# fetch_controller

==> fetch_controller/clk_routes.png <==
Scale bar: 100 um.
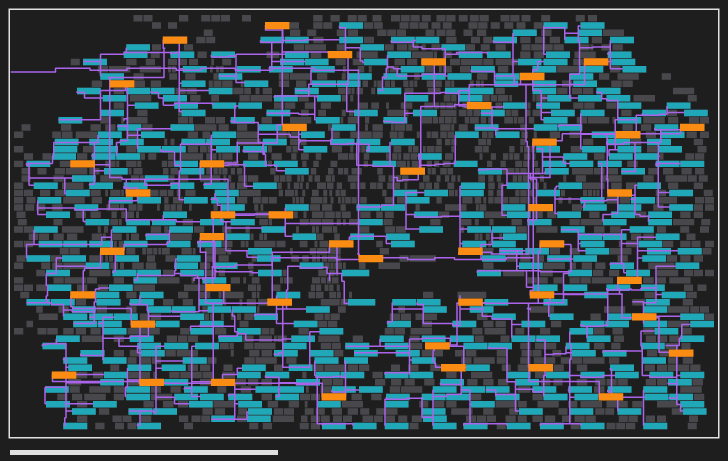

File: src/rtl/fetch_controller.sv
`default_nettype none
// ============================================================================
//  Module      : fetch_controller
//  Description : IF-stage fetch sequencer. Owns the fetch PC, drives the
//                combinational instruction-memory address, and buffers
//                fetched {pc, instr} pairs in a small prefetch FIFO that feeds
//                the IF/ID register. Absorbs decode stalls and flushes on
//                branch/jump redirect.
//  Revision    : 1.0 - initial release
// ============================================================================
module fetch_controller #(
  parameter int unsigned       ADDR_W     = 64,
  parameter logic [ADDR_W-1:0] RESET_PC   = '0,
  parameter int unsigned       FIFO_DEPTH = 4
) (
  input  logic              clk,
  input  logic              reset,
  input  logic              fetch_en,
  output logic [ADDR_W-1:0] imem_addr,
  input  logic [31:0]       imem_instr,
  output logic              if_valid,
  input  logic              if_ready,
  output logic [ADDR_W-1:0] if_pc,
  output logic [31:0]       if_instr,
  input  logic              redirect_valid,
  input  logic [ADDR_W-1:0] redirect_pc,
  output logic              misalign_err,
  output logic [2:0]        fifo_count
);

  // Pointer width indexes the storage; count needs one extra value so that
  // "full" and "empty" are distinct without a wrap bit on the pointers.
  localparam int unsigned       c_PTR_W   = (FIFO_DEPTH > 1) ? $clog2(FIFO_DEPTH) : 1;
  localparam int unsigned       c_CNT_W   = $clog2(FIFO_DEPTH + 1);
  localparam logic [c_CNT_W-1:0] c_DEPTH  = c_CNT_W'(FIFO_DEPTH);
  localparam logic [c_CNT_W-1:0] c_CNT_ONE = c_CNT_W'(1);
  localparam logic [c_PTR_W-1:0] c_PTR_ONE = c_PTR_W'(1);
  localparam logic [ADDR_W-1:0] c_PC_STEP = ADDR_W'(4);

  logic [ADDR_W-1:0]  r_fetch_pc;
  logic [c_PTR_W-1:0] r_rd_ptr;
  logic [c_PTR_W-1:0] r_wr_ptr;
  logic [c_CNT_W-1:0] r_count;
  logic               r_misalign;
  logic [ADDR_W-1:0]  r_pc_mem    [FIFO_DEPTH];
  logic [31:0]        r_instr_mem [FIFO_DEPTH];

  logic w_not_empty;
  logic w_pop;
  logic w_push;

  // Handshake decode: a redirect suppresses both sides so the head presented
  // in the redirect cycle is never consumed and nothing stale is enqueued.
  always_comb begin
    w_not_empty = (r_count != '0);
    w_pop       = w_not_empty & if_ready & ~redirect_valid;
    w_push      = fetch_en & ~r_misalign & ~redirect_valid &
                  ((r_count < c_DEPTH) | w_pop);
  end

  // Fetch PC, pointers, occupancy and the sticky misalignment flag.
  always_ff @(posedge clk or posedge reset) begin
    if (reset) begin
      r_fetch_pc <= RESET_PC;
      r_rd_ptr   <= '0;
      r_wr_ptr   <= '0;
      r_count    <= '0;
      r_misalign <= 1'b0;
    end else if (redirect_valid) begin
      r_fetch_pc <= redirect_pc;
      r_rd_ptr   <= '0;
      r_wr_ptr   <= '0;
      r_count    <= '0;
      r_misalign <= |redirect_pc[1:0];
    end else begin
      if (w_push) begin
        r_wr_ptr   <= r_wr_ptr + c_PTR_ONE;
        r_fetch_pc <= r_fetch_pc + c_PC_STEP;
      end
      if (w_pop) begin
        r_rd_ptr <= r_rd_ptr + c_PTR_ONE;
      end
      case ({w_push, w_pop})
        2'b10:   r_count <= r_count + c_CNT_ONE;
        2'b01:   r_count <= r_count - c_CNT_ONE;
        default: r_count <= r_count;
      endcase
    end
  end

  // Prefetch storage; cleared on reset so the head reads as zero afterwards.
  always_ff @(posedge clk or posedge reset) begin
    if (reset) begin
      for (int i = 0; i < FIFO_DEPTH; i++) begin
        r_pc_mem[i]    <= '0;
        r_instr_mem[i] <= '0;
      end
    end else if (w_push) begin
      r_pc_mem[r_wr_ptr]    <= r_fetch_pc;
      r_instr_mem[r_wr_ptr] <= imem_instr;
    end
  end

  // Output mapping: memory address tracks the fetch PC, head entry drives IF/ID.
  always_comb begin
    imem_addr    = r_fetch_pc;
    if_valid     = w_not_empty;
    if_pc        = r_pc_mem[r_rd_ptr];
    if_instr     = r_instr_mem[r_rd_ptr];
    misalign_err = r_misalign;
    fifo_count   = 3'(r_count);
  end

endmodule
`default_nettype wire

File: config.mk
export PLATFORM = sky130hd
export DESIGN_NAME = fetch_controller
export DESIGN_NICKNAME = d
export VERILOG_FILES = /design/src/rtl/fetch_controller.sv
export SDC_FILE = /design/constraint.sdc
export NUM_CORES = 1
export LEC_CHECK = 0
export CAP_MARGIN = 20
export CORE_ASPECT_RATIO = 0.6
export CORE_MARGIN = 1
export CORE_UTILIZATION = 51
export DETAILED_ROUTE_END_ITERATION = 8
export GPL_ROUTABILITY_DRIVEN = 0
export PLACE_DENSITY = 0.77
export SYNTH_ARGS = -nofsm -noshare
export SYNTH_HDL_FRONTEND = slang
export SYNTH_SLANG_ARGS = --single-unit
File: constraint.sdc
create_clock -name clk -period 13.6 [get_ports clk]
set_input_delay 1.36 -clock clk [delete_from_list [all_inputs] [get_ports clk]]
set_output_delay 1.36 -clock clk [all_outputs]
set_load 0.005 [all_outputs]
# decoded_instruction_queue_flat

===== config.mk =====
export PLATFORM = sky130hd
export DESIGN_NAME = decoded_instruction_queue_flat
export DESIGN_NICKNAME = d
export VERILOG_FILES = /design/src/rtl/decoded_instruction_queue_if.sv /design/src/rtl/decoded_instruction_queue.sv /design/src/flat_wrapper.sv
export SDC_FILE = /design/constraint.sdc
export NUM_CORES = 1
export LEC_CHECK = 0
export CAP_MARGIN = 20
export CORE_MARGIN = 5
export CORE_UTILIZATION = 49
export DETAILED_ROUTE_END_ITERATION = 8
export GPL_TIMING_DRIVEN = 0
export PLACE_DENSITY = 0.72
export SETUP_SLACK_MARGIN = 0.2
export SYNTH_ARGS = -nofsm -noshare
export SYNTH_HDL_FRONTEND = slang
export SYNTH_SLANG_ARGS = --single-unit

===== constraint.sdc =====
create_clock -name clock_i -period 12 [get_ports clock_i]
set_input_delay 2.4 -clock clock_i [delete_from_list [all_inputs] [get_ports clock_i]]
set_output_delay 2.4 -clock clock_i [all_outputs]
set_load 0.1 [all_outputs]

===== src/rtl/decoded_instruction_queue_if.sv =====
// Decoded micro-op bundle plus its valid flag, shared by the decoder->queue
// and queue->issue links. master drives the bundle, slave consumes it.
interface decoded_instruction_queue_if #(
    parameter int addressWidth            = 64,
    parameter int opcodeSize              = 12,
    parameter int funcUnitCodeSize        = 3,
    parameter int instructionCounterWidth = 64,
    parameter int instMinIdWidth          = 7,
    parameter int PidSize                 = 20,
    parameter int TidSize                 = 16,
    parameter int regAccessPatternSize    = 2,
    parameter int regSize                 = 5,
    parameter int immediateSize           = 16
);
    logic                               enable;
    logic [opcodeSize-1:0]              opcode;
    logic [addressWidth-1:0]            instructionAddress;
    logic [funcUnitCodeSize-1:0]        functionalUnitType;
    logic [instructionCounterWidth:0]   instMajId;
    logic [instMinIdWidth-1:0]          instMinId;
    logic                               is64Bit;
    logic [PidSize-1:0]                 instPid;
    logic [TidSize-1:0]                 instTid;
    logic [regAccessPatternSize-1:0]    op1rw;
    logic [regAccessPatternSize-1:0]    op2rw;
    logic                               op1isReg;
    logic                               op2isReg;
    logic                               immIsExtended;
    logic                               immIsShifted;
    logic [2*regSize+immediateSize-1:0] instructionBody;

    modport master (
        output enable, opcode, instructionAddress, functionalUnitType,
               instMajId, instMinId, is64Bit, instPid, instTid,
               op1rw, op2rw, op1isReg, op2isReg,
               immIsExtended, immIsShifted, instructionBody
    );

    modport slave (
        input enable, opcode, instructionAddress, functionalUnitType,
              instMajId, instMinId, is64Bit, instPid, instTid,
              op1rw, op2rw, op1isReg, op2isReg,
              immIsExtended, immIsShifted, instructionBody
    );
endinterface


===== src/rtl/decoded_instruction_queue.sv =====
// In-order show-ahead FIFO of decoded micro-ops between decoder and issue.
// Ports: clock_i, reset_i (sync, active-high), flush_i, pop_i;
//   inQ  (slave)  decoder bundle, enable = push request;
//   outQ (master) head entry, enable = queue not empty;
//   stall_o (full), overflow_o (sticky dropped push), count_o (occupancy).
module decoded_instruction_queue #(
    parameter int QueueDepth              = 4,
    parameter int addressWidth            = 64,
    parameter int opcodeSize              = 12,
    parameter int funcUnitCodeSize        = 3,
    parameter int instructionCounterWidth = 64,
    parameter int instMinIdWidth          = 7,
    parameter int PidSize                 = 20,
    parameter int TidSize                 = 16,
    parameter int regAccessPatternSize    = 2,
    parameter int regSize                 = 5,
    parameter int immediateSize           = 16
) (
    input  logic                          clock_i,
    input  logic                          reset_i,
    input  logic                          flush_i,
    input  logic                          pop_i,
    decoded_instruction_queue_if.slave    inQ,
    decoded_instruction_queue_if.master   outQ,
    output logic                          stall_o,
    output logic                          overflow_o,
    output logic [$clog2(QueueDepth):0]   count_o
);
    localparam int PtrW = $clog2(QueueDepth);
    localparam int CntW = PtrW + 1;
    localparam int BodyW = 2*regSize + immediateSize;

    typedef struct packed {
        logic [opcodeSize-1:0]             opcode;
        logic [addressWidth-1:0]           instructionAddress;
        logic [funcUnitCodeSize-1:0]       functionalUnitType;
        logic [instructionCounterWidth:0]  instMajId;
        logic [instMinIdWidth-1:0]         instMinId;
        logic                              is64Bit;
        logic [PidSize-1:0]                instPid;
        logic [TidSize-1:0]                instTid;
        logic [regAccessPatternSize-1:0]   op1rw;
        logic [regAccessPatternSize-1:0]   op2rw;
        logic                              op1isReg;
        logic                              op2isReg;
        logic                              immIsExtended;
        logic                              immIsShifted;
        logic [BodyW-1:0]                  instructionBody;
    } entry_t;

    entry_t         mem [QueueDepth];
    entry_t         inEntry;
    entry_t         headEntry;
    logic [PtrW-1:0] rdPtr;
    logic [PtrW-1:0] wrPtr;
    logic [CntW-1:0] count;
    logic           empty;
    logic           full;
    logic           popEff;
    logic           push;

    assign empty  = (count == '0);
    assign full   = (count == CntW'(QueueDepth));
    assign popEff = pop_i & ~empty;
    // A full queue still accepts a push when the head leaves this cycle.
    assign push   = inQ.enable & (~full | popEff);

    assign inEntry = '{
        opcode:             inQ.opcode,
        instructionAddress: inQ.instructionAddress,
        functionalUnitType: inQ.functionalUnitType,
        instMajId:          inQ.instMajId,
        instMinId:          inQ.instMinId,
        is64Bit:            inQ.is64Bit,
        instPid:            inQ.instPid,
        instTid:            inQ.instTid,
        op1rw:              inQ.op1rw,
        op2rw:              inQ.op2rw,
        op1isReg:           inQ.op1isReg,
        op2isReg:           inQ.op2isReg,
        immIsExtended:      inQ.immIsExtended,
        immIsShifted:       inQ.immIsShifted,
        instructionBody:    inQ.instructionBody
    };

    always_ff @(posedge clock_i) begin
        if (reset_i) begin
            rdPtr      <= '0;
            wrPtr      <= '0;
            count      <= '0;
            overflow_o <= 1'b0;
        end else if (flush_i) begin
            rdPtr <= '0;
            wrPtr <= '0;
            count <= '0;
        end else begin
            if (push)
                wrPtr <= wrPtr + 1'b1;
            if (popEff)
                rdPtr <= rdPtr + 1'b1;
            unique case ({push, popEff})
                2'b10:   count <= count + 1'b1;
                2'b01:   count <= count - 1'b1;
                default: count <= count;
            endcase
            if (inQ.enable & full & ~popEff)
                overflow_o <= 1'b1;
        end
    end

    // Storage needs no reset; the head is masked while the queue is empty.
    always_ff @(posedge clock_i) begin
        if (!reset_i && !flush_i && push)
            mem[wrPtr] <= inEntry;
    end

    assign headEntry = empty ? '0 : mem[rdPtr];

    assign outQ.enable             = ~empty;
    assign outQ.opcode             = headEntry.opcode;
    assign outQ.instructionAddress = headEntry.instructionAddress;
    assign outQ.functionalUnitType = headEntry.functionalUnitType;
    assign outQ.instMajId          = headEntry.instMajId;
    assign outQ.instMinId          = headEntry.instMinId;
    assign outQ.is64Bit            = headEntry.is64Bit;
    assign outQ.instPid            = headEntry.instPid;
    assign outQ.instTid            = headEntry.instTid;
    assign outQ.op1rw              = headEntry.op1rw;
    assign outQ.op2rw              = headEntry.op2rw;
    assign outQ.op1isReg           = headEntry.op1isReg;
    assign outQ.op2isReg           = headEntry.op2isReg;
    assign outQ.immIsExtended      = headEntry.immIsExtended;
    assign outQ.immIsShifted       = headEntry.immIsShifted;
    assign outQ.instructionBody    = headEntry.instructionBody;

    assign stall_o = full;
    assign count_o = count;
endmodule


===== src/flat_wrapper.sv =====
// flat-port wrapper written by rule: the top's interface ports become plain ports
module decoded_instruction_queue_flat 
#(
    parameter int QueueDepth              = 4,
    parameter int addressWidth            = 64,
    parameter int opcodeSize              = 12,
    parameter int funcUnitCodeSize        = 3,
    parameter int instructionCounterWidth = 64,
    parameter int instMinIdWidth          = 7,
    parameter int PidSize                 = 20,
    parameter int TidSize                 = 16,
    parameter int regAccessPatternSize    = 2,
    parameter int regSize                 = 5,
    parameter int immediateSize           = 16
)
  (clock_i, reset_i, flush_i, pop_i, stall_o, overflow_o, count_o, inQ_enable, inQ_opcode, inQ_instructionAddress, inQ_functionalUnitType, inQ_instMajId, inQ_instMinId, inQ_is64Bit, inQ_instPid, inQ_instTid, inQ_op1rw, inQ_op2rw, inQ_op1isReg, inQ_op2isReg, inQ_immIsExtended, inQ_immIsShifted, inQ_instructionBody, outQ_enable, outQ_opcode, outQ_instructionAddress, outQ_functionalUnitType, outQ_instMajId, outQ_instMinId, outQ_is64Bit, outQ_instPid, outQ_instTid, outQ_op1rw, outQ_op2rw, outQ_op1isReg, outQ_op2isReg, outQ_immIsExtended, outQ_immIsShifted, outQ_instructionBody);
  decoded_instruction_queue_if #(.addressWidth(addressWidth), .opcodeSize(opcodeSize), .funcUnitCodeSize(funcUnitCodeSize), .instructionCounterWidth(instructionCounterWidth), .instMinIdWidth(instMinIdWidth), .PidSize(PidSize), .TidSize(TidSize), .regAccessPatternSize(regAccessPatternSize), .regSize(regSize), .immediateSize(immediateSize)) inQ_i ();
  decoded_instruction_queue_if #(.addressWidth(addressWidth), .opcodeSize(opcodeSize), .funcUnitCodeSize(funcUnitCodeSize), .instructionCounterWidth(instructionCounterWidth), .instMinIdWidth(instMinIdWidth), .PidSize(PidSize), .TidSize(TidSize), .regAccessPatternSize(regAccessPatternSize), .regSize(regSize), .immediateSize(immediateSize)) outQ_i ();
  input  logic clock_i;
  input  logic reset_i;
  input  logic flush_i;
  input  logic pop_i;
  output logic stall_o;
  output logic overflow_o;
  output logic [$clog2(QueueDepth):0] count_o;
  input wire logic [$bits(inQ_i.enable)-1:0] inQ_enable;
  input wire logic [$bits(inQ_i.opcode)-1:0] inQ_opcode;
  input wire logic [$bits(inQ_i.instructionAddress)-1:0] inQ_instructionAddress;
  input wire logic [$bits(inQ_i.functionalUnitType)-1:0] inQ_functionalUnitType;
  input wire logic [$bits(inQ_i.instMajId)-1:0] inQ_instMajId;
  input wire logic [$bits(inQ_i.instMinId)-1:0] inQ_instMinId;
  input wire logic [$bits(inQ_i.is64Bit)-1:0] inQ_is64Bit;
  input wire logic [$bits(inQ_i.instPid)-1:0] inQ_instPid;
  input wire logic [$bits(inQ_i.instTid)-1:0] inQ_instTid;
  input wire logic [$bits(inQ_i.op1rw)-1:0] inQ_op1rw;
  input wire logic [$bits(inQ_i.op2rw)-1:0] inQ_op2rw;
  input wire logic [$bits(inQ_i.op1isReg)-1:0] inQ_op1isReg;
  input wire logic [$bits(inQ_i.op2isReg)-1:0] inQ_op2isReg;
  input wire logic [$bits(inQ_i.immIsExtended)-1:0] inQ_immIsExtended;
  input wire logic [$bits(inQ_i.immIsShifted)-1:0] inQ_immIsShifted;
  input wire logic [$bits(inQ_i.instructionBody)-1:0] inQ_instructionBody;
  output wire logic [$bits(outQ_i.enable)-1:0] outQ_enable;
  output wire logic [$bits(outQ_i.opcode)-1:0] outQ_opcode;
  output wire logic [$bits(outQ_i.instructionAddress)-1:0] outQ_instructionAddress;
  output wire logic [$bits(outQ_i.functionalUnitType)-1:0] outQ_functionalUnitType;
  output wire logic [$bits(outQ_i.instMajId)-1:0] outQ_instMajId;
  output wire logic [$bits(outQ_i.instMinId)-1:0] outQ_instMinId;
  output wire logic [$bits(outQ_i.is64Bit)-1:0] outQ_is64Bit;
  output wire logic [$bits(outQ_i.instPid)-1:0] outQ_instPid;
  output wire logic [$bits(outQ_i.instTid)-1:0] outQ_instTid;
  output wire logic [$bits(outQ_i.op1rw)-1:0] outQ_op1rw;
  output wire logic [$bits(outQ_i.op2rw)-1:0] outQ_op2rw;
  output wire logic [$bits(outQ_i.op1isReg)-1:0] outQ_op1isReg;
  output wire logic [$bits(outQ_i.op2isReg)-1:0] outQ_op2isReg;
  output wire logic [$bits(outQ_i.immIsExtended)-1:0] outQ_immIsExtended;
  output wire logic [$bits(outQ_i.immIsShifted)-1:0] outQ_immIsShifted;
  output wire logic [$bits(outQ_i.instructionBody)-1:0] outQ_instructionBody;
  assign inQ_i.enable = inQ_enable;
  assign inQ_i.opcode = inQ_opcode;
  assign inQ_i.instructionAddress = inQ_instructionAddress;
  assign inQ_i.functionalUnitType = inQ_functionalUnitType;
  assign inQ_i.instMajId = inQ_instMajId;
  assign inQ_i.instMinId = inQ_instMinId;
  assign inQ_i.is64Bit = inQ_is64Bit;
  assign inQ_i.instPid = inQ_instPid;
  assign inQ_i.instTid = inQ_instTid;
  assign inQ_i.op1rw = inQ_op1rw;
  assign inQ_i.op2rw = inQ_op2rw;
  assign inQ_i.op1isReg = inQ_op1isReg;
  assign inQ_i.op2isReg = inQ_op2isReg;
  assign inQ_i.immIsExtended = inQ_immIsExtended;
  assign inQ_i.immIsShifted = inQ_immIsShifted;
  assign inQ_i.instructionBody = inQ_instructionBody;
  assign outQ_enable = outQ_i.enable;
  assign outQ_opcode = outQ_i.opcode;
  assign outQ_instructionAddress = outQ_i.instructionAddress;
  assign outQ_functionalUnitType = outQ_i.functionalUnitType;
  assign outQ_instMajId = outQ_i.instMajId;
  assign outQ_instMinId = outQ_i.instMinId;
  assign outQ_is64Bit = outQ_i.is64Bit;
  assign outQ_instPid = outQ_i.instPid;
  assign outQ_instTid = outQ_i.instTid;
  assign outQ_op1rw = outQ_i.op1rw;
  assign outQ_op2rw = outQ_i.op2rw;
  assign outQ_op1isReg = outQ_i.op1isReg;
  assign outQ_op2isReg = outQ_i.op2isReg;
  assign outQ_immIsExtended = outQ_i.immIsExtended;
  assign outQ_immIsShifted = outQ_i.immIsShifted;
  assign outQ_instructionBody = outQ_i.instructionBody;
  decoded_instruction_queue #(.QueueDepth(QueueDepth), .addressWidth(addressWidth), .opcodeSize(opcodeSize), .funcUnitCodeSize(funcUnitCodeSize), .instructionCounterWidth(instructionCounterWidth), .instMinIdWidth(instMinIdWidth), .PidSize(PidSize), .TidSize(TidSize), .regAccessPatternSize(regAccessPatternSize), .regSize(regSize), .immediateSize(immediateSize)) u_core (.clock_i(clock_i), .reset_i(reset_i), .flush_i(flush_i), .pop_i(pop_i), .inQ(inQ_i), .outQ(outQ_i), .stall_o(stall_o), .overflow_o(overflow_o), .count_o(count_o));
endmodule

# seq_alu

===== config.mk =====
export PLATFORM = sky130hd
export DESIGN_NAME = seq_alu
export DESIGN_NICKNAME = d
export VERILOG_FILES = /design/src/rtl/alu_pkg.sv /design/src/rtl/seq_mul.sv /design/src/rtl/seq_alu.sv
export SDC_FILE = /design/constraint.sdc
export NUM_CORES = 1
export LEC_CHECK = 0
export CAP_MARGIN = 20
export CELL_PAD_IN_SITES_DETAIL_PLACEMENT = 1
export CELL_PAD_IN_SITES_GLOBAL_PLACEMENT = 2
export CORE_ASPECT_RATIO = 0.7
export CORE_MARGIN = 2
export CORE_UTILIZATION = 35
export DETAILED_ROUTE_END_ITERATION = 8
export GPL_ROUTABILITY_DRIVEN = 0
export PLACE_DENSITY_LB_ADDON = 0.2
export SLEW_MARGIN = 20
export SYNTH_ARGS = -nofsm -noshare
export SYNTH_HDL_FRONTEND = slang
export SYNTH_HIERARCHICAL = 1
export SYNTH_SLANG_ARGS = --single-unit

===== constraint.sdc =====
create_clock -name clk_i -period 3.3 [get_ports clk_i]
set_clock_uncertainty 0.2 [all_clocks]
set_input_delay 0.495 -clock clk_i [delete_from_list [all_inputs] [get_ports clk_i]]
set_output_delay 0.495 -clock clk_i [all_outputs]
set_load 0.005 [all_outputs]

===== src/rtl/alu_pkg.sv =====
// Shared opcode encodings, FSM state type and default widths for the sequential ALU.
package alu_pkg;

    localparam int WIDTH_DEF  = 32;
    localparam int CTRL_W_DEF = 3;

    localparam logic [CTRL_W_DEF-1:0] OP_ADD = 3'b000;
    localparam logic [CTRL_W_DEF-1:0] OP_MUL = 3'b001;
    localparam logic [CTRL_W_DEF-1:0] OP_SUB = 3'b010;
    localparam logic [CTRL_W_DEF-1:0] OP_AND = 3'b011;
    localparam logic [CTRL_W_DEF-1:0] OP_OR  = 3'b100;
    localparam logic [CTRL_W_DEF-1:0] OP_XOR = 3'b101;
    localparam logic [CTRL_W_DEF-1:0] OP_SLT = 3'b110;
    localparam logic [CTRL_W_DEF-1:0] OP_NOP = 3'b111;

    typedef enum logic [1:0] {
        ST_IDLE = 2'b00,
        ST_MUL  = 2'b01,
        ST_DONE = 2'b10
    } state_t;

endpackage


===== src/rtl/seq_mul.sv =====
// Iterative unsigned shift-add multiplier: one multiplier bit per cycle, WIDTH cycles per product.
module seq_mul #(
    parameter int WIDTH = 32
) (
    input  logic               clk_i,
    input  logic               rst_i,
    input  logic               start_i,
    input  logic [WIDTH-1:0]   a_i,
    input  logic [WIDTH-1:0]   b_i,
    output logic               busy_o,
    output logic               done_o,
    output logic [2*WIDTH-1:0] product_o
);

    localparam int CNT_W = $clog2(WIDTH);

    logic [WIDTH-1:0] mcand_q, mcand_d;
    logic [WIDTH-1:0] hi_q, hi_d;
    logic [WIDTH-1:0] lo_q, lo_d;
    logic [CNT_W-1:0] cnt_q, cnt_d;
    logic             busy_q, busy_d;
    logic             done_q, done_d;
    logic [WIDTH:0]   sum_s;

    // lo_q starts as the multiplier and is shifted out while product bits shift in from the top
    always_comb begin
        sum_s   = {1'b0, hi_q} + (lo_q[0] ? {1'b0, mcand_q} : {(WIDTH+1){1'b0}});
        mcand_d = mcand_q;
        hi_d    = hi_q;
        lo_d    = lo_q;
        cnt_d   = cnt_q;
        busy_d  = busy_q;
        done_d  = 1'b0;
        if (start_i) begin
            mcand_d = a_i;
            hi_d    = {WIDTH{1'b0}};
            lo_d    = b_i;
            cnt_d   = {CNT_W{1'b0}};
            busy_d  = 1'b1;
        end else if (busy_q) begin
            hi_d = sum_s[WIDTH:1];
            lo_d = {sum_s[0], lo_q[WIDTH-1:1]};
            if (cnt_q == CNT_W'(WIDTH-1)) begin
                cnt_d  = {CNT_W{1'b0}};
                busy_d = 1'b0;
                done_d = 1'b1;
            end else begin
                cnt_d = cnt_q + CNT_W'(1);
            end
        end else begin
            cnt_d = cnt_q;
        end
    end

    // Multiplier state registers
    always_ff @(posedge clk_i or negedge rst_i) begin
        if (!rst_i) begin
            mcand_q <= {WIDTH{1'b0}};
            hi_q    <= {WIDTH{1'b0}};
            lo_q    <= {WIDTH{1'b0}};
            cnt_q   <= {CNT_W{1'b0}};
            busy_q  <= 1'b0;
            done_q  <= 1'b0;
        end else begin
            mcand_q <= mcand_d;
            hi_q    <= hi_d;
            lo_q    <= lo_d;
            cnt_q   <= cnt_d;
            busy_q  <= busy_d;
            done_q  <= done_d;
        end
    end

    assign busy_o    = busy_q;
    assign done_o    = done_q;
    assign product_o = {hi_q, lo_q};

endmodule


===== src/rtl/seq_alu.sv =====
// Sequential ALU: valid/ready handshake, single-cycle logic/arithmetic ops and an iterative MUL.
module seq_alu
    import alu_pkg::*;
#(
    parameter int WIDTH  = WIDTH_DEF,
    parameter int CTRL_W = CTRL_W_DEF
) (
    input  logic              clk_i,
    input  logic              rst_i,
    input  logic              in_valid_i,
    output logic              in_ready_o,
    input  logic [WIDTH-1:0]  data1_i,
    input  logic [WIDTH-1:0]  data2_i,
    input  logic [CTRL_W-1:0] ALUCtrl_i,
    output logic              out_valid_o,
    input  logic              out_ready_i,
    output logic [WIDTH-1:0]  data_o,
    output logic [WIDTH-1:0]  hi_o,
    output logic              Zero_o,
    output logic              ovf_o,
    output logic              busy_o
);

    localparam logic [CTRL_W-1:0] C_ADD = CTRL_W'(OP_ADD);
    localparam logic [CTRL_W-1:0] C_MUL = CTRL_W'(OP_MUL);
    localparam logic [CTRL_W-1:0] C_SUB = CTRL_W'(OP_SUB);
    localparam logic [CTRL_W-1:0] C_AND = CTRL_W'(OP_AND);
    localparam logic [CTRL_W-1:0] C_OR  = CTRL_W'(OP_OR);
    localparam logic [CTRL_W-1:0] C_XOR = CTRL_W'(OP_XOR);
    localparam logic [CTRL_W-1:0] C_SLT = CTRL_W'(OP_SLT);

    state_t             state_q, state_d;
    logic [WIDTH-1:0]   data_q, data_d;
    logic [WIDTH-1:0]   hi_q, hi_d;
    logic               zero_q, zero_d;
    logic               ovf_q, ovf_d;
    logic               mul_zero_q, mul_zero_d;

    logic               accept_s;
    logic               mul_start_s;
    logic               mul_busy_s;
    logic               mul_done_s;
    logic [2*WIDTH-1:0] mul_prod_s;
    logic [WIDTH-1:0]   b_neg_s;
    logic [WIDTH-1:0]   add_s;
    logic [WIDTH-1:0]   sub_s;
    logic               zero_s;
    logic               add_ovf_s;
    logic               sub_ovf_s;
    logic [WIDTH-1:0]   res_s;
    logic               ovf_s;

    assign accept_s = in_valid_i & (state_q == ST_IDLE);

    // Single-cycle datapath evaluated on the live inputs; only sampled at the accept edge
    always_comb begin
        b_neg_s   = ~data2_i + WIDTH'(1);
        add_s     = data1_i + data2_i;
        sub_s     = data1_i + b_neg_s;
        zero_s    = (sub_s == {WIDTH{1'b0}});
        add_ovf_s = (data1_i[WIDTH-1] == data2_i[WIDTH-1]) & (add_s[WIDTH-1] != data1_i[WIDTH-1]);
        sub_ovf_s = (data1_i[WIDTH-1] == b_neg_s[WIDTH-1]) & (sub_s[WIDTH-1] != data1_i[WIDTH-1]);
        res_s     = {WIDTH{1'b0}};
        ovf_s     = 1'b0;
        case (ALUCtrl_i)
            C_ADD: begin
                res_s = add_s;
                ovf_s = add_ovf_s;
            end
            C_SUB: begin
                res_s = sub_s;
                ovf_s = sub_ovf_s;
            end
            C_AND:   res_s = data1_i & data2_i;
            C_OR:    res_s = data1_i | data2_i;
            C_XOR:   res_s = data1_i ^ data2_i;
            C_SLT:   res_s = {{(WIDTH-1){1'b0}}, ($signed(data1_i) < $signed(data2_i))};
            default: res_s = {WIDTH{1'b0}};
        endcase
    end

    // Next-state and result-register update
    always_comb begin
        state_d     = state_q;
        data_d      = data_q;
        hi_d        = hi_q;
        zero_d      = zero_q;
        ovf_d       = ovf_q;
        mul_zero_d  = mul_zero_q;
        mul_start_s = 1'b0;
        case (state_q)
            ST_IDLE: begin
                if (accept_s) begin
                    if (ALUCtrl_i == C_MUL) begin
                        state_d     = ST_MUL;
                        mul_start_s = 1'b1;
                        mul_zero_d  = zero_s;
                    end else begin
                        state_d = ST_DONE;
                        data_d  = res_s;
                        hi_d    = {WIDTH{1'b0}};
                        zero_d  = zero_s;
                        ovf_d   = ovf_s;
                    end
                end else begin
                    state_d = ST_IDLE;
                end
            end
            ST_MUL: begin
                if (mul_done_s) begin
                    state_d = ST_DONE;
                    data_d  = mul_prod_s[WIDTH-1:0];
                    hi_d    = mul_prod_s[2*WIDTH-1:WIDTH];
                    zero_d  = mul_zero_q;
                    ovf_d   = 1'b0;
                end else begin
                    state_d = ST_MUL;
                end
            end
            ST_DONE: begin
                if (out_ready_i) begin
                    state_d = ST_IDLE;
                end else begin
                    state_d = ST_DONE;
                end
            end
            default: state_d = ST_IDLE;
        endcase
    end

    // FSM and result registers
    always_ff @(posedge clk_i or negedge rst_i) begin
        if (!rst_i) begin
            state_q    <= ST_IDLE;
            data_q     <= {WIDTH{1'b0}};
            hi_q       <= {WIDTH{1'b0}};
            zero_q     <= 1'b0;
            ovf_q      <= 1'b0;
            mul_zero_q <= 1'b0;
        end else begin
            state_q    <= state_d;
            data_q     <= data_d;
            hi_q       <= hi_d;
            zero_q     <= zero_d;
            ovf_q      <= ovf_d;
            mul_zero_q <= mul_zero_d;
        end
    end

    seq_mul #(
        .WIDTH (WIDTH)
    ) u_mul (
        .clk_i     (clk_i),
        .rst_i     (rst_i),
        .start_i   (mul_start_s),
        .a_i       (data1_i),
        .b_i       (data2_i),
        .busy_o    (mul_busy_s),
        .done_o    (mul_done_s),
        .product_o (mul_prod_s)
    );

    assign in_ready_o  = (state_q == ST_IDLE);
    assign out_valid_o = (state_q == ST_DONE);
    assign busy_o      = mul_busy_s;
    assign data_o      = data_q;
    assign hi_o        = hi_q;
    assign Zero_o      = zero_q;
    assign ovf_o       = ovf_q;

endmodule



==> gallery <==
Drive-strength map.
Scale bar: 100 um.
shot_01.png
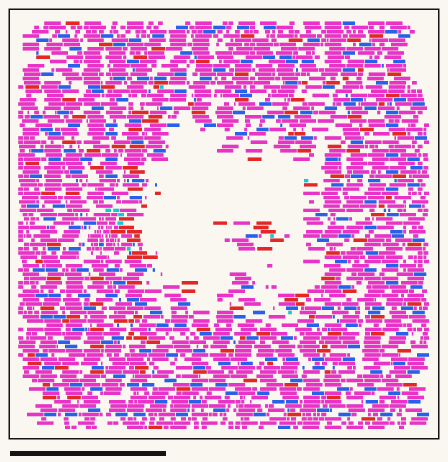
shot_02.png
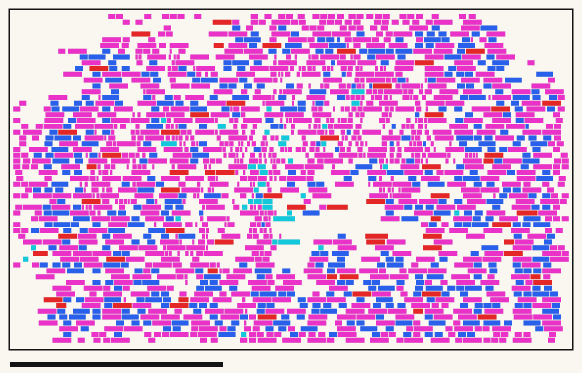
shot_03.png
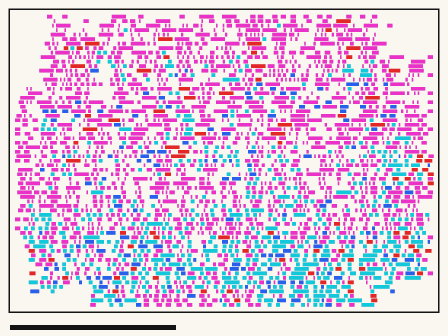
shot_03.png is seq_alu.
shot_02.png is fetch_controller.
shot_01.png is decoded_instruction_queue_flat.
Of these, largest die: shot_01.png
Of these, fewest cells: shot_02.png

==> decoded_instruction_queue_flat/clk_routes.png <==
Scale bar: 100 um.
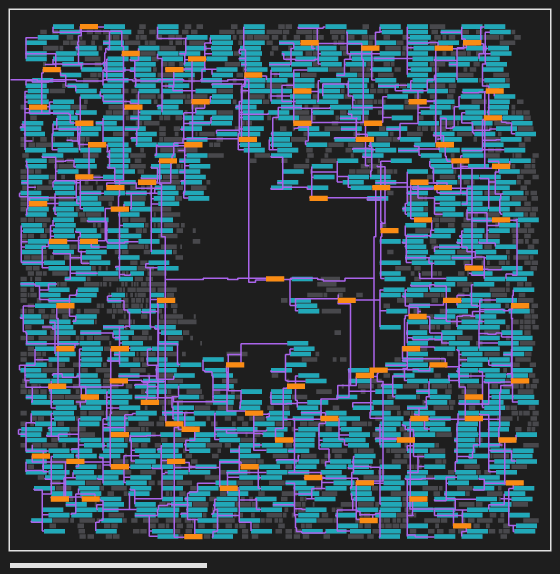
[orange] clock drivers | count: 89
[cyan] flip-flops | count: 898
[purple] clock wires | length: 9460 um
flops lie	widely spread
skew final: 0.0275 ns
clock-net power: 2.56 mW

==> decoded_instruction_queue_flat/clocks.png <==
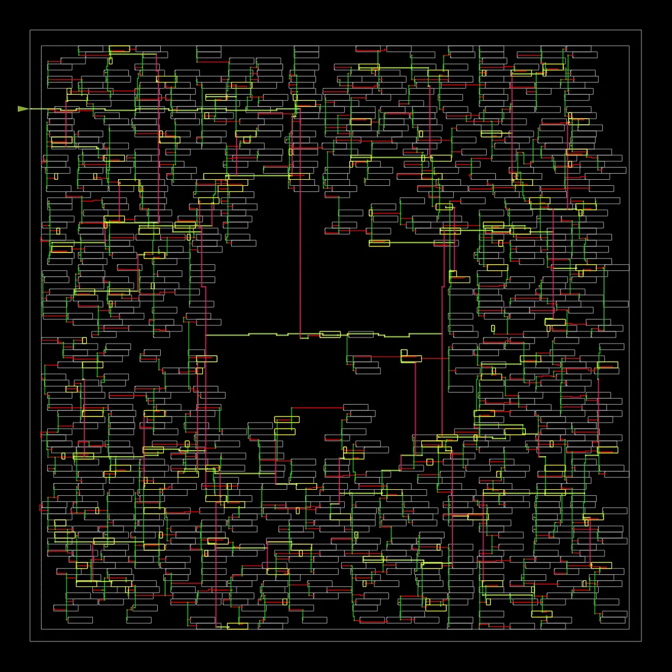
cts bufs inserted: 89
clkbuf count: 116
Sink Count: 898

==> impl_metrics.ini, decoded_instruction_queue_flat <==
; physical design summary
[drt]
dr.pass1.iters = 5
vias = 16300
ant_nets = 0
wl_per_cell_um = 24.1

[worst_setup_path]
cp_data_arrival_time_ns = 3.88
path_cells = or3_1 > buf_2 > buf_2 > clkbuf_1 > and2_1 > clkdlybuf4s50_1
crit_top_cell = buf_2
rr_worst_depth = 5
path_max_fanout = 10
crit_start = u_core.count_o[0]
reg2reg_slack_ns = 9.27
worstSetupStartpointType = flop

[finish]
fin_nets = 2262
largest_reg_flops = 888
area_growth_pct = 26.1
final_common_cell = edfxtp_1
seqAreaFraction_pct = 62.6
largestClassByArea = sequential cells
logic_gates = 487

[placed_design]
hpwl_mm = 47.1
dp.cells = 2869

[yosys]
most_common_cell = edfxtp_1
top_cell_area_share_pct = 78.3
ys_sh_simple_pct = 4.46
ys_sh_xor_pct = 0.0772
top_logic_kind = multiplexers
ys.flop_type = edfxtp_1
common_cells = 888 x edfxtp_1, 223 x and2_1, 222 x mux4_2
netlist_area_um2 = 34100
mux_area_share_pct = 14.7

[power]
power_switching_mw = 1.61
maxPowerGroup = sequential cells
pg_comb_mw = 0.697
pg_seq_mw = 3.49
powerDensity_nw_per_um2 = 157

[global_routing]
grt.total_usage_pct = 19.3
grt_pass1_wl_mm = 109

[timing]
tightest_slew_ns = 1.15
hold_viol_final = 0
timing.final.setup_violations = 0
report.final.slew_viol_count = 0
post-route-min-period_ns = 6.28

[die]
die_area_um2 = 74900
die_x_um = 274
die_h_um = 274
io_pins = 455

[status]
outcome = completed

[min_path]
holdCritStartpoint = u_core.overflow_o
hold_end = u_core.overflow_o

[run]
warnings = 29

[clock_network]
postCtsHoldBufs = 0
cts_tree = built
[decoded_instruction_queue_flat: stage by stage]
step	worst slack (ns)	setup TNS, ns
after floorplan	3.57	0
after global placement	-1.48	-1257.08
after detailed placement	6.23	0
after CTS	5.55	0
after global routing	5.47	0
final	5.72	0
[decoded_instruction_queue_flat: routing by layer]
metal  share of wire, %  global-route usage, %  wire length [um]  up-vias
met1                 39                   25.5             28500     8487
met2                 51                   31.8             37000      490
li1                   -                      -                 -     7172
met4                2.2                   5.18              1630       14
met3                8.0                   5.89              5810      117
met5               0.13                      0                94        -
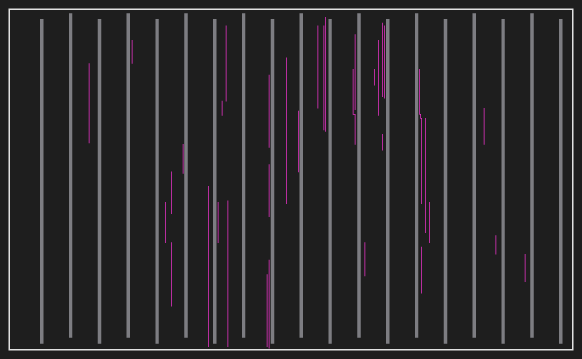
(fetch_controller/layer_met4.png)
Supply wires on this layer in grey.
share of all routed wire	2.1%
longest straight run	75.5 um
nets with wire on the layer	22
final WL: 53.9 mm
Via Count: 13800

Notes on fetch_controller/clk_routes.png above:
[cyan] flip-flops | count: 456
[orange] clock drivers | count: 43
[purple] clock wires | length: 5630 um
flops lie	widely spread
routed clock nets	44
skew final: 0.0262 ns
clock latency on the worst-skew pair: 0.56 ns
clock-net power: 1.20 mW
Clk pwr share: 29.2%

==> impl_metrics.ini, fetch_controller <==
; physical design summary
[status]
outcome = completed

[drt]
drc = 0
first_iter_violations = 1160
drt-met1-wl_mm = 24.0

[die]
row_count = 57
die_x_um = 264
io_pins = 266

[timing]
clock.fmax_ghz = 0.207
slew-limit-headroom_pct = 29.8
hold_viol_final = 0

[clock_network]
post_cts_buffers = 0
htree_levels = 2
cts-root-buf = clkbuf_16
ctsResizeCount = 0
cts_tree = built

[yosys]
ys_sh_xor_pct = 1.29
ys.flop_type = dfrtp_1
yosys-stat-area_um2 = 21100
netlist_area_um2 = 21100
mux_area_share_pct = 30.4
common_cells = 456 x dfrtp_1, 373 x mux2_2, 96 x mux4_2

[worst_setup_path]
worstSetupStartpointType = flop
worst-path-stages = 3

[power]
switching_share_pct = 26.8
maxPowerGroup = sequential cells

[finish]
num-nonclk-buffers = 284
comb_area_um2 = 9130
seqAreaFraction_pct = 44.8
num_antenna_cells = 4

[global_routing]
antenna_found_initial = 4
met3_usage_pct = 5.37
use_met1_pct = 38.2

[min_path]
hold_depth = 2
hp-class = flop to flop
fetch_controller: tightest hold or removal path: stages, from the launching register on:
cell	delay (ns)
dfrtp_1	0.34
nand2_1	0.04
o21ai_0	0.06
fetch_controller: flip-flops by register name (all words and copies together) (netlist names):
name,flops
r_pc_mem,256
r_instr_mem,128
imem_addr,64
fifo_count,3
r_rd_ptr,2
r_wr_ptr,2
misalign_err,1
==> seq_alu/clk_routes.png <==
Scale bar: 100 um.
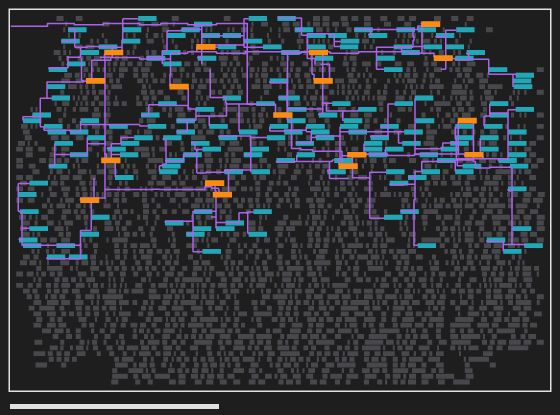
[orange] clock drivers | count: 17
[purple] clock wires | length: 2720 um
[cyan] flip-flops | count: 172
routed clock nets	18
Clk pwr share: 13.7%
clock latency on the worst-skew pair: 0.48 ns

==> seq_alu/logic_types.png <==
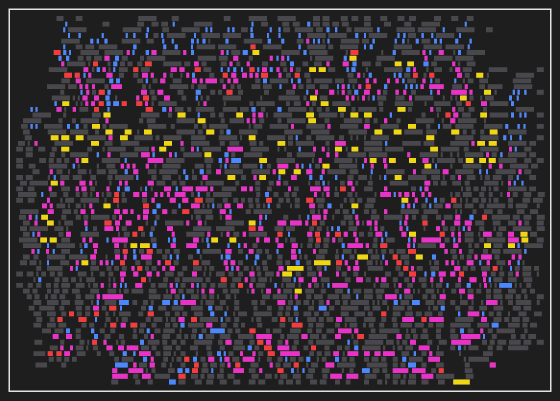
colour	family	cells	most used
blue	nand cells	355	nand2_1
magenta	aoi and oai cells	462	a21oi_1
yellow	mux cells	91	mux2i_1
red	non-inverting ao/oa cells	95	a21o_1
fin cells: 3075
dominant logic cell type in the layout: buf_4

==> impl_metrics.ini, seq_alu <==
; physical design summary
[status]
outcome = finished, violations left
violations = negative setup slack

[yosys]
syn_area_per_cell_um2 = 8.13
netlist_area_um2 = 15900
edf_count = 0
compound_area_share_pct = 23.0
async_flop_share_pct = 100
yosys.cell_types.count = 91

[timing]
timing.final.setup_violations = 29
worst_slack_ns = -1.13

[finish]
drive_gt1_share_pct = 31.4
largestClassByArea = combinational gates
fin_nets = 2699
num_antenna_cells = 0

[worst_setup_path]
crit_start = data2_i[3]
reg2reg_slack_ns = 0.13

[global_routing]
antenna_found_initial = 1
top_usage_layer = met2
grt_pass1_wl_mm = 106

[min_path]
hold_end = u_mul/lo_q[3]
hp-class = input port to flop

[die]
row_count = 65
die_area_um2 = 47100

[drt]
ant_nets = 0
route.met2.wl_mm = 32.6
routed_wl_mm = 70.2
wl_per_cell_um = 22.8

[clock_network]
post_cts_buffers = 30
[seq_alu: layout by cell type, fill, tap and decap left out, drive strengths merged, types with 33 or more instances in the layout]
| master | count |
|---|---|
| a21o | 40 |
| buf | 472 |
| and2 | 41 |
| clkdlybuf4s50 | 125 |
| a21oi | 141 |
| dfrtp | 172 |
| mux2i | 58 |
| o21ai | 149 |
| ha | 166 |
| nand3 | 68 |
| nand2 | 235 |
| mux2 | 33 |
| nor2 | 135 |
| xnor2 | 76 |
| inv | 121 |

# reaction_timer_ctrl

==> src/rtl/reaction_pkg.sv <==
// rtl/reaction_pkg.sv - shared states, display codes and LED patterns for the reaction timer
package reaction_pkg;

    typedef enum logic [2:0] {
        S_IDLE  = 3'd0,
        S_ARM   = 3'd1,
        S_WAIT  = 3'd2,
        S_REACT = 3'd3,
        S_SHOW  = 3'd4,
        S_BEST  = 3'd5,
        S_FALSE = 3'd6
    } state_t;

    localparam logic [1:0] DISP_BLANK = 2'd0;
    localparam logic [1:0] DISP_TIME  = 2'd1;
    localparam logic [1:0] DISP_BEST  = 2'd2;
    localparam logic [1:0] DISP_ERR   = 2'd3;

    localparam logic [9:0] LED_ALL_ON   = 10'h3FF;
    localparam logic [9:0] LED_NEW_BEST = 10'h2AA;
    localparam logic [9:0] LED_FALSE    = 10'h155;

    localparam logic [15:0] BCD_MAX = 16'h9999;

endpackage

==> src/rtl/bcd_ms_counter.sv <==
// rtl/bcd_ms_counter.sv - four-digit BCD millisecond counter with clear and saturation at 9999
module bcd_ms_counter
    import reaction_pkg::*;
(
    input  logic        clk,
    input  logic        rst_n,
    input  logic        clr,
    input  logic        en,
    output logic [15:0] count,
    output logic [15:0] count_next,
    output logic        sat
);

    logic [15:0] inc;
    logic        carry;

    always_comb begin
        inc   = count;
        carry = 1'b1;
        for (int i = 0; i < 4; i++) begin
            if (carry) begin
                if (count[4*i +: 4] == 4'd9) begin
                    inc[4*i +: 4] = 4'd0;
                end else begin
                    inc[4*i +: 4] = count[4*i +: 4] + 4'd1;
                    carry         = 1'b0;
                end
            end
        end
    end

    assign sat = (count == BCD_MAX);

    // The next value is exported so the owner can compare against it on the same edge it is stored.
    assign count_next = clr ? 16'h0000 : ((en && !sat) ? inc : count);

    always_ff @(posedge clk or negedge rst_n) begin
        if (!rst_n) begin
            count <= 16'h0000;
        end else begin
            count <= count_next;
        end
    end

endmodule

==> src/rtl/reaction_timer_ctrl.sv <==
// rtl/reaction_timer_ctrl.sv - reaction timer game controller; FALSE_START_EN enables false-start detection in WAIT
module reaction_timer_ctrl
    import reaction_pkg::*;
#(
    parameter int          MIN_DELAY_MS = 500,
    parameter logic [15:0] BEST_INIT    = 16'h9999
) (
    input  logic        MAX10_CLK1_50,
    input  logic        rst_n,
    input  logic        ms_tick,
    input  logic        start_n,
    input  logic        stop_n,
    input  logic        clr_best,
    input  logic [10:0] rand_delay,
    output logic [9:0]  leds,
    output logic [15:0] time_bcd,
    output logic [15:0] best_bcd,
    output logic [1:0]  disp_sel,
    output logic        new_best,
    output logic [2:0]  state_o
);

    localparam logic [11:0] MIN_DELAY = 12'(MIN_DELAY_MS);

    state_t      state;
    state_t      state_next;
    logic        start_s1, start_s2, start_d;
    logic        stop_s1, stop_s2, stop_d;
    logic        start_press, stop_press;
    logic [11:0] delay;
    logic        cnt_clr, cnt_en, cnt_sat;
    logic [15:0] cnt_next;
    logic        show_entry, better;

    always_ff @(posedge MAX10_CLK1_50 or negedge rst_n) begin
        if (!rst_n) begin
            {start_s1, start_s2, start_d} <= 3'b111;
            {stop_s1, stop_s2, stop_d}    <= 3'b111;
        end else begin
            {start_s1, start_s2, start_d} <= {start_n, start_s1, start_s2};
            {stop_s1, stop_s2, stop_d}    <= {stop_n, stop_s1, stop_s2};
        end
    end

    assign start_press = start_d & ~start_s2;
    assign stop_press  = stop_d & ~stop_s2;

    bcd_ms_counter u_counter (
        .clk        (MAX10_CLK1_50),
        .rst_n      (rst_n),
        .clr        (cnt_clr),
        .en         (cnt_en),
        .count      (time_bcd),
        .count_next (cnt_next),
        .sat        (cnt_sat)
    );

    always_comb begin
        state_next = state;
        leds       = 10'h000;
        disp_sel   = DISP_BLANK;
        cnt_clr    = 1'b0;
        cnt_en     = 1'b0;
        case (state)
            S_IDLE: if (start_press) state_next = S_ARM;
            S_ARM:  if (stop_s2) state_next = S_WAIT;
            S_WAIT: begin
`ifdef FALSE_START_EN
                if (stop_press) begin
                    state_next = S_FALSE;
                end else
`endif
                if (ms_tick && delay <= 12'd1) begin
                    state_next = S_REACT;
                    cnt_clr    = 1'b1;
                end
            end
            S_REACT: begin
                leds     = LED_ALL_ON;
                disp_sel = DISP_TIME;
                cnt_en   = ms_tick;
                if (stop_press || cnt_sat) state_next = S_SHOW;
            end
            S_SHOW: begin
                leds     = new_best ? LED_NEW_BEST : 10'h000;
                disp_sel = DISP_TIME;
                if (start_press)     state_next = S_ARM;
                else if (stop_press) state_next = S_BEST;
            end
            S_BEST: begin
                disp_sel = DISP_BEST;
                if (start_press)     state_next = S_ARM;
                else if (stop_press) state_next = S_IDLE;
            end
            S_FALSE: begin
                leds     = LED_FALSE;
                disp_sel = DISP_ERR;
                if (start_press) state_next = S_IDLE;
            end
            default: state_next = S_IDLE;
        endcase
    end

    always_ff @(posedge MAX10_CLK1_50 or negedge rst_n) begin
        if (!rst_n) begin
            state <= S_IDLE;
        end else begin
            state <= state_next;
        end
    end

    always_ff @(posedge MAX10_CLK1_50 or negedge rst_n) begin
        if (!rst_n) begin
            delay <= 12'd0;
        end else if (state == S_ARM && stop_s2) begin
            delay <= MIN_DELAY + {1'b0, rand_delay};
        end else if (state == S_WAIT && ms_tick && delay != 12'd0) begin
            delay <= delay - 12'd1;
        end
    end

    // Compare against the post-edge count so a tick coinciding with the stop press is included.
    assign show_entry = (state == S_REACT) && (state_next == S_SHOW);
    assign better     = cnt_next < best_bcd;

    always_ff @(posedge MAX10_CLK1_50 or negedge rst_n) begin
        if (!rst_n) begin
            best_bcd <= BEST_INIT;
            new_best <= 1'b0;
        end else begin
            if (clr_best) begin
                best_bcd <= BEST_INIT;
            end else if (show_entry && better) begin
                best_bcd <= cnt_next;
            end
            if (show_entry) begin
                new_best <= better && !clr_best;
            end else if (state_next != S_SHOW) begin
                new_best <= 1'b0;
            end
        end
    end

    assign state_o = state;

endmodule

==> config.mk <==
export PLATFORM = sky130hd
export DESIGN_NAME = reaction_timer_ctrl
export DESIGN_NICKNAME = d
export VERILOG_FILES = /design/src/rtl/reaction_pkg.sv /design/src/rtl/bcd_ms_counter.sv /design/src/rtl/reaction_timer_ctrl.sv
export SDC_FILE = /design/constraint.sdc
export NUM_CORES = 1
export LEC_CHECK = 0
export CORE_MARGIN = 3
export CORE_UTILIZATION = 55
export DETAILED_ROUTE_END_ITERATION = 6
export MAX_ROUTING_LAYER = met4
export PLACE_DENSITY = 0.84
export REMOVE_ABC_BUFFERS = 1
export SYNTH_ARGS = -nofsm -noshare
export SYNTH_HDL_FRONTEND = slang
export SYNTH_SLANG_ARGS = --single-unit
==> constraint.sdc <==
create_clock -name MAX10_CLK1_50 -period 6.5 [get_ports MAX10_CLK1_50]
set_clock_uncertainty 0.1 [all_clocks]
set_input_delay 1.3 -clock MAX10_CLK1_50 [delete_from_list [all_inputs] [get_ports MAX10_CLK1_50]]
set_output_delay 1.3 -clock MAX10_CLK1_50 [all_outputs]
set_load 0.01 [all_outputs]
# freq_meter

--- src/rtl/freq_meter.sv ---
// freq_meter: measures the frequency of an asynchronous square wave by
// counting its rising edges over a gate window of SYS_CLK/GATE_HZ cycles.
// The result is in Hz, with a resolution of GATE_HZ.
// Optional range alarm: define FREQ_METER_RANGE_EN to add the F_MIN/F_MAX
// comparators. Without it, Alarm is tied low.
module freq_meter #(
    parameter int SYS_CLK = 50000000,
    parameter int GATE_HZ = 1,
    parameter int CNT_W   = 32
`ifdef FREQ_METER_RANGE_EN
    ,
    parameter int F_MIN   = 0,
    parameter int F_MAX   = SYS_CLK / 2
`endif
) (
    input  logic             Clk_in,
    input  logic             Rst_n,
    input  logic             En,
    input  logic             Sig_in,
    output logic [CNT_W-1:0] Freq_out,
    output logic             Valid,
    output logic             Busy,
    output logic             Ovf,
    output logic             Alarm
);

    localparam int GATE_CYC = SYS_CLK / GATE_HZ;
    localparam int GATE_W   = (GATE_CYC > 2) ? $clog2(GATE_CYC) : 1;
    localparam int PROD_W   = CNT_W + 32;

    localparam logic [GATE_W-1:0] GATE_LOAD = GATE_W'(GATE_CYC - 1);
    localparam logic [CNT_W-1:0]  CNT_MAX   = '1;

    // A gate window shorter than two cycles cannot hold MEASURE plus LATCH.
    if (GATE_CYC < 2) begin : g_gate_check
        $error("freq_meter: SYS_CLK/GATE_HZ must be at least 2");
    end

    typedef enum logic [1:0] {
        IDLE    = 2'd0,
        MEASURE = 2'd1,
        LATCH   = 2'd2
    } state_t;

    state_t              state, state_nxt;
    logic                sync_1, sync_2, sync_hist;
    logic                sig_rise;
    logic [GATE_W-1:0]   gate_cnt;
    logic [CNT_W-1:0]    edge_cnt;
    logic                ovf_int;
    logic [PROD_W-1:0]   product;
    logic                prod_ovf;
    logic [CNT_W-1:0]    result;

    // Two-flop synchronizer plus a history flop for rising-edge detection.
    // NOTE: sequential state uses non-blocking assignments so every flop
    // samples the pre-edge value of its neighbour, forming a true pipeline.
    always_ff @(posedge Clk_in or negedge Rst_n) begin
        if (!Rst_n) begin
            sync_1    <= 1'b0;
            sync_2    <= 1'b0;
            sync_hist <= 1'b0;
        end else begin
            sync_1    <= Sig_in;
            sync_2    <= sync_1;
            sync_hist <= sync_2;
        end
    end

    assign sig_rise = sync_2 & ~sync_hist;

    // Scale the edge count to Hz and saturate at all-ones on overflow.
    assign product  = PROD_W'(edge_cnt) * PROD_W'(GATE_HZ);
    assign prod_ovf = |product[PROD_W-1:CNT_W];
    assign result   = prod_ovf ? CNT_MAX : product[CNT_W-1:0];

    // State register.
    always_ff @(posedge Clk_in or negedge Rst_n) begin
        if (!Rst_n) begin
            state <= IDLE;
        end else begin
            state <= state_nxt;
        end
    end

    // Next-state and Busy decode.
    // NOTE: every output of this block gets a default first, so no path can
    // leave a signal unassigned and infer a latch.
    always_comb begin
        state_nxt = state;
        Busy      = 1'b0;
        case (state)
            IDLE: begin
                if (En) state_nxt = MEASURE;
            end
            MEASURE: begin
                Busy = 1'b1;
                if (!En)                  state_nxt = IDLE;
                else if (gate_cnt == '0)  state_nxt = LATCH;
            end
            LATCH: begin
                state_nxt = En ? MEASURE : IDLE;
            end
            default: state_nxt = IDLE;
        endcase
    end

    // Gate timer, edge counter and result registers.
    always_ff @(posedge Clk_in or negedge Rst_n) begin
        if (!Rst_n) begin
            gate_cnt <= '0;
            edge_cnt <= '0;
            ovf_int  <= 1'b0;
            Freq_out <= '0;
            Valid    <= 1'b0;
            Ovf      <= 1'b0;
        end else begin
            Valid <= 1'b0;
            case (state)
                IDLE: begin
                    gate_cnt <= GATE_LOAD;
                    edge_cnt <= '0;
                    ovf_int  <= 1'b0;
                end
                MEASURE: begin
                    gate_cnt <= gate_cnt - GATE_W'(1);
                    if (sig_rise) begin
                        if (edge_cnt == CNT_MAX) ovf_int  <= 1'b1;
                        else                     edge_cnt <= edge_cnt + CNT_W'(1);
                    end
                end
                LATCH: begin
                    Freq_out <= result;
                    Ovf      <= ovf_int | prod_ovf;
                    Valid    <= 1'b1;
                    gate_cnt <= GATE_LOAD;
                    // An edge seen in the latch cycle opens the next window.
                    edge_cnt <= CNT_W'(sig_rise);
                    ovf_int  <= 1'b0;
                end
                default: ;
            endcase
        end
    end

`ifdef FREQ_METER_RANGE_EN
    localparam logic [PROD_W-1:0] F_MIN_V = PROD_W'(F_MIN);
    localparam logic [PROD_W-1:0] F_MAX_V = PROD_W'(F_MAX);

    // Range alarm, refreshed together with each published result.
    always_ff @(posedge Clk_in or negedge Rst_n) begin
        if (!Rst_n) begin
            Alarm <= 1'b0;
        end else if (state == LATCH) begin
            Alarm <= (PROD_W'(result) < F_MIN_V) || (PROD_W'(result) > F_MAX_V)
                     || ovf_int || prod_ovf;
        end
    end
`else
    assign Alarm = 1'b0;
`endif

endmodule

--- config.mk ---
export PLATFORM = sky130hd
export DESIGN_NAME = freq_meter
export DESIGN_NICKNAME = d
export VERILOG_FILES = /design/src/rtl/freq_meter.sv
export SDC_FILE = /design/constraint.sdc
export NUM_CORES = 1
export LEC_CHECK = 0
export ABC_CLOCK_PERIOD_IN_PS = 5000
export CAP_MARGIN = 20
export CORE_ASPECT_RATIO = 0.6
export CORE_MARGIN = 2
export CORE_UTILIZATION = 52
export DETAILED_ROUTE_END_ITERATION = 12
export PLACE_DENSITY = 0.76
export SKIP_CTS_REPAIR_TIMING = 1
export SLEW_MARGIN = 10
export SYNTH_ARGS = -nofsm -noshare
export SYNTH_HDL_FRONTEND = slang
export SYNTH_SLANG_ARGS = --single-unit
--- constraint.sdc ---
create_clock -name Clk_in -period 5 [get_ports Clk_in]
set_input_delay 1 -clock Clk_in [delete_from_list [all_inputs] [get_ports Clk_in]]
set_output_delay 1 -clock Clk_in [all_outputs]
set_load 0.02 [all_outputs]
==> reaction_timer_ctrl/clocks.png <==
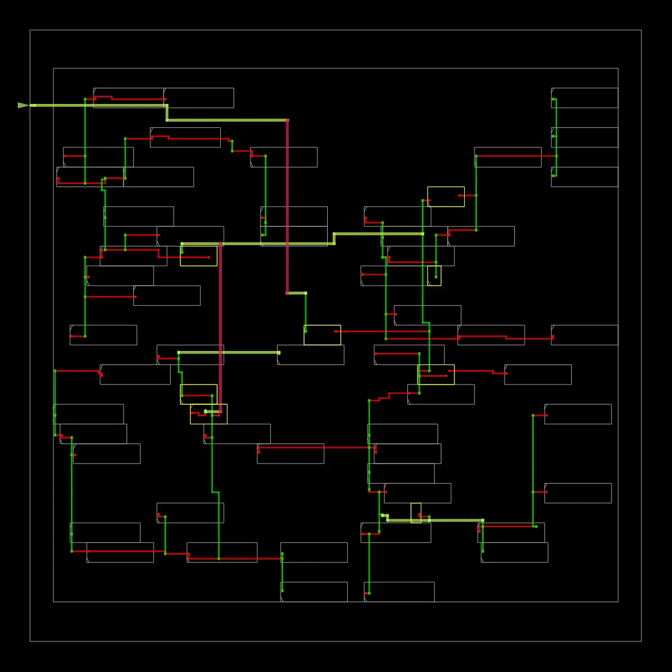
clock latency on the worst-skew pair: 0.31 ns
cts bufs inserted: 5
clkbuf count: 7
Flops: 54

==> impl_metrics.ini, reaction_timer_ctrl <==
; physical design summary
[power]
maxPowerGroup = combinational logic
max-vdd-ir-drop_mv = 0.261
p_total_mw = 1.41
switching_share_pct = 40.7
pg_seq_mw = 0.551
power_switching_mw = 0.573

[yosys]
ys.flop_type = dfrtp_1
synthAdderAreaFrac_pct = 7.45
async_flop_share_pct = 100
yosys.cell_types.count = 52
yosysWarnings = 0
syn_inst = 369
ys_cells = 369
yosys-stat-area_um2 = 3360
top_logic_kind = simple AND/OR/NAND/NOR gates
edf_count = 0

[clock_network]
clk_pin_slew_ns = 0.10
ctsResizeCount = 0
post_cts_buffers = 0
cts-root-buf = clkbuf_8

[drt]
wl_per_cell_um = 17.3
ant_nets = 0
vias = 3037
first_iter_violations = 250
route.met2.wl_mm = 4.02

[global_routing]
met3_usage_pct = 4.22
grt.met2_usage_pct = 38.7
top_usage_layer = met2
antenna_found_initial = 0
grt_pass1_wl_mm = 14.1
grt_max_degree = 55
use_met1_pct = 33.3

[finish]
seqAreaFraction_pct = 33.5
design_area_um2 = 4090
logic_gates = 270
comb_area_um2 = 1790
layout.core_utilization_pct = 71.6
num-nonclk-buffers = 67
drive_gt1_share_pct = 8.27
fin_nets = 459
seq_area_um2 = 1370
inverters = 24
fin_cells = 495

[min_path]
hold_end = stop_s2
hp-class = flop to flop

[timing]
post-route-min-period_ns = 5.43
timing.final.crit_share_pct = 83.5
report.final.slew_viol_count = 0
timing.final.setup_violations = 0
clock.fmax_ghz = 0.184
hold_viol_final = 0

[worst_setup_path]
crit_end = best_bcd[15]
cp_data_arrival_time_ns = 5.55
critPathTopFamily = simple AND/OR/NAND/NOR gates
critPathKind = input port to flop
critPathBufInv = 1
reg2reg_slack_ns = 1.80
cpPeakStageDelay_ns = 0.69
path_max_fanout = 9
rr_startpoint = u_counter.count[1]
crit_start = ms_tick

[placed_design]
post-place-ws_ns = 0.841
dp.cells = 487

[die]
die_h_um = 84.2
die_x_um = 84.2
fp_util_pct = 58.8

[status]
outcome = completed

[run]
warnings = 28
==> reaction_timer_ctrl: synth_stat cells (5+ instances only) <==
cell      count
a211oi_1      5
a21oi_1      16
a31oi_1       8
buf_4         9
clkbuf_1      8
dfrtp_1      40
dfstp_2      14
ha_1         20
inv_1        24
mux2i_1       7
nand2_1      28
nand3_1      13
nand4_1       8
nor2_1       37
nor3_1       10
o211ai_1      7
o21ai_0      27
o31ai_1       8
xnor2_1      15
xor2_1        9
==> freq_meter/flops_by_reg.png <==
Other sequential cells in the stronger grey, the rest of the logic in the fainter grey.
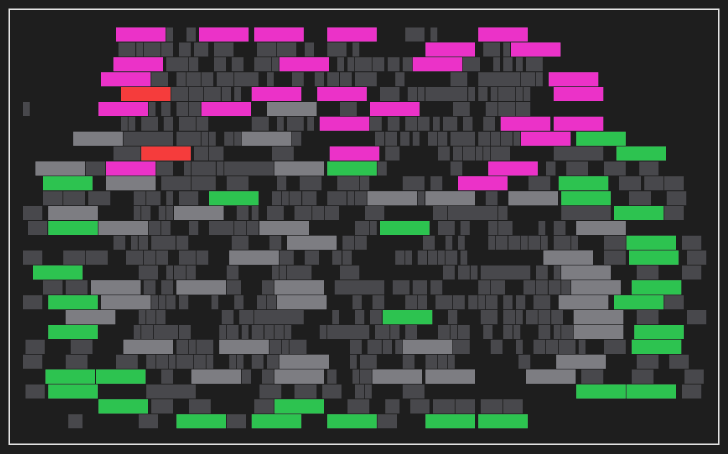
colour	netlist name	placed flops
green	`Freq_out`	32
magenta	`gate_cnt`	26
red	`state`	2
not coloured	38
Reg area: 2450 um^2
post-layout util: 61.7%
Seq area share: 43.3%
Sequential Power: 0.836 mW

==> impl_metrics.ini, freq_meter <==
; physical design summary
[worst_setup_path]
path_max_fanout = 39
cp_data_arrival_time_ns = 3.39
rr_startpoint = state[0]
crit_path_top_delay_cell = ha_2
critPathTopFamily = simple AND/OR/NAND/NOR gates
critPathKind = flop to flop

[global_routing]
grt_pass1_wl_mm = 19.0
met3_usage_pct = 6.06

[die]
tap_cells = 130

[timing]
post-route-min-period_ns = 3.14

[yosys]
common_cells = 98 x dfrtp_1, 46 x nand2_1, 33 x mux2_2
synth_flops = 98
top_cell_area_share_pct = 49.9
yosys.cell_types.count = 60
area_leaders = dfrtp_1 50%, mux2_2 7.6%, a31oi_1 3.6%

[clock_network]
cts_tree = built

[finish]
clock_buffer_count = 10
logic_gates = 348
fin_cells = 643
comb_area_share_pct = 41.2
inverters = 10
comb_area_um2 = 2330

[placed_design]
port_buffers = 38

[power]
max-vdd-ir-drop_mv = 0.198

[status]
outcome = completed

[drt]
wl_met3_um = 753
top_layer_used = met4
-- freq_meter: where the power goes --
part | switching, mW | internal, mW
clock network | 0.294 | 0.352
logic | 0.271 | 0.101
registers | 0.0222 | 0.814
-- freq_meter: metrics by stage --
step	hold WS, ns	util, %
6_report	0.351	61.7
5_1_grt	0.372	61.7
4_1_cts	0.355	61.7
3_5_place_dp	0.340	58.6
3_3_place_gp	0.333	58.6
2_1_floorplan	0.331	-

# ff_bank_multimode

$ cat src/rtl/ff_bank_multimode.sv
// ff_bank_multimode: WIDTH-bit register bank. Each bit can act as a D, T or
// JK flip-flop, or the whole bank can act as a synchronous up/down counter.
// The bank also supports parallel load, a clock enable and change detection.
//
// Ports
//   clk  : rising-edge clock
//   rst  : synchronous active-high reset (q <= RST_VAL, chg <= 0)
//   ce   : enable for mode operations (does not gate ld or rst)
//   ld   : parallel load, q <= a
//   mode : 00 D, 01 T, 10 JK, 11 COUNT
//   a    : D data / T mask / J vector / COUNT a[0] = count enable
//   b    : K vector (JK) / COUNT b[0] = direction (0 up, 1 down)
//   q    : registered state
//   qn   : ~q
//   tc   : terminal count (combinational), high the cycle before a wrap
//   chg  : registered, high for the cycle after any q bit changed

// One bit of the bank. The bit holds its own flop and also exports its
// next-state value, so the top level can detect changes.
module ff_bank_lane #(
  parameter logic RST_BIT = 1'b0
) (
  input  logic       clk,
  input  logic       rst,
  input  logic       ld,
  input  logic       ce,
  input  logic [1:0] mode,
  input  logic       a_i,
  input  logic       b_i,
  input  logic       cnt_tgl,  // counter-chain toggle request for this bit
  output logic       q_o,
  output logic       nxt_o
);
  logic q_d, q_q;

  always_comb begin
    q_d = q_q;
    if (ld) begin
      q_d = a_i;
    end else if (ce) begin
      case (mode)
        2'b00: q_d = a_i;
        2'b01: q_d = q_q ^ a_i;
        2'b10: begin
          case ({a_i, b_i})
            2'b01:   q_d = 1'b0;
            2'b10:   q_d = 1'b1;
            2'b11:   q_d = ~q_q;
            default: q_d = q_q;
          endcase
        end
        default: q_d = q_q ^ cnt_tgl;
      endcase
    end
  end

  // Reset is checked first, so X on any other input cannot reach q while
  // rst is high.
  always_ff @(posedge clk) begin
    if (rst) q_q <= RST_BIT;
    else     q_q <= q_d;
  end

  assign q_o   = q_q;
  assign nxt_o = q_d;
endmodule

module ff_bank_multimode #(
  parameter int                WIDTH   = 4,
  parameter logic [WIDTH-1:0]  RST_VAL = {WIDTH{1'b0}}
) (
  input  logic             clk,
  input  logic             rst,
  input  logic             ce,
  input  logic             ld,
  input  logic [1:0]       mode,
  input  logic [WIDTH-1:0] a,
  input  logic [WIDTH-1:0] b,
  output logic [WIDTH-1:0] q,
  output logic [WIDTH-1:0] qn,
  output logic             tc,
  output logic             chg
);
  logic [WIDTH-1:0] nxt;
  logic [WIDTH-1:0] cnt_tgl;
  // low_one[i] / low_zero[i]: every bit below i is 1 / 0. Index WIDTH covers
  // the whole bank, which is exactly the terminal-count condition.
  logic [WIDTH:0]   low_one;
  logic [WIDTH:0]   low_zero;
  logic             cnt_en;
  logic             cnt_dn;
  logic             chg_d, chg_q;

  assign cnt_en      = a[0];
  assign cnt_dn      = b[0];
  assign low_one[0]  = 1'b1;
  assign low_zero[0] = 1'b1;

  genvar i;
  generate
    for (i = 0; i < WIDTH; i++) begin : g_lane
      assign low_one[i+1]  = low_one[i]  &  q[i];
      assign low_zero[i+1] = low_zero[i] & ~q[i];
      // T-flop counter chain: bit i toggles once all lower bits are at the
      // carry (up) or borrow (down) value. Bit 0 sees an empty product.
      assign cnt_tgl[i] = cnt_en & (cnt_dn ? low_zero[i] : low_one[i]);

      ff_bank_lane #(.RST_BIT(RST_VAL[i])) u_lane (
        .clk     (clk),
        .rst     (rst),
        .ld      (ld),
        .ce      (ce),
        .mode    (mode),
        .a_i     (a[i]),
        .b_i     (b[i]),
        .cnt_tgl (cnt_tgl[i]),
        .q_o     (q[i]),
        .nxt_o   (nxt[i])
      );
    end
  endgenerate

  assign qn = ~q;

  // High while the next counting edge wraps the bank. Cascaded banks use this
  // signal as their count enable.
  assign tc = (mode == 2'b11) & ce & cnt_en & ~ld & ~rst &
              ((~cnt_dn & low_one[WIDTH]) | (cnt_dn & low_zero[WIDTH]));

  always_comb begin
    chg_d = |(nxt ^ q);
  end

  always_ff @(posedge clk) begin
    if (rst) chg_q <= 1'b0;
    else     chg_q <= chg_d;
  end

  assign chg = chg_q;
endmodule

$ cat config.mk
export PLATFORM = sky130hd
export DESIGN_NAME = ff_bank_multimode
export DESIGN_NICKNAME = d
export VERILOG_FILES = /design/src/rtl/ff_bank_multimode.sv
export SDC_FILE = /design/constraint.sdc
export NUM_CORES = 1
export LEC_CHECK = 0
export ABC_AREA = 1
export CELL_PAD_IN_SITES_DETAIL_PLACEMENT = 0
export CELL_PAD_IN_SITES_GLOBAL_PLACEMENT = 1
export CORE_MARGIN = 3
export CORE_UTILIZATION = 27
export CTS_CLUSTER_SIZE = 25
export DETAILED_ROUTE_END_ITERATION = 7
export GPL_ROUTABILITY_DRIVEN = 0
export PLACE_DENSITY_LB_ADDON = 0.1
export SYNTH_ARGS = -nofsm -noshare
export SYNTH_HDL_FRONTEND = slang
export SYNTH_SLANG_ARGS = --single-unit
$ cat constraint.sdc
create_clock -name clk -period 1.94 [get_ports clk]
set_clock_uncertainty 0.15 [all_clocks]
set_input_delay 0.291 -clock clk [delete_from_list [all_inputs] [get_ports clk]]
set_output_delay 0.291 -clock clk [all_outputs]
set_load 0.01 [all_outputs]
# disp_scan_ctrl

### src/rtl/disp_scan_ctrl.sv
// Four-digit multiplexed 7-segment scanner with anti-ghost blanking, PWM
// brightness, leading-zero blanking and frame-synchronous display updates.
module disp_scan_ctrl #(
  parameter int CLK_FREQ_HZ  = 12000000,
  parameter int FRAME_HZ     = 250,
  parameter int BLANK_CYCLES = 64
) (
  input  logic        clk,
  input  logic        reset,
  input  logic [15:0] hex,
  input  logic [3:0]  dp_in,
  input  logic        load,
  input  logic [2:0]  brightness,
  input  logic        lz_blank,
  output logic [3:0]  an,
  output logic [7:0]  sseg,
  output logic        frame_start,
  output logic        busy_pending
);

  localparam int SLOT_CYCLES = CLK_FREQ_HZ / (4 * FRAME_HZ);
  localparam int ON_CYCLES   = SLOT_CYCLES - BLANK_CYCLES;
  localparam int SUB_CYCLES  = (ON_CYCLES > 0) ? ON_CYCLES / 8 : 1;
  localparam int BLK_W       = (BLANK_CYCLES > 1) ? $clog2(BLANK_CYCLES) : 1;
  localparam int SUB_W       = (SUB_CYCLES > 1) ? $clog2(SUB_CYCLES) : 1;
  localparam logic [BLK_W-1:0] BLK_LAST = BLK_W'(BLANK_CYCLES - 1);
  localparam logic [SUB_W-1:0] SUB_LAST = SUB_W'(SUB_CYCLES - 1);

  if ((ON_CYCLES <= 0) || ((ON_CYCLES % 8) != 0) || (BLANK_CYCLES < 1)) begin : g_bad_cfg
    $error("disp_scan_ctrl: ON_CYCLES must be a positive multiple of 8");
  end

  typedef enum logic [0:0] {ST_BLANK = 1'b0, ST_ON = 1'b1} state_t;

  state_t           state_r;
  logic [1:0]       digit_r;
  logic [BLK_W-1:0] cnt_r;
  logic [SUB_W-1:0] sub_cnt_r;
  logic [2:0]       phase_r;
  logic [2:0]       bright_r;
  logic [15:0]      stage_hex_r, disp_hex_r;
  logic [3:0]       stage_dp_r, disp_dp_r;
  logic             pending_r;
  logic [3:0]       an_r;
  logic [7:0]       sseg_r;
  logic             frame_start_r;

  logic [3:0] cur_val_s;
  logic       cur_dp_s;
  logic [3:0] lz_s;
  logic       blank_digit_s;
  logic       on_drive_s;
  logic [3:0] an_s;
  logic [7:0] sseg_s;
  logic       frame_s;
  logic       commit_s;

  function automatic logic [6:0] seg_decode(input logic [3:0] v);
    logic [6:0] s;
    case (v)
      4'h0: s = 7'h40;  4'h1: s = 7'h79;  4'h2: s = 7'h24;  4'h3: s = 7'h30;
      4'h4: s = 7'h19;  4'h5: s = 7'h12;  4'h6: s = 7'h02;  4'h7: s = 7'h78;
      4'h8: s = 7'h00;  4'h9: s = 7'h10;  4'hA: s = 7'h08;  4'hB: s = 7'h03;
      4'hC: s = 7'h46;  4'hD: s = 7'h21;  4'hE: s = 7'h06;  4'hF: s = 7'h0E;
      default: s = 7'h7F;
    endcase
    return s;
  endfunction

  // Next-cycle output values derived from the current scan position and committed data.
  always_comb begin
    cur_val_s = 4'h0;
    case (digit_r)
      2'd0:    cur_val_s = disp_hex_r[3:0];
      2'd1:    cur_val_s = disp_hex_r[7:4];
      2'd2:    cur_val_s = disp_hex_r[11:8];
      2'd3:    cur_val_s = disp_hex_r[15:12];
      default: cur_val_s = 4'h0;
    endcase
    cur_dp_s = disp_dp_r[digit_r];
    // A digit is a leading zero only if every more-significant digit is also zero.
    lz_s[3] = lz_blank && (disp_hex_r[15:12] == 4'h0);
    lz_s[2] = lz_s[3] && (disp_hex_r[11:8] == 4'h0);
    lz_s[1] = lz_s[2] && (disp_hex_r[7:4] == 4'h0);
    lz_s[0] = 1'b0;
    blank_digit_s = lz_s[digit_r];
    on_drive_s = (state_r == ST_ON) && (phase_r <= bright_r) && !(blank_digit_s && !cur_dp_s);
    if (on_drive_s) begin
      an_s   = ~(4'b0001 << digit_r);
      sseg_s = {~cur_dp_s, blank_digit_s ? 7'h7F : seg_decode(cur_val_s)};
    end else begin
      an_s   = 4'b1111;
      sseg_s = 8'hFF;
    end
    frame_s  = (state_r == ST_BLANK) && (digit_r == 2'd0) && (cnt_r == {BLK_W{1'b0}});
    commit_s = (state_r == ST_ON) && (digit_r == 2'd3) && (phase_r == 3'd7) && (sub_cnt_r == SUB_LAST);
  end

  // Scan FSM, load/commit bookkeeping and registered outputs.
  always_ff @(posedge clk or negedge reset) begin
    if (!reset) begin
      state_r       <= ST_BLANK;
      digit_r       <= 2'd0;
      cnt_r         <= {BLK_W{1'b0}};
      sub_cnt_r     <= {SUB_W{1'b0}};
      phase_r       <= 3'd0;
      bright_r      <= 3'd0;
      stage_hex_r   <= 16'h0000;
      stage_dp_r    <= 4'h0;
      disp_hex_r    <= 16'h0000;
      disp_dp_r     <= 4'h0;
      pending_r     <= 1'b0;
      an_r          <= 4'b1111;
      sseg_r        <= 8'hFF;
      frame_start_r <= 1'b0;
    end else begin
      an_r          <= an_s;
      sseg_r        <= sseg_s;
      frame_start_r <= frame_s;

      if (commit_s) begin
        if (load) begin
          disp_hex_r <= hex;
          disp_dp_r  <= dp_in;
        end else if (pending_r) begin
          disp_hex_r <= stage_hex_r;
          disp_dp_r  <= stage_dp_r;
        end else begin
          disp_hex_r <= disp_hex_r;
        end
        pending_r <= 1'b0;
      end else if (load) begin
        stage_hex_r <= hex;
        stage_dp_r  <= dp_in;
        pending_r   <= 1'b1;
      end else begin
        pending_r <= pending_r;
      end

      case (state_r)
        ST_BLANK: begin
          if (cnt_r == BLK_LAST) begin
            cnt_r     <= {BLK_W{1'b0}};
            sub_cnt_r <= {SUB_W{1'b0}};
            phase_r   <= 3'd0;
            bright_r  <= brightness;
            state_r   <= ST_ON;
          end else begin
            cnt_r <= cnt_r + BLK_W'(1);
          end
        end
        ST_ON: begin
          if (sub_cnt_r == SUB_LAST) begin
            sub_cnt_r <= {SUB_W{1'b0}};
            if (phase_r == 3'd7) begin
              state_r <= ST_BLANK;
              digit_r <= digit_r + 2'd1;
            end else begin
              phase_r <= phase_r + 3'd1;
            end
          end else begin
            sub_cnt_r <= sub_cnt_r + SUB_W'(1);
          end
        end
        default: state_r <= ST_BLANK;
      endcase
    end
  end

  assign an           = an_r;
  assign sseg         = sseg_r;
  assign frame_start  = frame_start_r;
  assign busy_pending = pending_r;

endmodule

### config.mk
export PLATFORM = sky130hd
export DESIGN_NAME = disp_scan_ctrl
export DESIGN_NICKNAME = d
export VERILOG_FILES = /design/src/rtl/disp_scan_ctrl.sv
export SDC_FILE = /design/constraint.sdc
export NUM_CORES = 1
export LEC_CHECK = 0
export ABC_AREA = 0
export ABC_CLOCK_PERIOD_IN_PS = 4200
export CAP_MARGIN = 20
export CORE_MARGIN = 5
export CORE_UTILIZATION = 60
export CTS_BUF_LIST = sky130_fd_sc_hd__clkbuf_8
export DETAILED_ROUTE_END_ITERATION = 6
export PLACE_DENSITY = 0.82
export SETUP_SLACK_MARGIN = 0.02
export SLEW_MARGIN = 30
export SYNTH_ARGS = -nofsm -noshare
export SYNTH_HDL_FRONTEND = slang
export SYNTH_SLANG_ARGS = --single-unit
### constraint.sdc
create_clock -name clk -period 4.2 [get_ports clk]
set_input_delay 0.42 -clock clk [delete_from_list [all_inputs] [get_ports clk]]
set_output_delay 0.42 -clock clk [all_outputs]
set_load 0.02 [all_outputs]
# us_echo_responder

===== src/rtl/us_resp_pkg.sv =====
// Shared types and constants for the ultrasonic echo responder.
// Build option: US_RESP_OUT_OF_RANGE_EN selects timeout echoes for out-of-range distances.
package us_resp_pkg;

  typedef enum logic [2:0] {
    StIdle,
    StTrigHigh,
    StBurst,
    StEcho,
    StHoldoff
  } us_state_e;

  localparam int unsigned TRIG_MIN_US    = 10;
  localparam int unsigned ECHO_US_PER_CM = 58;
  localparam int unsigned MAX_CM         = 400;
  localparam int unsigned TIMEOUT_US     = 38000;

  // Clamp a raw distance into the 1..MAX_CM range the echo counter accepts.
  function automatic logic [8:0] clamp_cm(input logic [9:0] cm);
    if (cm == 10'd0) return 9'd1;
    if (cm > 10'(MAX_CM)) return 9'(MAX_CM);
    return cm[8:0];
  endfunction

endpackage


===== src/rtl/us_tick_gen.sv =====
// Microsecond prescaler: one-clock tick every Div clocks, restarted by a synchronous clear.
module us_tick_gen #(
  parameter int unsigned Div = 50
) (
  input  logic clk_i,
  input  logic rst_ni,
  input  logic clr_i,
  output logic tick_o
);

  localparam int unsigned CntW = (Div > 1) ? $clog2(Div) : 1;
  localparam logic [CntW-1:0] CntMax = CntW'(Div - 1);

  logic [CntW-1:0] cnt_q, cnt_d;

  assign tick_o = (cnt_q == CntMax);

  always_comb begin
    cnt_d = cnt_q + 1'b1;
    if (clr_i || tick_o) cnt_d = '0;
  end

  always_ff @(posedge clk_i or negedge rst_ni) begin
    if (!rst_ni) cnt_q <= '0;
    else         cnt_q <= cnt_d;
  end

endmodule


===== src/rtl/us_echo_responder.sv =====
// Ultrasonic ranging sensor emulator: trigger in, echo pulse of 58 us/cm out.
// Build option: US_RESP_OUT_OF_RANGE_EN gives a TIMEOUT_US echo for distance 0 or > MAX_CM.
module us_echo_responder
  import us_resp_pkg::*;
#(
  parameter int unsigned CLK_FREQ_HZ = 50_000_000,
  parameter int unsigned BURST_US    = 200,
  parameter int unsigned HOLDOFF_US  = 10000
) (
  input  logic       clk,
  input  logic       reset_n,
  input  logic       trig,
  input  logic [9:0] dist_cm,
  output logic       echo,
  output logic       busy,
  output logic       trig_err
);

  localparam int unsigned US_DIV = CLK_FREQ_HZ / 1_000_000;
  localparam int unsigned UsW    = 20;

  localparam logic [UsW-1:0] TrigMin   = UsW'(TRIG_MIN_US);
  localparam logic [UsW-1:0] TrigSat   = UsW'(15);
  localparam logic [UsW-1:0] BurstLast = UsW'(BURST_US - 1);
  localparam logic [UsW-1:0] HoldLast  = UsW'(HOLDOFF_US - 1);
  localparam logic [5:0]     SubLast   = 6'(ECHO_US_PER_CM - 1);

  logic sync0_q, trig_s_q, trig_prev_q, vld_q, armed_q;
  logic trig_rise, trig_fall, trig_long;
  logic tick, adv;
  logic burst_done, echo_done, hold_done;

  us_state_e      state_q;
  logic [UsW-1:0] us_cnt_q;
  logic [8:0]     cm_q;
  logic [5:0]     sub_q;
  logic           echo_q, busy_q, err_q;
`ifdef US_RESP_OUT_OF_RANGE_EN
  localparam logic [UsW-1:0] TmoLast = UsW'(TIMEOUT_US - 1);
  logic tmo_q;
`endif

  // armed_q blocks a trigger already high at reset release from counting as a rise.
  always_ff @(posedge clk or negedge reset_n) begin
    if (!reset_n) begin
      sync0_q     <= 1'b0;
      trig_s_q    <= 1'b0;
      trig_prev_q <= 1'b0;
      vld_q       <= 1'b0;
      armed_q     <= 1'b0;
    end else begin
      sync0_q     <= trig;
      trig_s_q    <= sync0_q;
      trig_prev_q <= trig_s_q;
      vld_q       <= 1'b1;
      if (vld_q && !sync0_q) armed_q <= 1'b1;
    end
  end

  us_tick_gen #(
    .Div(US_DIV)
  ) u_tick (
    .clk_i (clk),
    .rst_ni(reset_n),
    .clr_i (adv),
    .tick_o(tick)
  );

  assign trig_rise  = armed_q & trig_s_q & ~trig_prev_q;
  assign trig_fall  = ~trig_s_q & trig_prev_q;
  // A tick landing on the fall edge still counts toward the minimum width.
  assign trig_long  = (us_cnt_q >= TrigMin) || (tick && (us_cnt_q == TrigMin - 1'b1));
  assign burst_done = tick && (us_cnt_q == BurstLast);
  assign hold_done  = tick && (us_cnt_q == HoldLast);

  always_comb begin
`ifdef US_RESP_OUT_OF_RANGE_EN
    if (tmo_q) echo_done = tick && (us_cnt_q == TmoLast);
    else       echo_done = tick && (sub_q == SubLast) && (cm_q == 9'd1);
`else
    echo_done = tick && (sub_q == SubLast) && (cm_q == 9'd1);
`endif
  end

  always_comb begin
    adv = 1'b0;
    unique case (state_q)
      StIdle:     adv = trig_rise;
      StTrigHigh: adv = trig_fall;
      StBurst:    adv = burst_done;
      StEcho:     adv = echo_done;
      StHoldoff:  adv = hold_done;
      default:    adv = 1'b1;
    endcase
  end

  always_ff @(posedge clk or negedge reset_n) begin
    if (!reset_n) begin
      state_q  <= StIdle;
      us_cnt_q <= '0;
      cm_q     <= '0;
      sub_q    <= '0;
      echo_q   <= 1'b0;
      busy_q   <= 1'b0;
      err_q    <= 1'b0;
`ifdef US_RESP_OUT_OF_RANGE_EN
      tmo_q    <= 1'b0;
`endif
    end else begin
      err_q <= 1'b0;
      if (adv) begin
        us_cnt_q <= '0;
      end else if (tick && !(state_q == StTrigHigh && us_cnt_q == TrigSat)) begin
        us_cnt_q <= us_cnt_q + 1'b1;
      end

      unique case (state_q)
        StIdle: begin
          if (trig_rise) begin
            state_q <= StTrigHigh;
            busy_q  <= 1'b1;
          end
        end
        StTrigHigh: begin
          if (trig_fall) begin
            if (trig_long) begin
              state_q <= StBurst;
`ifdef US_RESP_OUT_OF_RANGE_EN
              if (dist_cm == 10'd0 || dist_cm > 10'(MAX_CM)) begin
                tmo_q <= 1'b1;
                cm_q  <= 9'd1;
              end else begin
                tmo_q <= 1'b0;
                cm_q  <= dist_cm[8:0];
              end
`else
              cm_q <= clamp_cm(dist_cm);
`endif
            end else begin
              state_q <= StIdle;
              busy_q  <= 1'b0;
              err_q   <= 1'b1;
            end
          end
        end
        StBurst: begin
          if (burst_done) begin
            state_q <= StEcho;
            echo_q  <= 1'b1;
            sub_q   <= '0;
          end
        end
        StEcho: begin
          if (tick) begin
            if (sub_q == SubLast) begin
              sub_q <= '0;
              cm_q  <= cm_q - 1'b1;
            end else begin
              sub_q <= sub_q + 1'b1;
            end
          end
          if (echo_done) begin
            state_q <= StHoldoff;
            echo_q  <= 1'b0;
          end
        end
        StHoldoff: begin
          if (hold_done) begin
            state_q <= StIdle;
            busy_q  <= 1'b0;
          end
        end
        default: state_q <= StIdle;
      endcase
    end
  end

  assign echo     = echo_q;
  assign busy     = busy_q;
  assign trig_err = err_q;

endmodule

===== config.mk =====
export PLATFORM = sky130hd
export DESIGN_NAME = us_echo_responder
export DESIGN_NICKNAME = d
export VERILOG_FILES = /design/src/rtl/us_resp_pkg.sv /design/src/rtl/us_tick_gen.sv /design/src/rtl/us_echo_responder.sv
export SDC_FILE = /design/constraint.sdc
export NUM_CORES = 1
export LEC_CHECK = 0
export CAP_MARGIN = 0
export CORE_MARGIN = 5
export CORE_UTILIZATION = 28
export DETAILED_ROUTE_END_ITERATION = 10
export GPL_TIMING_DRIVEN = 1
export PLACE_DENSITY = 0.47
export SLEW_MARGIN = 20
export SYNTH_ARGS = -nofsm -noshare
export SYNTH_HDL_FRONTEND = slang
export SYNTH_HIERARCHICAL = 1
export SYNTH_SLANG_ARGS = --single-unit

===== constraint.sdc =====
create_clock -name clk -period 2.4 [get_ports clk]
set_input_delay 0.36 -clock clk [delete_from_list [all_inputs] [get_ports clk]]
set_output_delay 0.36 -clock clk [all_outputs]
set_load 0.05 [all_outputs]

# uart_rx

### config.mk
export PLATFORM = sky130hd
export DESIGN_NAME = uart_rx
export DESIGN_NICKNAME = d
export VERILOG_FILES = /design/src/rtl/uart_rx.sv
export SDC_FILE = /design/constraint.sdc
export NUM_CORES = 1
export LEC_CHECK = 0
export ABC_AREA = 1
export CAP_MARGIN = 10
export CORE_MARGIN = 3
export CORE_UTILIZATION = 55
export CTS_CLUSTER_SIZE = 20
export DETAILED_ROUTE_END_ITERATION = 16
export DONT_BUFFER_PORTS = 1
export GPL_TIMING_DRIVEN = 0
export PLACE_DENSITY_LB_ADDON = 0.05
export SLEW_MARGIN = 40
export SYNTH_ARGS = -nofsm -noshare
export SYNTH_HDL_FRONTEND = slang
export SYNTH_SLANG_ARGS = --single-unit
export TNS_END_PERCENT = 50
### constraint.sdc
create_clock -name clk_in -period 1.3 [get_ports clk_in]
set_input_delay 0.26 -clock clk_in [delete_from_list [all_inputs] [get_ports clk_in]]
set_output_delay 0.26 -clock clk_in [all_outputs]
set_load 0.01 [all_outputs]
### src/rtl/uart_rx.sv
// 8N1 UART receiver with OVS-times oversampling, driven by the baud generator's rxclk tick.
// Received bytes are held on a valid/ack register together with frame-error and overrun status.
module uart_rx #(
    parameter int DATA_BITS = 8,
    parameter int OVS       = 16,
    parameter int MID       = OVS / 2 - 1
) (
    input  logic                 clk_in,
    input  logic                 reset_n,
    input  logic                 rxclk,
    input  logic                 rx,
    input  logic                 rx_ack,
    output logic [DATA_BITS-1:0] rx_data,
    output logic                 rx_valid,
    output logic                 frame_err,
    output logic                 overrun,
    output logic                 busy
);

    localparam int TW = $clog2(OVS);
    localparam int BW = $clog2(DATA_BITS);

    typedef enum logic [2:0] {
        IDLE  = 3'd0,
        START = 3'd1,
        DATA  = 3'd2,
        STOP  = 3'd3,
        BREAK = 3'd4
    } state_t;

    state_t               state_reg;
    logic [TW-1:0]        tick_cnt_reg;
    logic [BW-1:0]        bit_idx_reg;
    logic [DATA_BITS-1:0] shift_reg;
    logic                 rx_meta_reg;
    logic                 rx_s_reg;
    logic                 done_reg;
    logic                 stop_reg;

    always_ff @(posedge clk_in or negedge reset_n) begin
        if (!reset_n) begin
            rx_meta_reg <= 1'b1;
            rx_s_reg    <= 1'b1;
        end else begin
            rx_meta_reg <= rx;
            rx_s_reg    <= rx_meta_reg;
        end
    end

    // done_reg/stop_reg carry the stop-sample result into the next cycle, where
    // the holding register decides between accepting the byte and flagging overrun.
    always_ff @(posedge clk_in or negedge reset_n) begin
        if (!reset_n) begin
            state_reg    <= IDLE;
            tick_cnt_reg <= '0;
            bit_idx_reg  <= '0;
            shift_reg    <= '0;
            done_reg     <= 1'b0;
            stop_reg     <= 1'b0;
        end else begin
            done_reg <= 1'b0;
            if (rxclk) begin
                case (state_reg)
                    IDLE: begin
                        if (!rx_s_reg) begin
                            state_reg    <= START;
                            tick_cnt_reg <= '0;
                        end
                    end
                    START: begin
                        if (tick_cnt_reg == TW'(MID)) begin
                            tick_cnt_reg <= '0;
                            bit_idx_reg  <= '0;
                            state_reg    <= rx_s_reg ? IDLE : DATA;
                        end else begin
                            tick_cnt_reg <= tick_cnt_reg + 1'b1;
                        end
                    end
                    DATA: begin
                        if (tick_cnt_reg == TW'(OVS - 1)) begin
                            tick_cnt_reg           <= '0;
                            shift_reg[bit_idx_reg] <= rx_s_reg;
                            if (bit_idx_reg == BW'(DATA_BITS - 1))
                                state_reg <= STOP;
                            else
                                bit_idx_reg <= bit_idx_reg + 1'b1;
                        end else begin
                            tick_cnt_reg <= tick_cnt_reg + 1'b1;
                        end
                    end
                    STOP: begin
                        if (tick_cnt_reg == TW'(OVS - 1)) begin
                            tick_cnt_reg <= '0;
                            done_reg     <= 1'b1;
                            stop_reg     <= rx_s_reg;
                            state_reg    <= rx_s_reg ? IDLE : BREAK;
                        end else begin
                            tick_cnt_reg <= tick_cnt_reg + 1'b1;
                        end
                    end
                    BREAK: begin
                        // Wait for the line to return high so a held-low line cannot retrigger.
                        if (rx_s_reg)
                            state_reg <= IDLE;
                    end
                    default: state_reg <= IDLE;
                endcase
            end
        end
    end

    always_ff @(posedge clk_in or negedge reset_n) begin
        if (!reset_n) begin
            rx_data   <= '0;
            rx_valid  <= 1'b0;
            frame_err <= 1'b0;
            overrun   <= 1'b0;
        end else if (done_reg) begin
            if (!rx_valid || rx_ack) begin
                rx_data   <= shift_reg;
                frame_err <= ~stop_reg;
                rx_valid  <= 1'b1;
            end else begin
                overrun <= 1'b1;
            end
        end else if (rx_ack && rx_valid) begin
            rx_valid  <= 1'b0;
            frame_err <= 1'b0;
            overrun   <= 1'b0;
        end
    end

    assign busy = (state_reg != IDLE);

endmodule
# display_arbiter

==> config.mk <==
export PLATFORM = sky130hd
export DESIGN_NAME = display_arbiter
export DESIGN_NICKNAME = d
export VERILOG_FILES = /design/src/rtl/display_arbiter.sv
export SDC_FILE = /design/constraint.sdc
export NUM_CORES = 1
export LEC_CHECK = 0
export CORE_MARGIN = 3
export CORE_UTILIZATION = 29
export CTS_CLUSTER_DIAMETER = 40
export DETAILED_ROUTE_END_ITERATION = 8
export SYNTH_ARGS = -nofsm -noshare
export SYNTH_HDL_FRONTEND = slang
export SYNTH_SLANG_ARGS = --single-unit
==> constraint.sdc <==
create_clock -name clk -period 6.6 [get_ports clk]
set_input_delay 1.32 -clock clk [delete_from_list [all_inputs] [get_ports clk]]
set_output_delay 1.32 -clock clk [all_outputs]
set_load 0.005 [all_outputs]
==> src/rtl/display_arbiter.sv <==
// display_arbiter: two-requester arbiter with round-robin tie-break and minimum dwell before preemption,
// driving a shared 2:1 data mux with registered select, data and valid.
module display_arbiter #(
    parameter int WIDTH = 4,
    parameter int DWELL = 8
) (
    input  logic             clk,
    input  logic             reset,
    input  logic             req0,
    input  logic             req1,
    input  logic             done0,
    input  logic             done1,
    input  logic [WIDTH-1:0] d0,
    input  logic [WIDTH-1:0] d1,
    output logic             gnt0,
    output logic             gnt1,
    output logic             selection,
    output logic [WIDTH-1:0] out,
    output logic             valid
);
    localparam int CW = (DWELL > 1) ? $clog2(DWELL) : 1;
    localparam logic [CW-1:0] CMAX = CW'(DWELL - 1);

    typedef enum logic [1:0] {IDLE, OWN0, OWN1} state_t;

    state_t           state_q, state_d;
    logic [CW-1:0]    cnt_q, cnt_d;
    logic             last_q, last_d;
    logic             sel_q, sel_d;
    logic [WIDTH-1:0] out_q, out_d;
    logic             gnt0_q, gnt1_q, valid_q;
    logic             sat, exit0, exit1;

    always_comb begin
        sat   = cnt_q == CMAX;
        exit0 = done0 | ~req0;
        exit1 = done1 | ~req1;
        state_d = IDLE;
        case (state_q)
            IDLE:    state_d = (req0 & req1) ? (last_q ? OWN0 : OWN1) : req0 ? OWN0 : req1 ? OWN1 : IDLE;
            OWN0:    state_d = (req1 & (exit0 | sat)) ? OWN1 : exit0 ? IDLE : OWN0;
            OWN1:    state_d = (req0 & (exit1 | sat)) ? OWN0 : exit1 ? IDLE : OWN1;
            default: state_d = IDLE;
        endcase
        // counter restarts on every new grant, including a direct handoff
        cnt_d  = (state_d == IDLE || state_d != state_q) ? '0 : sat ? cnt_q : cnt_q + CW'(1);
        last_d = (state_d == OWN1) ? 1'b1 : (state_d == OWN0) ? 1'b0 : last_q;
        sel_d  = (state_d == OWN1) ? 1'b1 : (state_d == OWN0) ? 1'b0 : sel_q;
        out_d  = (state_d == OWN1) ? d1 : (state_d == OWN0) ? d0 : out_q;
    end

    always_ff @(posedge clk or posedge reset) begin
        if (reset) begin
            state_q <= IDLE;
            cnt_q   <= '0;
            last_q  <= 1'b1;
            sel_q   <= 1'b0;
            out_q   <= '0;
            gnt0_q  <= 1'b0;
            gnt1_q  <= 1'b0;
            valid_q <= 1'b0;
        end else begin
            state_q <= state_d;
            cnt_q   <= cnt_d;
            last_q  <= last_d;
            sel_q   <= sel_d;
            out_q   <= out_d;
            gnt0_q  <= state_d == OWN0;
            gnt1_q  <= state_d == OWN1;
            valid_q <= state_d != IDLE;
        end
    end

    assign gnt0      = gnt0_q;
    assign gnt1      = gnt1_q;
    assign selection = sel_q;
    assign out       = out_q;
    assign valid     = valid_q;
endmodule

==> disp_scan_ctrl/clk_routes.png <==
Scale bar: 20 um.
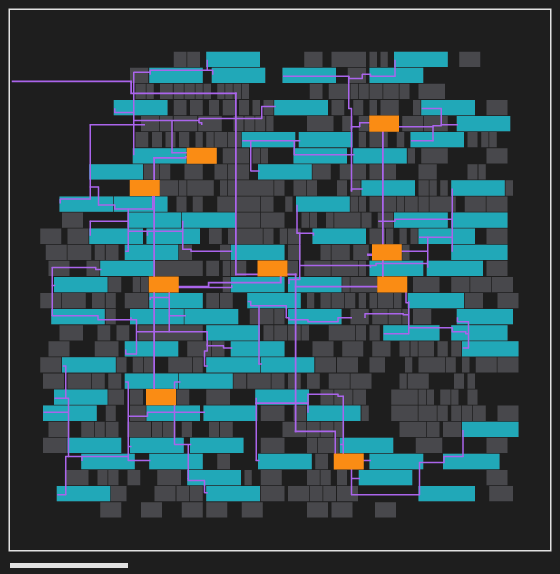
[purple] clock wires | length: 927 um
[orange] clock drivers | count: 9
[cyan] flip-flops | count: 80
routed clock nets	10
flops lie	widely spread
clock latency on the worst-skew pair: 0.35 ns
Clk pwr share: 40.0%
clock-net power: 0.583 mW
skew final: 0.00505 ns

==> impl_metrics.ini, disp_scan_ctrl <==
; physical design summary
[worst_setup_path]
worstSetupStartpointType = flop
crit_path_top_delay_cell = dfrtp_1
critPathTopFamily = simple AND/OR/NAND/NOR gates
crit_start = state_r

[timing]
tightest_slew_ns = 0.852
hold_ws_ns = 0.0953
timing.final.crit_share_pct = 66.8
slew-limit-headroom_pct = 41.6

[drt]
drc = 0
ant_nets = 0

[power]
powerDensity_nw_per_um2 = 317
p_total_mw = 1.46

[finish]
non_clock_buffer_area_share_pct = 8.90
num-nonclk-buffers = 41
num_antenna_cells = 0
fin_nets = 454

[run]
cap_violations = 0

[global_routing]
grt.total_usage_pct = 21.6

[die]
fp_util_pct = 62.1

[status]
outcome = completed

[yosys]
syn_area_per_cell_um2 = 10.6
disp_scan_ctrl: cell usage after synthesis (all sizes together), types with 2 or more instances:
master,n
xnor2,4
a22o,4
a222oi,3
o21ai,27
o221ai,5
clkbuf,11
o31ai,2
and3,3
nor3,2
o211ai,2
nor2b,4
nor4,4
ha,19
mux2i,5
nand4,3
nor2,13
mux2,21
nand3b,3
nand2,34
o22ai,37
inv,17
dfstp,12
a22oi,2
buf,8
nand2b,2
nand3,9
and2,2
dfrtp,68
a21oi,29
a31oi,6
==> uart_rx/logic_types.png <==
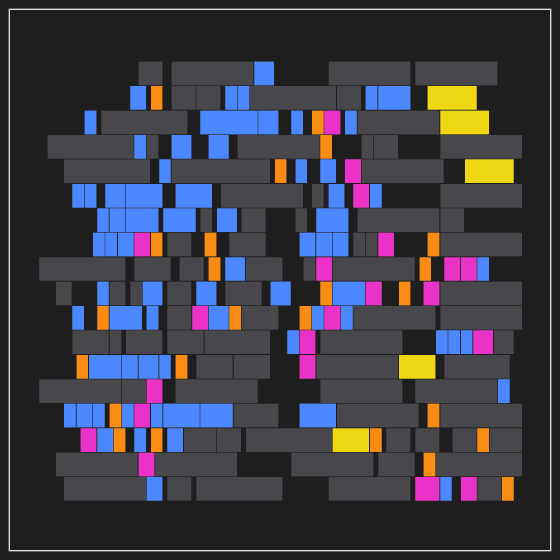
colour	family	cells	most used
orange	inv cells	24	inv_1
magenta	aoi and oai cells	21	o21ai_1
yellow	mux cells	5	mux2_4
blue	nand cells	71	nand2_1
logic share of the area: 41.0%
fin cells: 235
dominant logic cell type in the layout: nand2_1

==> impl_metrics.ini, uart_rx <==
; physical design summary
[status]
outcome = finished, violations left
violations = negative setup slack

[clock_network]
clock_latency_ns = 0.34
htree_levels = 2

[power]
power_frac_seq_pct = 40.2
power_leakage_nw = 0.980
power_switching_mw = 1.22
pg_seq_mw = 1.30

[global_routing]
grt.met2_usage_pct = 36.9
grt_overflow = 0
grt_max_degree = 34
grt.total_usage_pct = 20.2
grt_pass1_vias = 1257

[finish]
seqAreaFraction_pct = 41.0
non_clock_buffer_area_share_pct = 7.55
nFillCells = 178
layout.core_utilization_pct = 77.4
clock_buffer_count = 7

[timing]
timing.final.setup_violations = 13
worst_slack_ns = -0.104
slew-limit-headroom_pct = 82.9
rsz0062_at_grt = yes
hold_ws_ns = 0.101

[worst_setup_path]
crit_start = tick_cnt_reg[1]

[placed_design]
dp.cells = 212

[die]
die_x_um = 60.1
io_pins = 17

[yosys]
netlist_area_um2 = 1610
compound_area_share_pct = 6.76
top_logic_kind = simple AND/OR/NAND/NOR gates

[drt]
routed_wl_mm = 3.53
first_iter_violations = 49

[run]
warnings = 29

[min_path]
hp-class = input port to flop
## uart_rx: path summary, 6_finish.rpt
path,slack [ns],end,depth (start not counted)
max in group asynchronous,0.69,rx_meta_reg,2
min in group asynchronous,0.36,rx_data[1],2
worst max register to register,-0.10,state_reg[1],8
worst min-delay path,0.10,rx_valid,3
worst min register to register,0.36,rx_s_reg,0
worst max-delay path,-0.10,state_reg[1],8
## uart_rx: layer usage
layer / vias to the layer above / wire length [um]
met1: 649 / 1440
li1: 640 / -
met5: - / 0
met4: 0 / 51
met3: 6 / 160
met2: 38 / 1880
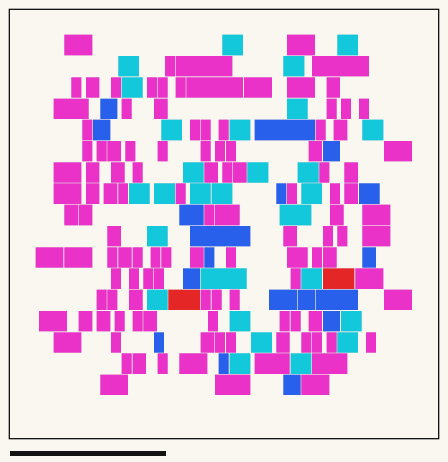
(ff_bank_multimode/sizes.png)
Scale bar: 20 um.
colour	size	cells	share
cyan	_3 and _4 cells	28	17%
magenta	_0 and _1 cells	119	71%
red	_6 and larger	2	1.2%
blue	_2 cells	18	11%
final instance area: 1120 um^2
Layout area overhead: 73.7%

==> impl_metrics.ini, ff_bank_multimode <==
; physical design summary
[worst_setup_path]
path_cells = buf_4 > inv_1 > clkdlybuf4s50_1
crit_start = g_lane[1].u_lane.q_o
crit_end = qn[1]
crit_path_top_delay_cell = clkdlybuf4s50_1
cp_data_arrival_time_ns = 1.42
crit_required_ns = 1.50
worstSetupStartpointType = flop

[finish]
seqAreaFraction_pct = 9.18
seq_area_um2 = 103
drive_gt1_share_pct = 28.7
clk_share_pct = 2.35
comb_area_share_pct = 41.8
inverters = 15
num_antenna_cells = 0
fin_cells = 195
num-nonclk-buffers = 48
nFillCells = 247

[drt]
ant_nets = 0
drt-met1-wl_mm = 1.04
vias_per_cell = 4.59
route.met2.wl_mm = 1.10

[yosys]
ys_seq_share_pct = 15.6
ys_cells = 122
most_common_cell = nand2_1
async_flop_share_pct = 0
top_cell_area_share_pct = 25.1
ys.flop_type = dfxtp_1
ys_sh_simple_pct = 51.4
top_logic_kind = simple AND/OR/NAND/NOR gates
common_cells = 43 x nand2_1, 17 x nand3_1, 12 x inv_1
syn_area_per_cell_um2 = 5.27

[placed_design]
place_area_um2 = 1020
port_buffers = 23

[global_routing]
grt.total_usage_pct = 17.0
grt_overflow = 0
grt_pass1_vias = 834
grt_pass1_wl_mm = 3.70
grt.met2_usage_pct = 28.7

[min_path]
holdCritStartpoint = a[2]
hold_depth = 3
hp-class = input port to flop

[clock_network]
post_cts_buffers = 0
clk_pin_slew_ns = 0.04
cts-root-buf = clkbuf_4
clock_sinks = 5
clock_latency_ns = 0.24
ctsResizeCount = 13

[timing]
post-route-min-period_ns = 1.86
hold_viol_final = 0
timing.final.crit_share_pct = 96.1
clock.fmax_ghz = 0.536

[run]
cap_violations = 0
warnings = 27

[power]
max-vdd-ir-drop_mv = 0.217
powerDensity_nw_per_um2 = 441
power_frac_seq_pct = 24.6

[die]
fp_util_pct = 28.8
die_h_um = 54.8
row_count = 17
tap_cells = 28
core_region_area_um2 = 2230

[status]
outcome = completed
ff_bank_multimode: power groups by stage:
stage               Combinational [mW]  Sequential (mW)  Clock (mW)
finish                           0.250            0.121       0.122
global route                     0.281            0.122       0.133
CTS                              0.245            0.120       0.126
detailed placement               0.237            0.121           0
global placement                 0.236            0.122           0
floorplan                        0.117            0.122           0
ff_bank_multimode: worst max-delay path, delay by kind of cell (launching register included):
family   cells  cell delay [ns]
buf+inv      3             0.85
flops        1             0.33
ff_bank_multimode: flip-flops by register name, indices dropped and copies added, names as in the netlist:
signal             flops
g_lane.u_lane.q_o      4
chg                    1
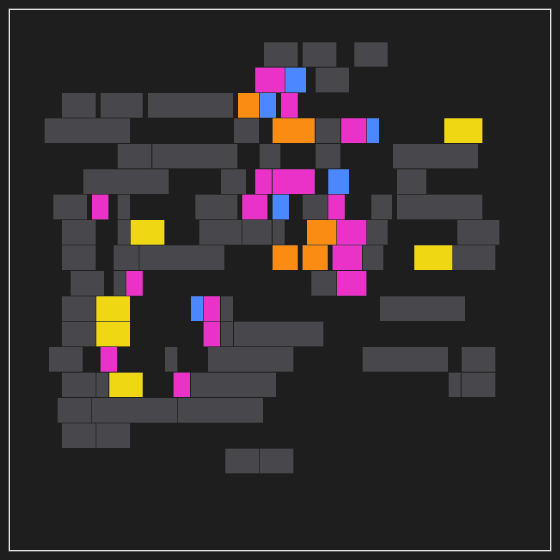
(display_arbiter/logic_types.png)
colour	family	cells
blue	nand cells	6
orange	and/or cells	5
magenta	aoi and oai cells	16
yellow	mux cells	6
logic share of the area: 38.0%
dominant logic cell type in the layout: clkdlybuf4s50_1
fin cells: 125

==> impl_metrics.ini, display_arbiter <==
; physical design summary
[status]
outcome = completed

[power]
power_leakage_nw = 0.439
power_frac_clock_pct = 16.0
switching_share_pct = 31.8
pg_comb_mw = 0.124
power_frac_comb_pct = 40.1
power_frac_seq_pct = 43.9

[global_routing]
antenna_found_initial = 0
grt_pass1_wl_mm = 2.73
met3_usage_pct = 4.68
grt.total_usage_pct = 10.5

[yosys]
top_cell_area_share_pct = 41.8
yosys.cell_types.count = 28
top_logic_kind = simple AND/OR/NAND/NOR gates
yosysWarnings = 0
netlist_area_um2 = 778
area_leaders = dfrtp_1 42%, ha_1 8.0%, mux2i_1 5.1%
ys.flop_type = dfrtp_1

[finish]
design_area_um2 = 1030
drive_gt1_share_pct = 8.42
nFillCells = 269
num_antenna_cells = 0
area_growth_pct = 32.8

[run]
cap_violations = 0

[drt]
first_iter_violations = 27
vias_per_cell = 4.87
drc = 0
dr.pass1.iters = 4
routed_wl_mm = 1.59

[die]
die_x_um = 57.8

[min_path]
holdCritStartpoint = last_q
hold_depth = 2

[timing]
rsz0062_at_grt = no
timing.final.setup_violations = 0
post-route-min-period_ns = 2.95
slew-limit-headroom_pct = 65.8

[worst_setup_path]
path_cells = clkdlybuf4s50_1 > nor3b_1 > o311ai_1 > and3_1 > ha_1 > mux2i_1 > a21oi_1

[clock_network]
cts_buffers = 3

[placed_design]
hpwl_mm = 1.25
[display_arbiter: per-layer routing]
layer,up-vias,part of all wire (%)
met5,-,0
met4,0,0
met1,282,46
li1,308,-
met2,19,47
met3,0,7.4
[display_arbiter: final cells by class]
type	count	area (um^2)	share of cell area, %
multi-input combinational	52	393	38.0
sequential	14	352	34.0
timing repair buffer	21	210	20.3
tap	30	37.5	3.63
clock buffer	4	26.3	2.54
inverter	4	15.0	1.45
[display_arbiter: state kept, by name (all words and copies together), names as in the netlist]
name and flops:
state_q 2, cnt_q 3, out 4, valid 1
gnt1 1, gnt0 1, last_q 1, selection 1
==> us_echo_responder/clocks.png <==
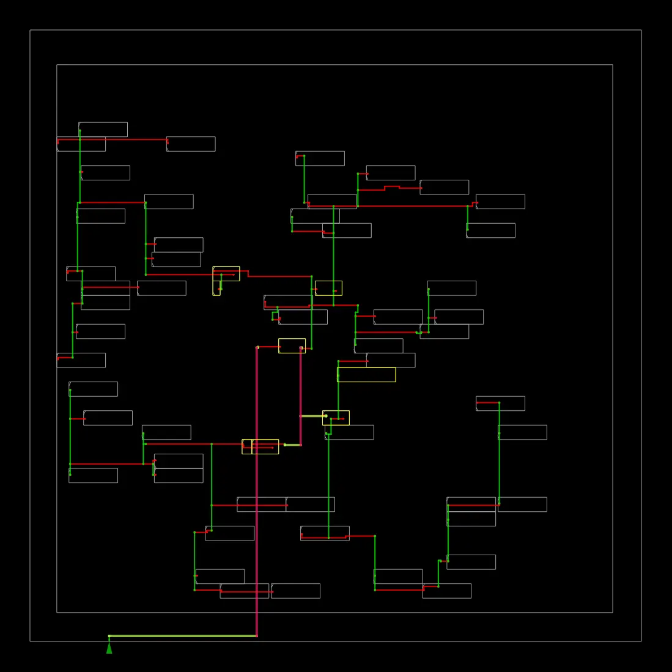
Sink Count: 52
cts bufs inserted: 5
clock latency on the worst-skew pair: 0.30 ns
clkbuf count: 6

==> impl_metrics.ini, us_echo_responder <==
; physical design summary
[yosys]
ys_sh_xor_pct = 3.95
netlist_area_um2 = 3110
ys_sh_simple_pct = 28.0
mux_area_share_pct = 2.01
syn_area_per_cell_um2 = 9.28
top_logic_kind = simple AND/OR/NAND/NOR gates
synth_flops = 52
yosysWarnings = 6

[timing]
worst_slack_ns = 0.163
tns_ns = 0
hold_viol_final = 0
timing.final.setup_violations = 0
tightest_slew_ns = 0.619

[clock_network]
post_cts_buffers = 0
postCtsHoldBufs = 0
cts-root-buf = clkbuf_8
ctsResizeCount = 1
cts_tree = built
clk_pin_slew_ns = 0.10
htree_levels = 2

[drt]
ant_nets = 0
dr.pass1.iters = 4
top_layer_used = met4
vias_per_cell = 5.10
wl_met3_um = 103
drt-met1-wl_mm = 3.98

[worst_setup_path]
crit_start = us_cnt_q[1]
end_kind = flop
cpPeakStageDelay_ns = 0.54
crit_required_ns = 2.63
critPathKind = flop to flop
crit_end = u_tick/cnt_q[5]
rr_endpoint = u_tick/cnt_q[5]

[power]
maxPowerGroup = sequential cells
pg_comb_mw = 0.430
p_total_mw = 2.02
power_frac_comb_pct = 21.4
pg_seq_mw = 0.984

[finish]
final_cell_mix = 52 x dfrtp_1, 37 x nor2_1, 31 x buf_4
clk_share_pct = 2.86
top_register = us_cnt_q
num_antenna_cells = 0
largest_reg_flops = 20
flop-count = 52
final_common_cell = dfrtp_1
non_clock_buffer_area_share_pct = 11.1
seq_area_um2 = 1300

[placed_design]
port_buffers = 15
hpwl_mm = 5.85

[global_routing]
grt.met2_usage_pct = 18.1
met3_usage_pct = 1.26
antenna_found_initial = 0
grt_pass1_wl_mm = 12.9

[run]
warnings = 31

[die]
fp_util_pct = 28.7
tap_cells = 140
row_count = 38

[min_path]
hp-class = input port to async pin

[status]
outcome = completed
us_echo_responder: cell usage after synthesis (all sizes together) (8+ instances only):
cell type  instances  share of area (%)
dfrtp             52                 42
nor2              38                4.7
nand2             22                2.7
o21ai             22                3.5
a21oi             20                3.3
nand4             16                3.7
inv               14                1.7
nand3             13                2.3
xor2              11                3.1
or3               10                2.1
ha                 9                3.6
nor3               8                1.3
us_echo_responder: worst max-delay path: cells and delay by family (launching register included):
kind / cells / cell delay [ns]
and+or+nand+nor: 3 / 0.93
AOI/OAI and AO/OA: 3 / 0.52
DFF: 1 / 0.46
adders and majority gates: 1 / 0.26

# uart_rx_param

### src/rtl/uart_rx_param.sv
// rtl/uart_rx_param.sv - oversampling UART receiver with holding register and RTS; UART_RX_MAJORITY_EN enables 2-of-3 bit voting
module uart_rx_param #(
    parameter int CLK_FREQ   = 12000000,
    parameter int BAUD_RATE  = 115200,
    parameter int OVERSAMPLE = 16,
    parameter int DATA_BITS  = 8,
    parameter int PARITY     = 0,
    parameter int STOP_BITS  = 1
) (
    input  logic                 clk,
    input  logic                 reset_n,
    input  logic                 rx,
    output logic [DATA_BITS-1:0] data_out,
    output logic                 valid,
    input  logic                 ready,
    output logic                 rts,
    output logic                 busy,
    output logic                 frame_err,
    output logic                 parity_err,
    output logic                 overrun_err
);

    localparam int DIV_CALC = CLK_FREQ / (BAUD_RATE * OVERSAMPLE);
    localparam int DIV      = (DIV_CALC < 1) ? 1 : DIV_CALC;
    localparam int DIV_W    = (DIV > 1) ? $clog2(DIV) : 1;
    localparam int OS_W     = $clog2(OVERSAMPLE);

    localparam logic [DIV_W-1:0] DIV_LAST   = DIV_W'(DIV - 1);
    localparam logic [OS_W-1:0]  OS_LAST    = OS_W'(OVERSAMPLE - 1);
    localparam logic [OS_W-1:0]  SAMPLE_IDX = OS_W'(OVERSAMPLE / 2);
    localparam logic [3:0]       LAST_DATA  = 4'(DATA_BITS - 1);
    localparam logic [3:0]       LAST_STOP  = 4'(STOP_BITS - 1);
    localparam logic             PAR_ODD    = (PARITY == 1);

    localparam logic [2:0] S_IDLE   = 3'd0;
    localparam logic [2:0] S_START  = 3'd1;
    localparam logic [2:0] S_DATA   = 3'd2;
    localparam logic [2:0] S_PARITY = 3'd3;
    localparam logic [2:0] S_STOP   = 3'd4;

    logic                 rx_meta;
    logic                 rx_s;
    logic                 rx_prev;
    logic [DIV_W-1:0]     div_cnt;
    logic [OS_W-1:0]      os_cnt;
    logic [2:0]           state;
    logic [3:0]           bit_cnt;
    logic [DATA_BITS-1:0] shreg;
    logic                 par_bad;
    logic                 stop_bad;
    logic                 done;
    logic                 tick;
    logic                 start_edge;
    logic                 sample_en;
    logic                 bit_val;
    logic                 frame_ok;
    logic                 load;

    always_ff @(posedge clk or negedge reset_n) begin
        if (!reset_n) begin
            rx_meta <= 1'b1;
            rx_s    <= 1'b1;
            rx_prev <= 1'b1;
        end else begin
            rx_meta <= rx;
            rx_s    <= rx_meta;
            rx_prev <= rx_s;
        end
    end

    assign tick       = (div_cnt == DIV_LAST);
    assign start_edge = (state == S_IDLE) && rx_prev && !rx_s;

    // Both counters restart on the start edge so every frame gets its own sampling phase.
    always_ff @(posedge clk or negedge reset_n) begin
        if (!reset_n) begin
            div_cnt <= '0;
            os_cnt  <= '0;
        end else if (start_edge) begin
            div_cnt <= '0;
            os_cnt  <= '0;
        end else if (tick) begin
            div_cnt <= '0;
            os_cnt  <= (os_cnt == OS_LAST) ? '0 : os_cnt + OS_W'(1);
        end else begin
            div_cnt <= div_cnt + DIV_W'(1);
        end
    end

`ifdef UART_RX_MAJORITY_EN
    localparam logic [OS_W-1:0] PRE_IDX    = OS_W'(OVERSAMPLE / 2 - 1);
    localparam logic [OS_W-1:0] DECIDE_IDX = OS_W'(OVERSAMPLE / 2 + 1);

    logic [1:0] maj_hist;

    always_ff @(posedge clk or negedge reset_n) begin
        if (!reset_n) begin
            maj_hist <= '0;
        end else if (tick) begin
            if (os_cnt == PRE_IDX) maj_hist[0] <= rx_s;
            if (os_cnt == SAMPLE_IDX) maj_hist[1] <= rx_s;
        end
    end

    assign sample_en = tick && (os_cnt == DECIDE_IDX);
    assign bit_val   = (maj_hist[0] & maj_hist[1]) | (maj_hist[0] & rx_s) | (maj_hist[1] & rx_s);
`else
    assign sample_en = tick && (os_cnt == SAMPLE_IDX);
    assign bit_val   = rx_s;
`endif

    always_ff @(posedge clk or negedge reset_n) begin
        if (!reset_n) begin
            state    <= S_IDLE;
            bit_cnt  <= '0;
            shreg    <= '0;
            par_bad  <= 1'b0;
            stop_bad <= 1'b0;
            done     <= 1'b0;
        end else begin
            done <= 1'b0;
            case (state)
                S_IDLE: begin
                    if (start_edge) state <= S_START;
                end
                S_START: begin
                    if (sample_en) begin
                        state   <= bit_val ? S_IDLE : S_DATA;
                        bit_cnt <= '0;
                    end
                end
                S_DATA: begin
                    if (sample_en) begin
                        shreg <= {bit_val, shreg[DATA_BITS-1:1]};
                        if (bit_cnt == LAST_DATA) begin
                            bit_cnt  <= '0;
                            par_bad  <= 1'b0;
                            stop_bad <= 1'b0;
                            state    <= (PARITY != 0) ? S_PARITY : S_STOP;
                        end else begin
                            bit_cnt <= bit_cnt + 4'd1;
                        end
                    end
                end
                S_PARITY: begin
                    if (sample_en) begin
                        par_bad <= (^shreg) ^ bit_val ^ PAR_ODD;
                        state   <= S_STOP;
                    end
                end
                S_STOP: begin
                    // Leave at the last stop sample so a back-to-back start edge is not missed.
                    if (sample_en) begin
                        stop_bad <= stop_bad | !bit_val;
                        if (bit_cnt == LAST_STOP) begin
                            bit_cnt <= '0;
                            done    <= 1'b1;
                            state   <= S_IDLE;
                        end else begin
                            bit_cnt <= bit_cnt + 4'd1;
                        end
                    end
                end
                default: state <= S_IDLE;
            endcase
        end
    end

    assign frame_ok = done && !stop_bad && !par_bad;
    assign load     = frame_ok && !(valid && !ready);

    always_ff @(posedge clk or negedge reset_n) begin
        if (!reset_n) begin
            data_out    <= '0;
            valid       <= 1'b0;
            rts         <= 1'b0;
            frame_err   <= 1'b0;
            parity_err  <= 1'b0;
            overrun_err <= 1'b0;
        end else begin
            frame_err   <= done && stop_bad;
            parity_err  <= done && !stop_bad && par_bad;
            overrun_err <= frame_ok && valid && !ready;
            rts         <= valid && !ready;
            if (load) begin
                data_out <= shreg;
                valid    <= 1'b1;
            end else if (valid && ready) begin
                valid <= 1'b0;
            end
        end
    end

    assign busy = (state != S_IDLE);

endmodule

### config.mk
export PLATFORM = sky130hd
export DESIGN_NAME = uart_rx_param
export DESIGN_NICKNAME = d
export VERILOG_FILES = /design/src/rtl/uart_rx_param.sv
export SDC_FILE = /design/constraint.sdc
export NUM_CORES = 1
export LEC_CHECK = 0
export CELL_PAD_IN_SITES_DETAIL_PLACEMENT = 1
export CELL_PAD_IN_SITES_GLOBAL_PLACEMENT = 1
export CORE_MARGIN = 2
export CORE_UTILIZATION = 49
export DETAILED_ROUTE_END_ITERATION = 7
export PLACE_DENSITY_LB_ADDON = 0.15
export SLEW_MARGIN = 25
export SYNTH_ARGS = -nofsm -noshare
export SYNTH_HDL_FRONTEND = slang
export SYNTH_SLANG_ARGS = --single-unit
### constraint.sdc
create_clock -name clk -period 2.97 [get_ports clk]
set_clock_uncertainty 0.1 [all_clocks]
set_input_delay 0.594 -clock clk [delete_from_list [all_inputs] [get_ports clk]]
set_output_delay 0.594 -clock clk [all_outputs]
set_load 0.05 [all_outputs]
==> uart_rx_param/clocks.png <==
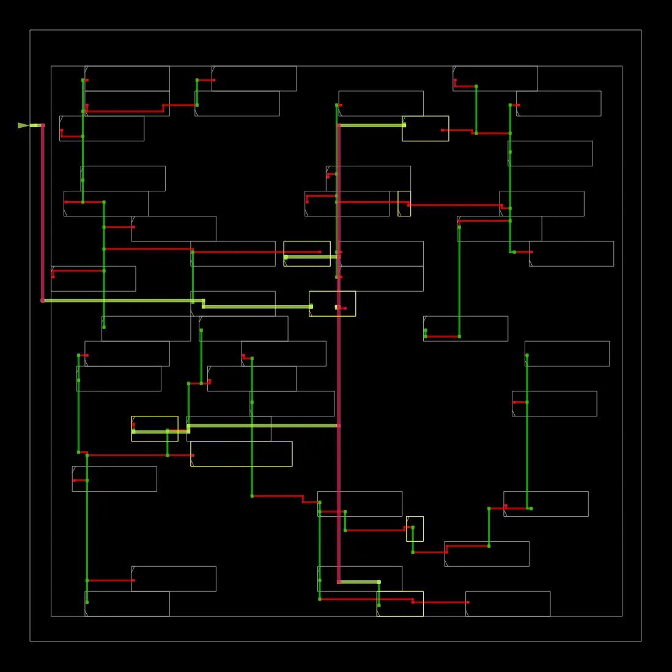
clkbuf count: 6
Flops: 41
cts bufs inserted: 5
clock-net power: 0.440 mW

==> uart_rx_param/clk_routes.png <==
Scale bar: 20 um.
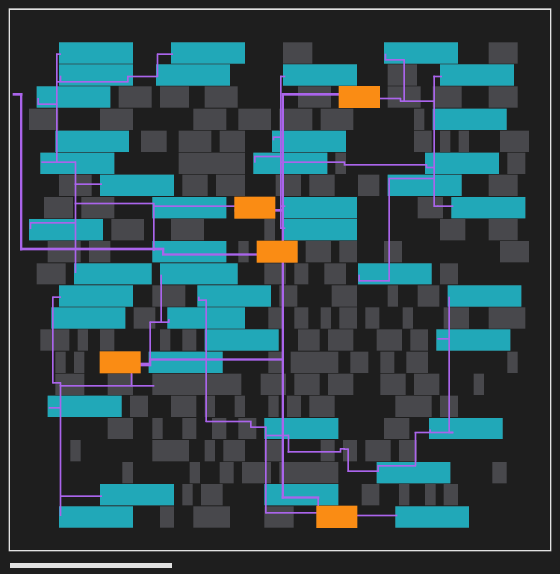
[purple] clock wires | length: 507 um
[cyan] flip-flops | count: 41
[orange] clock drivers | count: 5
flops lie	widely spread
clock latency on the worst-skew pair: 0.30 ns
Clk pwr share: 35.2%

==> impl_metrics.ini <==
; physical design summary
[die]
die_h_um = 66.5
die_area_um2 = 4420
fp_util_pct = 51.5
tap_cells = 48
io_pins = 18

[min_path]
hold_end = bit_val
hp-class = flop to flop
hold_depth = 0

[finish]
largestClassByArea = sequential cells
num_antenna_cells = 0
comb_area_share_pct = 37.2
area_growth_pct = 15.6

[yosys]
compound_area_share_pct = 9.88
synth_flops = 41
edf_count = 0
netlist_area_um2 = 1910

[status]
outcome = completed

[placed_design]
hpwl_mm = 2.70

[worst_setup_path]
crit_path_top_delay_cell = clkdlybuf4s50_1
cp_data_arrival_time_ns = 2.06
rr_startpoint = os_cnt[0]
crit_start = state[0]
worst-path-stages = 2
cpPeakStageDelay_ns = 0.72

[timing]
post-route-min-period_ns = 2.75

[power]
p_total_mw = 1.25

[drt]
route.met2.wl_mm = 1.94
wl_met3_um = 132
drc = 0
first_iter_violations = 64

[global_routing]
grt_overflow = 0

[clock_network]
clock_sinks = 41

[run]
cap_violations = 0
synthesized netlist by cell type, drive strengths merged, types with 2 or more instances:
cell type,count
buf,3
and2,2
xnor2,5
dfstp,3
nand2b,6
and3b,3
o41ai,2
nor2,11
clkbuf,2
nand2,8
inv,7
nand3b,4
or3b,2
or4,2
a21oi,9
nor4,2
o32ai,2
nor2b,2
o31ai,3
ha,4
mux2,16
nor3,2
xor2,3
dfrtp,38
o21ai,4


==> notes/layouts.md <==
Pictures saved along the way, in no particular order.

Drive-strength map.
picture 1
Scale bar: 20 um.
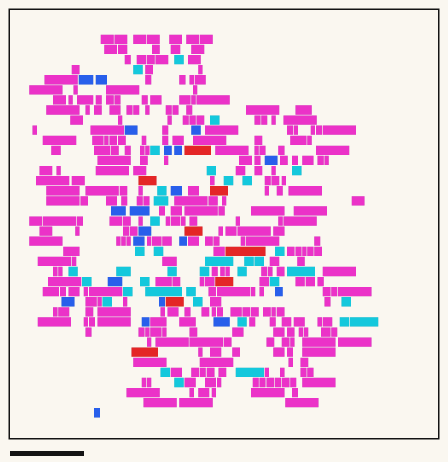
picture 2
Scale bar: 20 um.
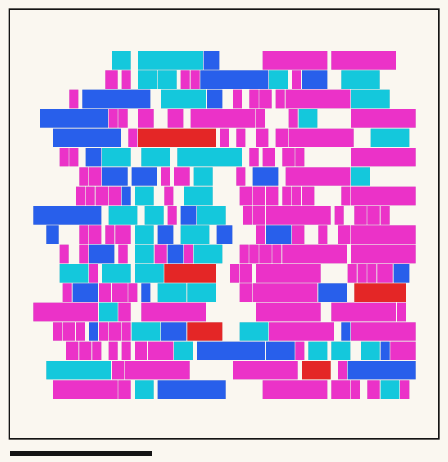
picture 3
Scale bar: 20 um.
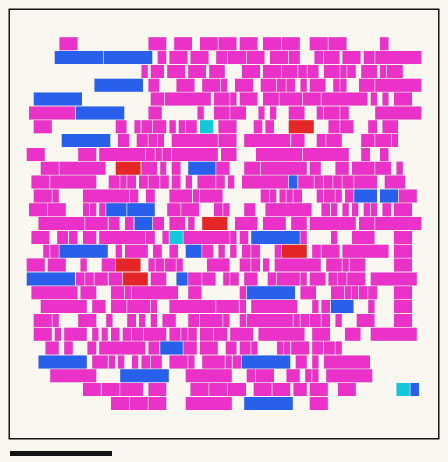
picture 4
Scale bar: 20 um.
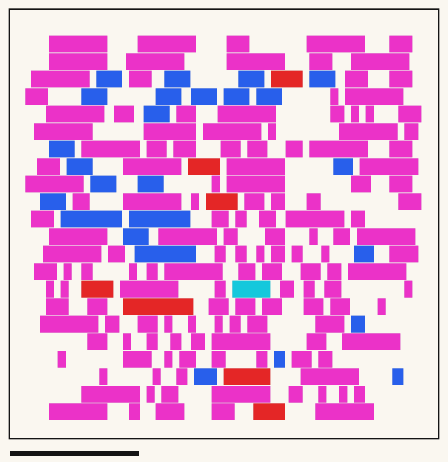
picture 5
Scale bar: 50 um.
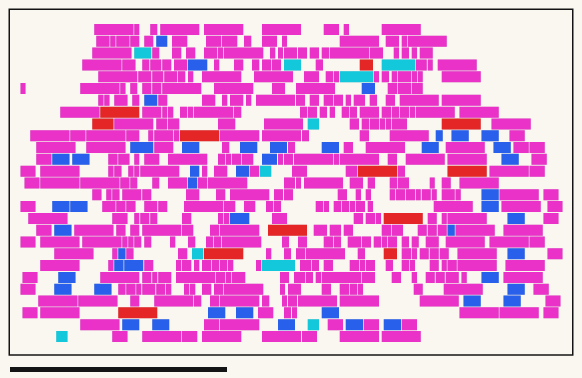
picture 6
Scale bar: 20 um.
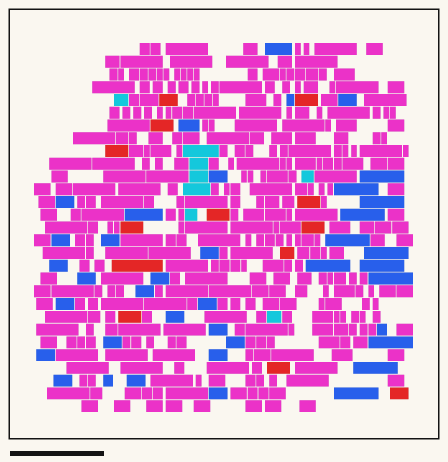
The one with the largest die is picture 1.
The one with the most cells is picture 5.
| picture | from |
|---|---|
| picture 3 | reaction_timer_ctrl |
| picture 1 | us_echo_responder |
| picture 4 | uart_rx_param |
| picture 5 | freq_meter |
| picture 2 | uart_rx |
| picture 6 | disp_scan_ctrl |

Key to picture 2:
colour	size	cells	share
cyan	_3 and _4 cells	39	19%
magenta	_0 and _1 cells	129	63%
red	_6 and larger	5	2.4%
blue	_2 cells	32	16%


==> screenshots <==
Where the registers sit.
Other sequential cells in the stronger grey, the rest of the logic in the fainter grey.
image #1
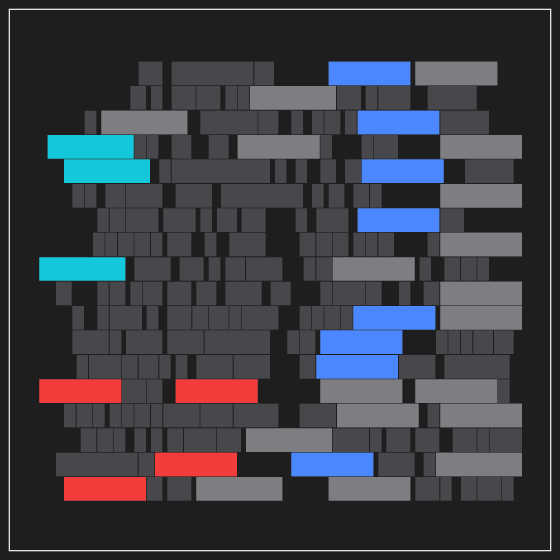
image #2
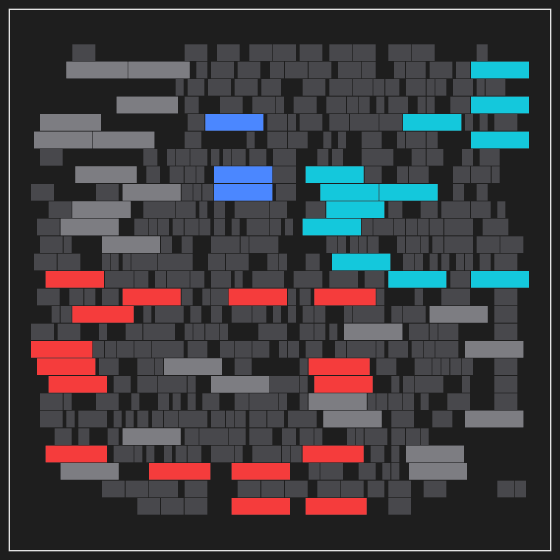
image #3
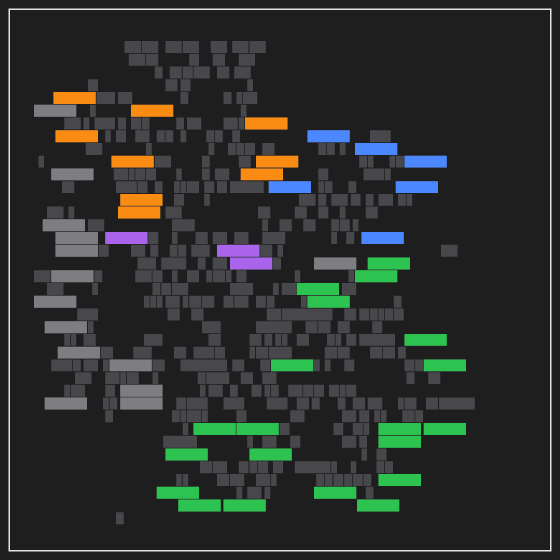
image #4
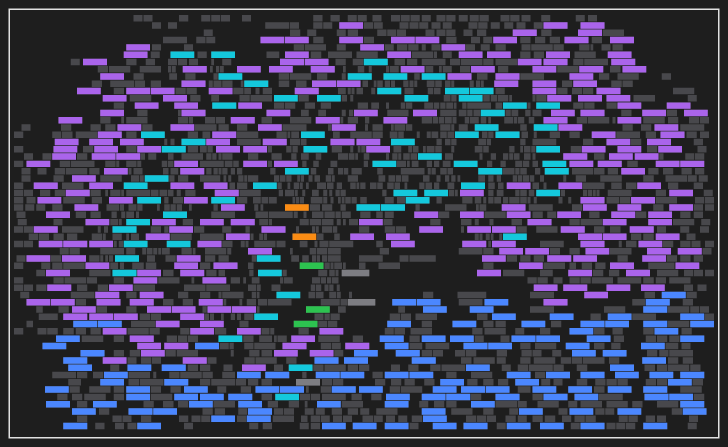
image #5
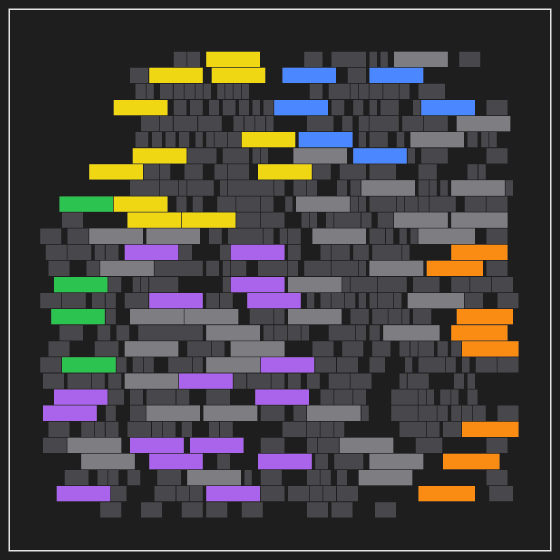
image #6
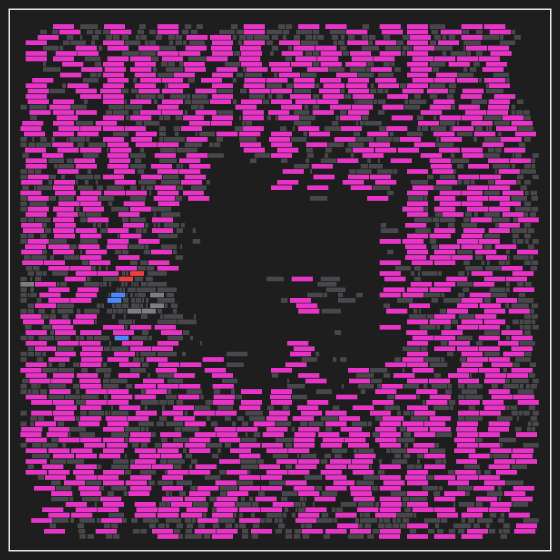
For reaction_timer_ctrl, see image #2.
For decoded_instruction_queue_flat, see image #6.
For fetch_controller, see image #4.
For uart_rx, see image #1.
For us_echo_responder, see image #3.
For disp_scan_ctrl, see image #5.
The one with the fewest cells is image #1.

No activity file was given, so power comes from the tool's default toggle rates.
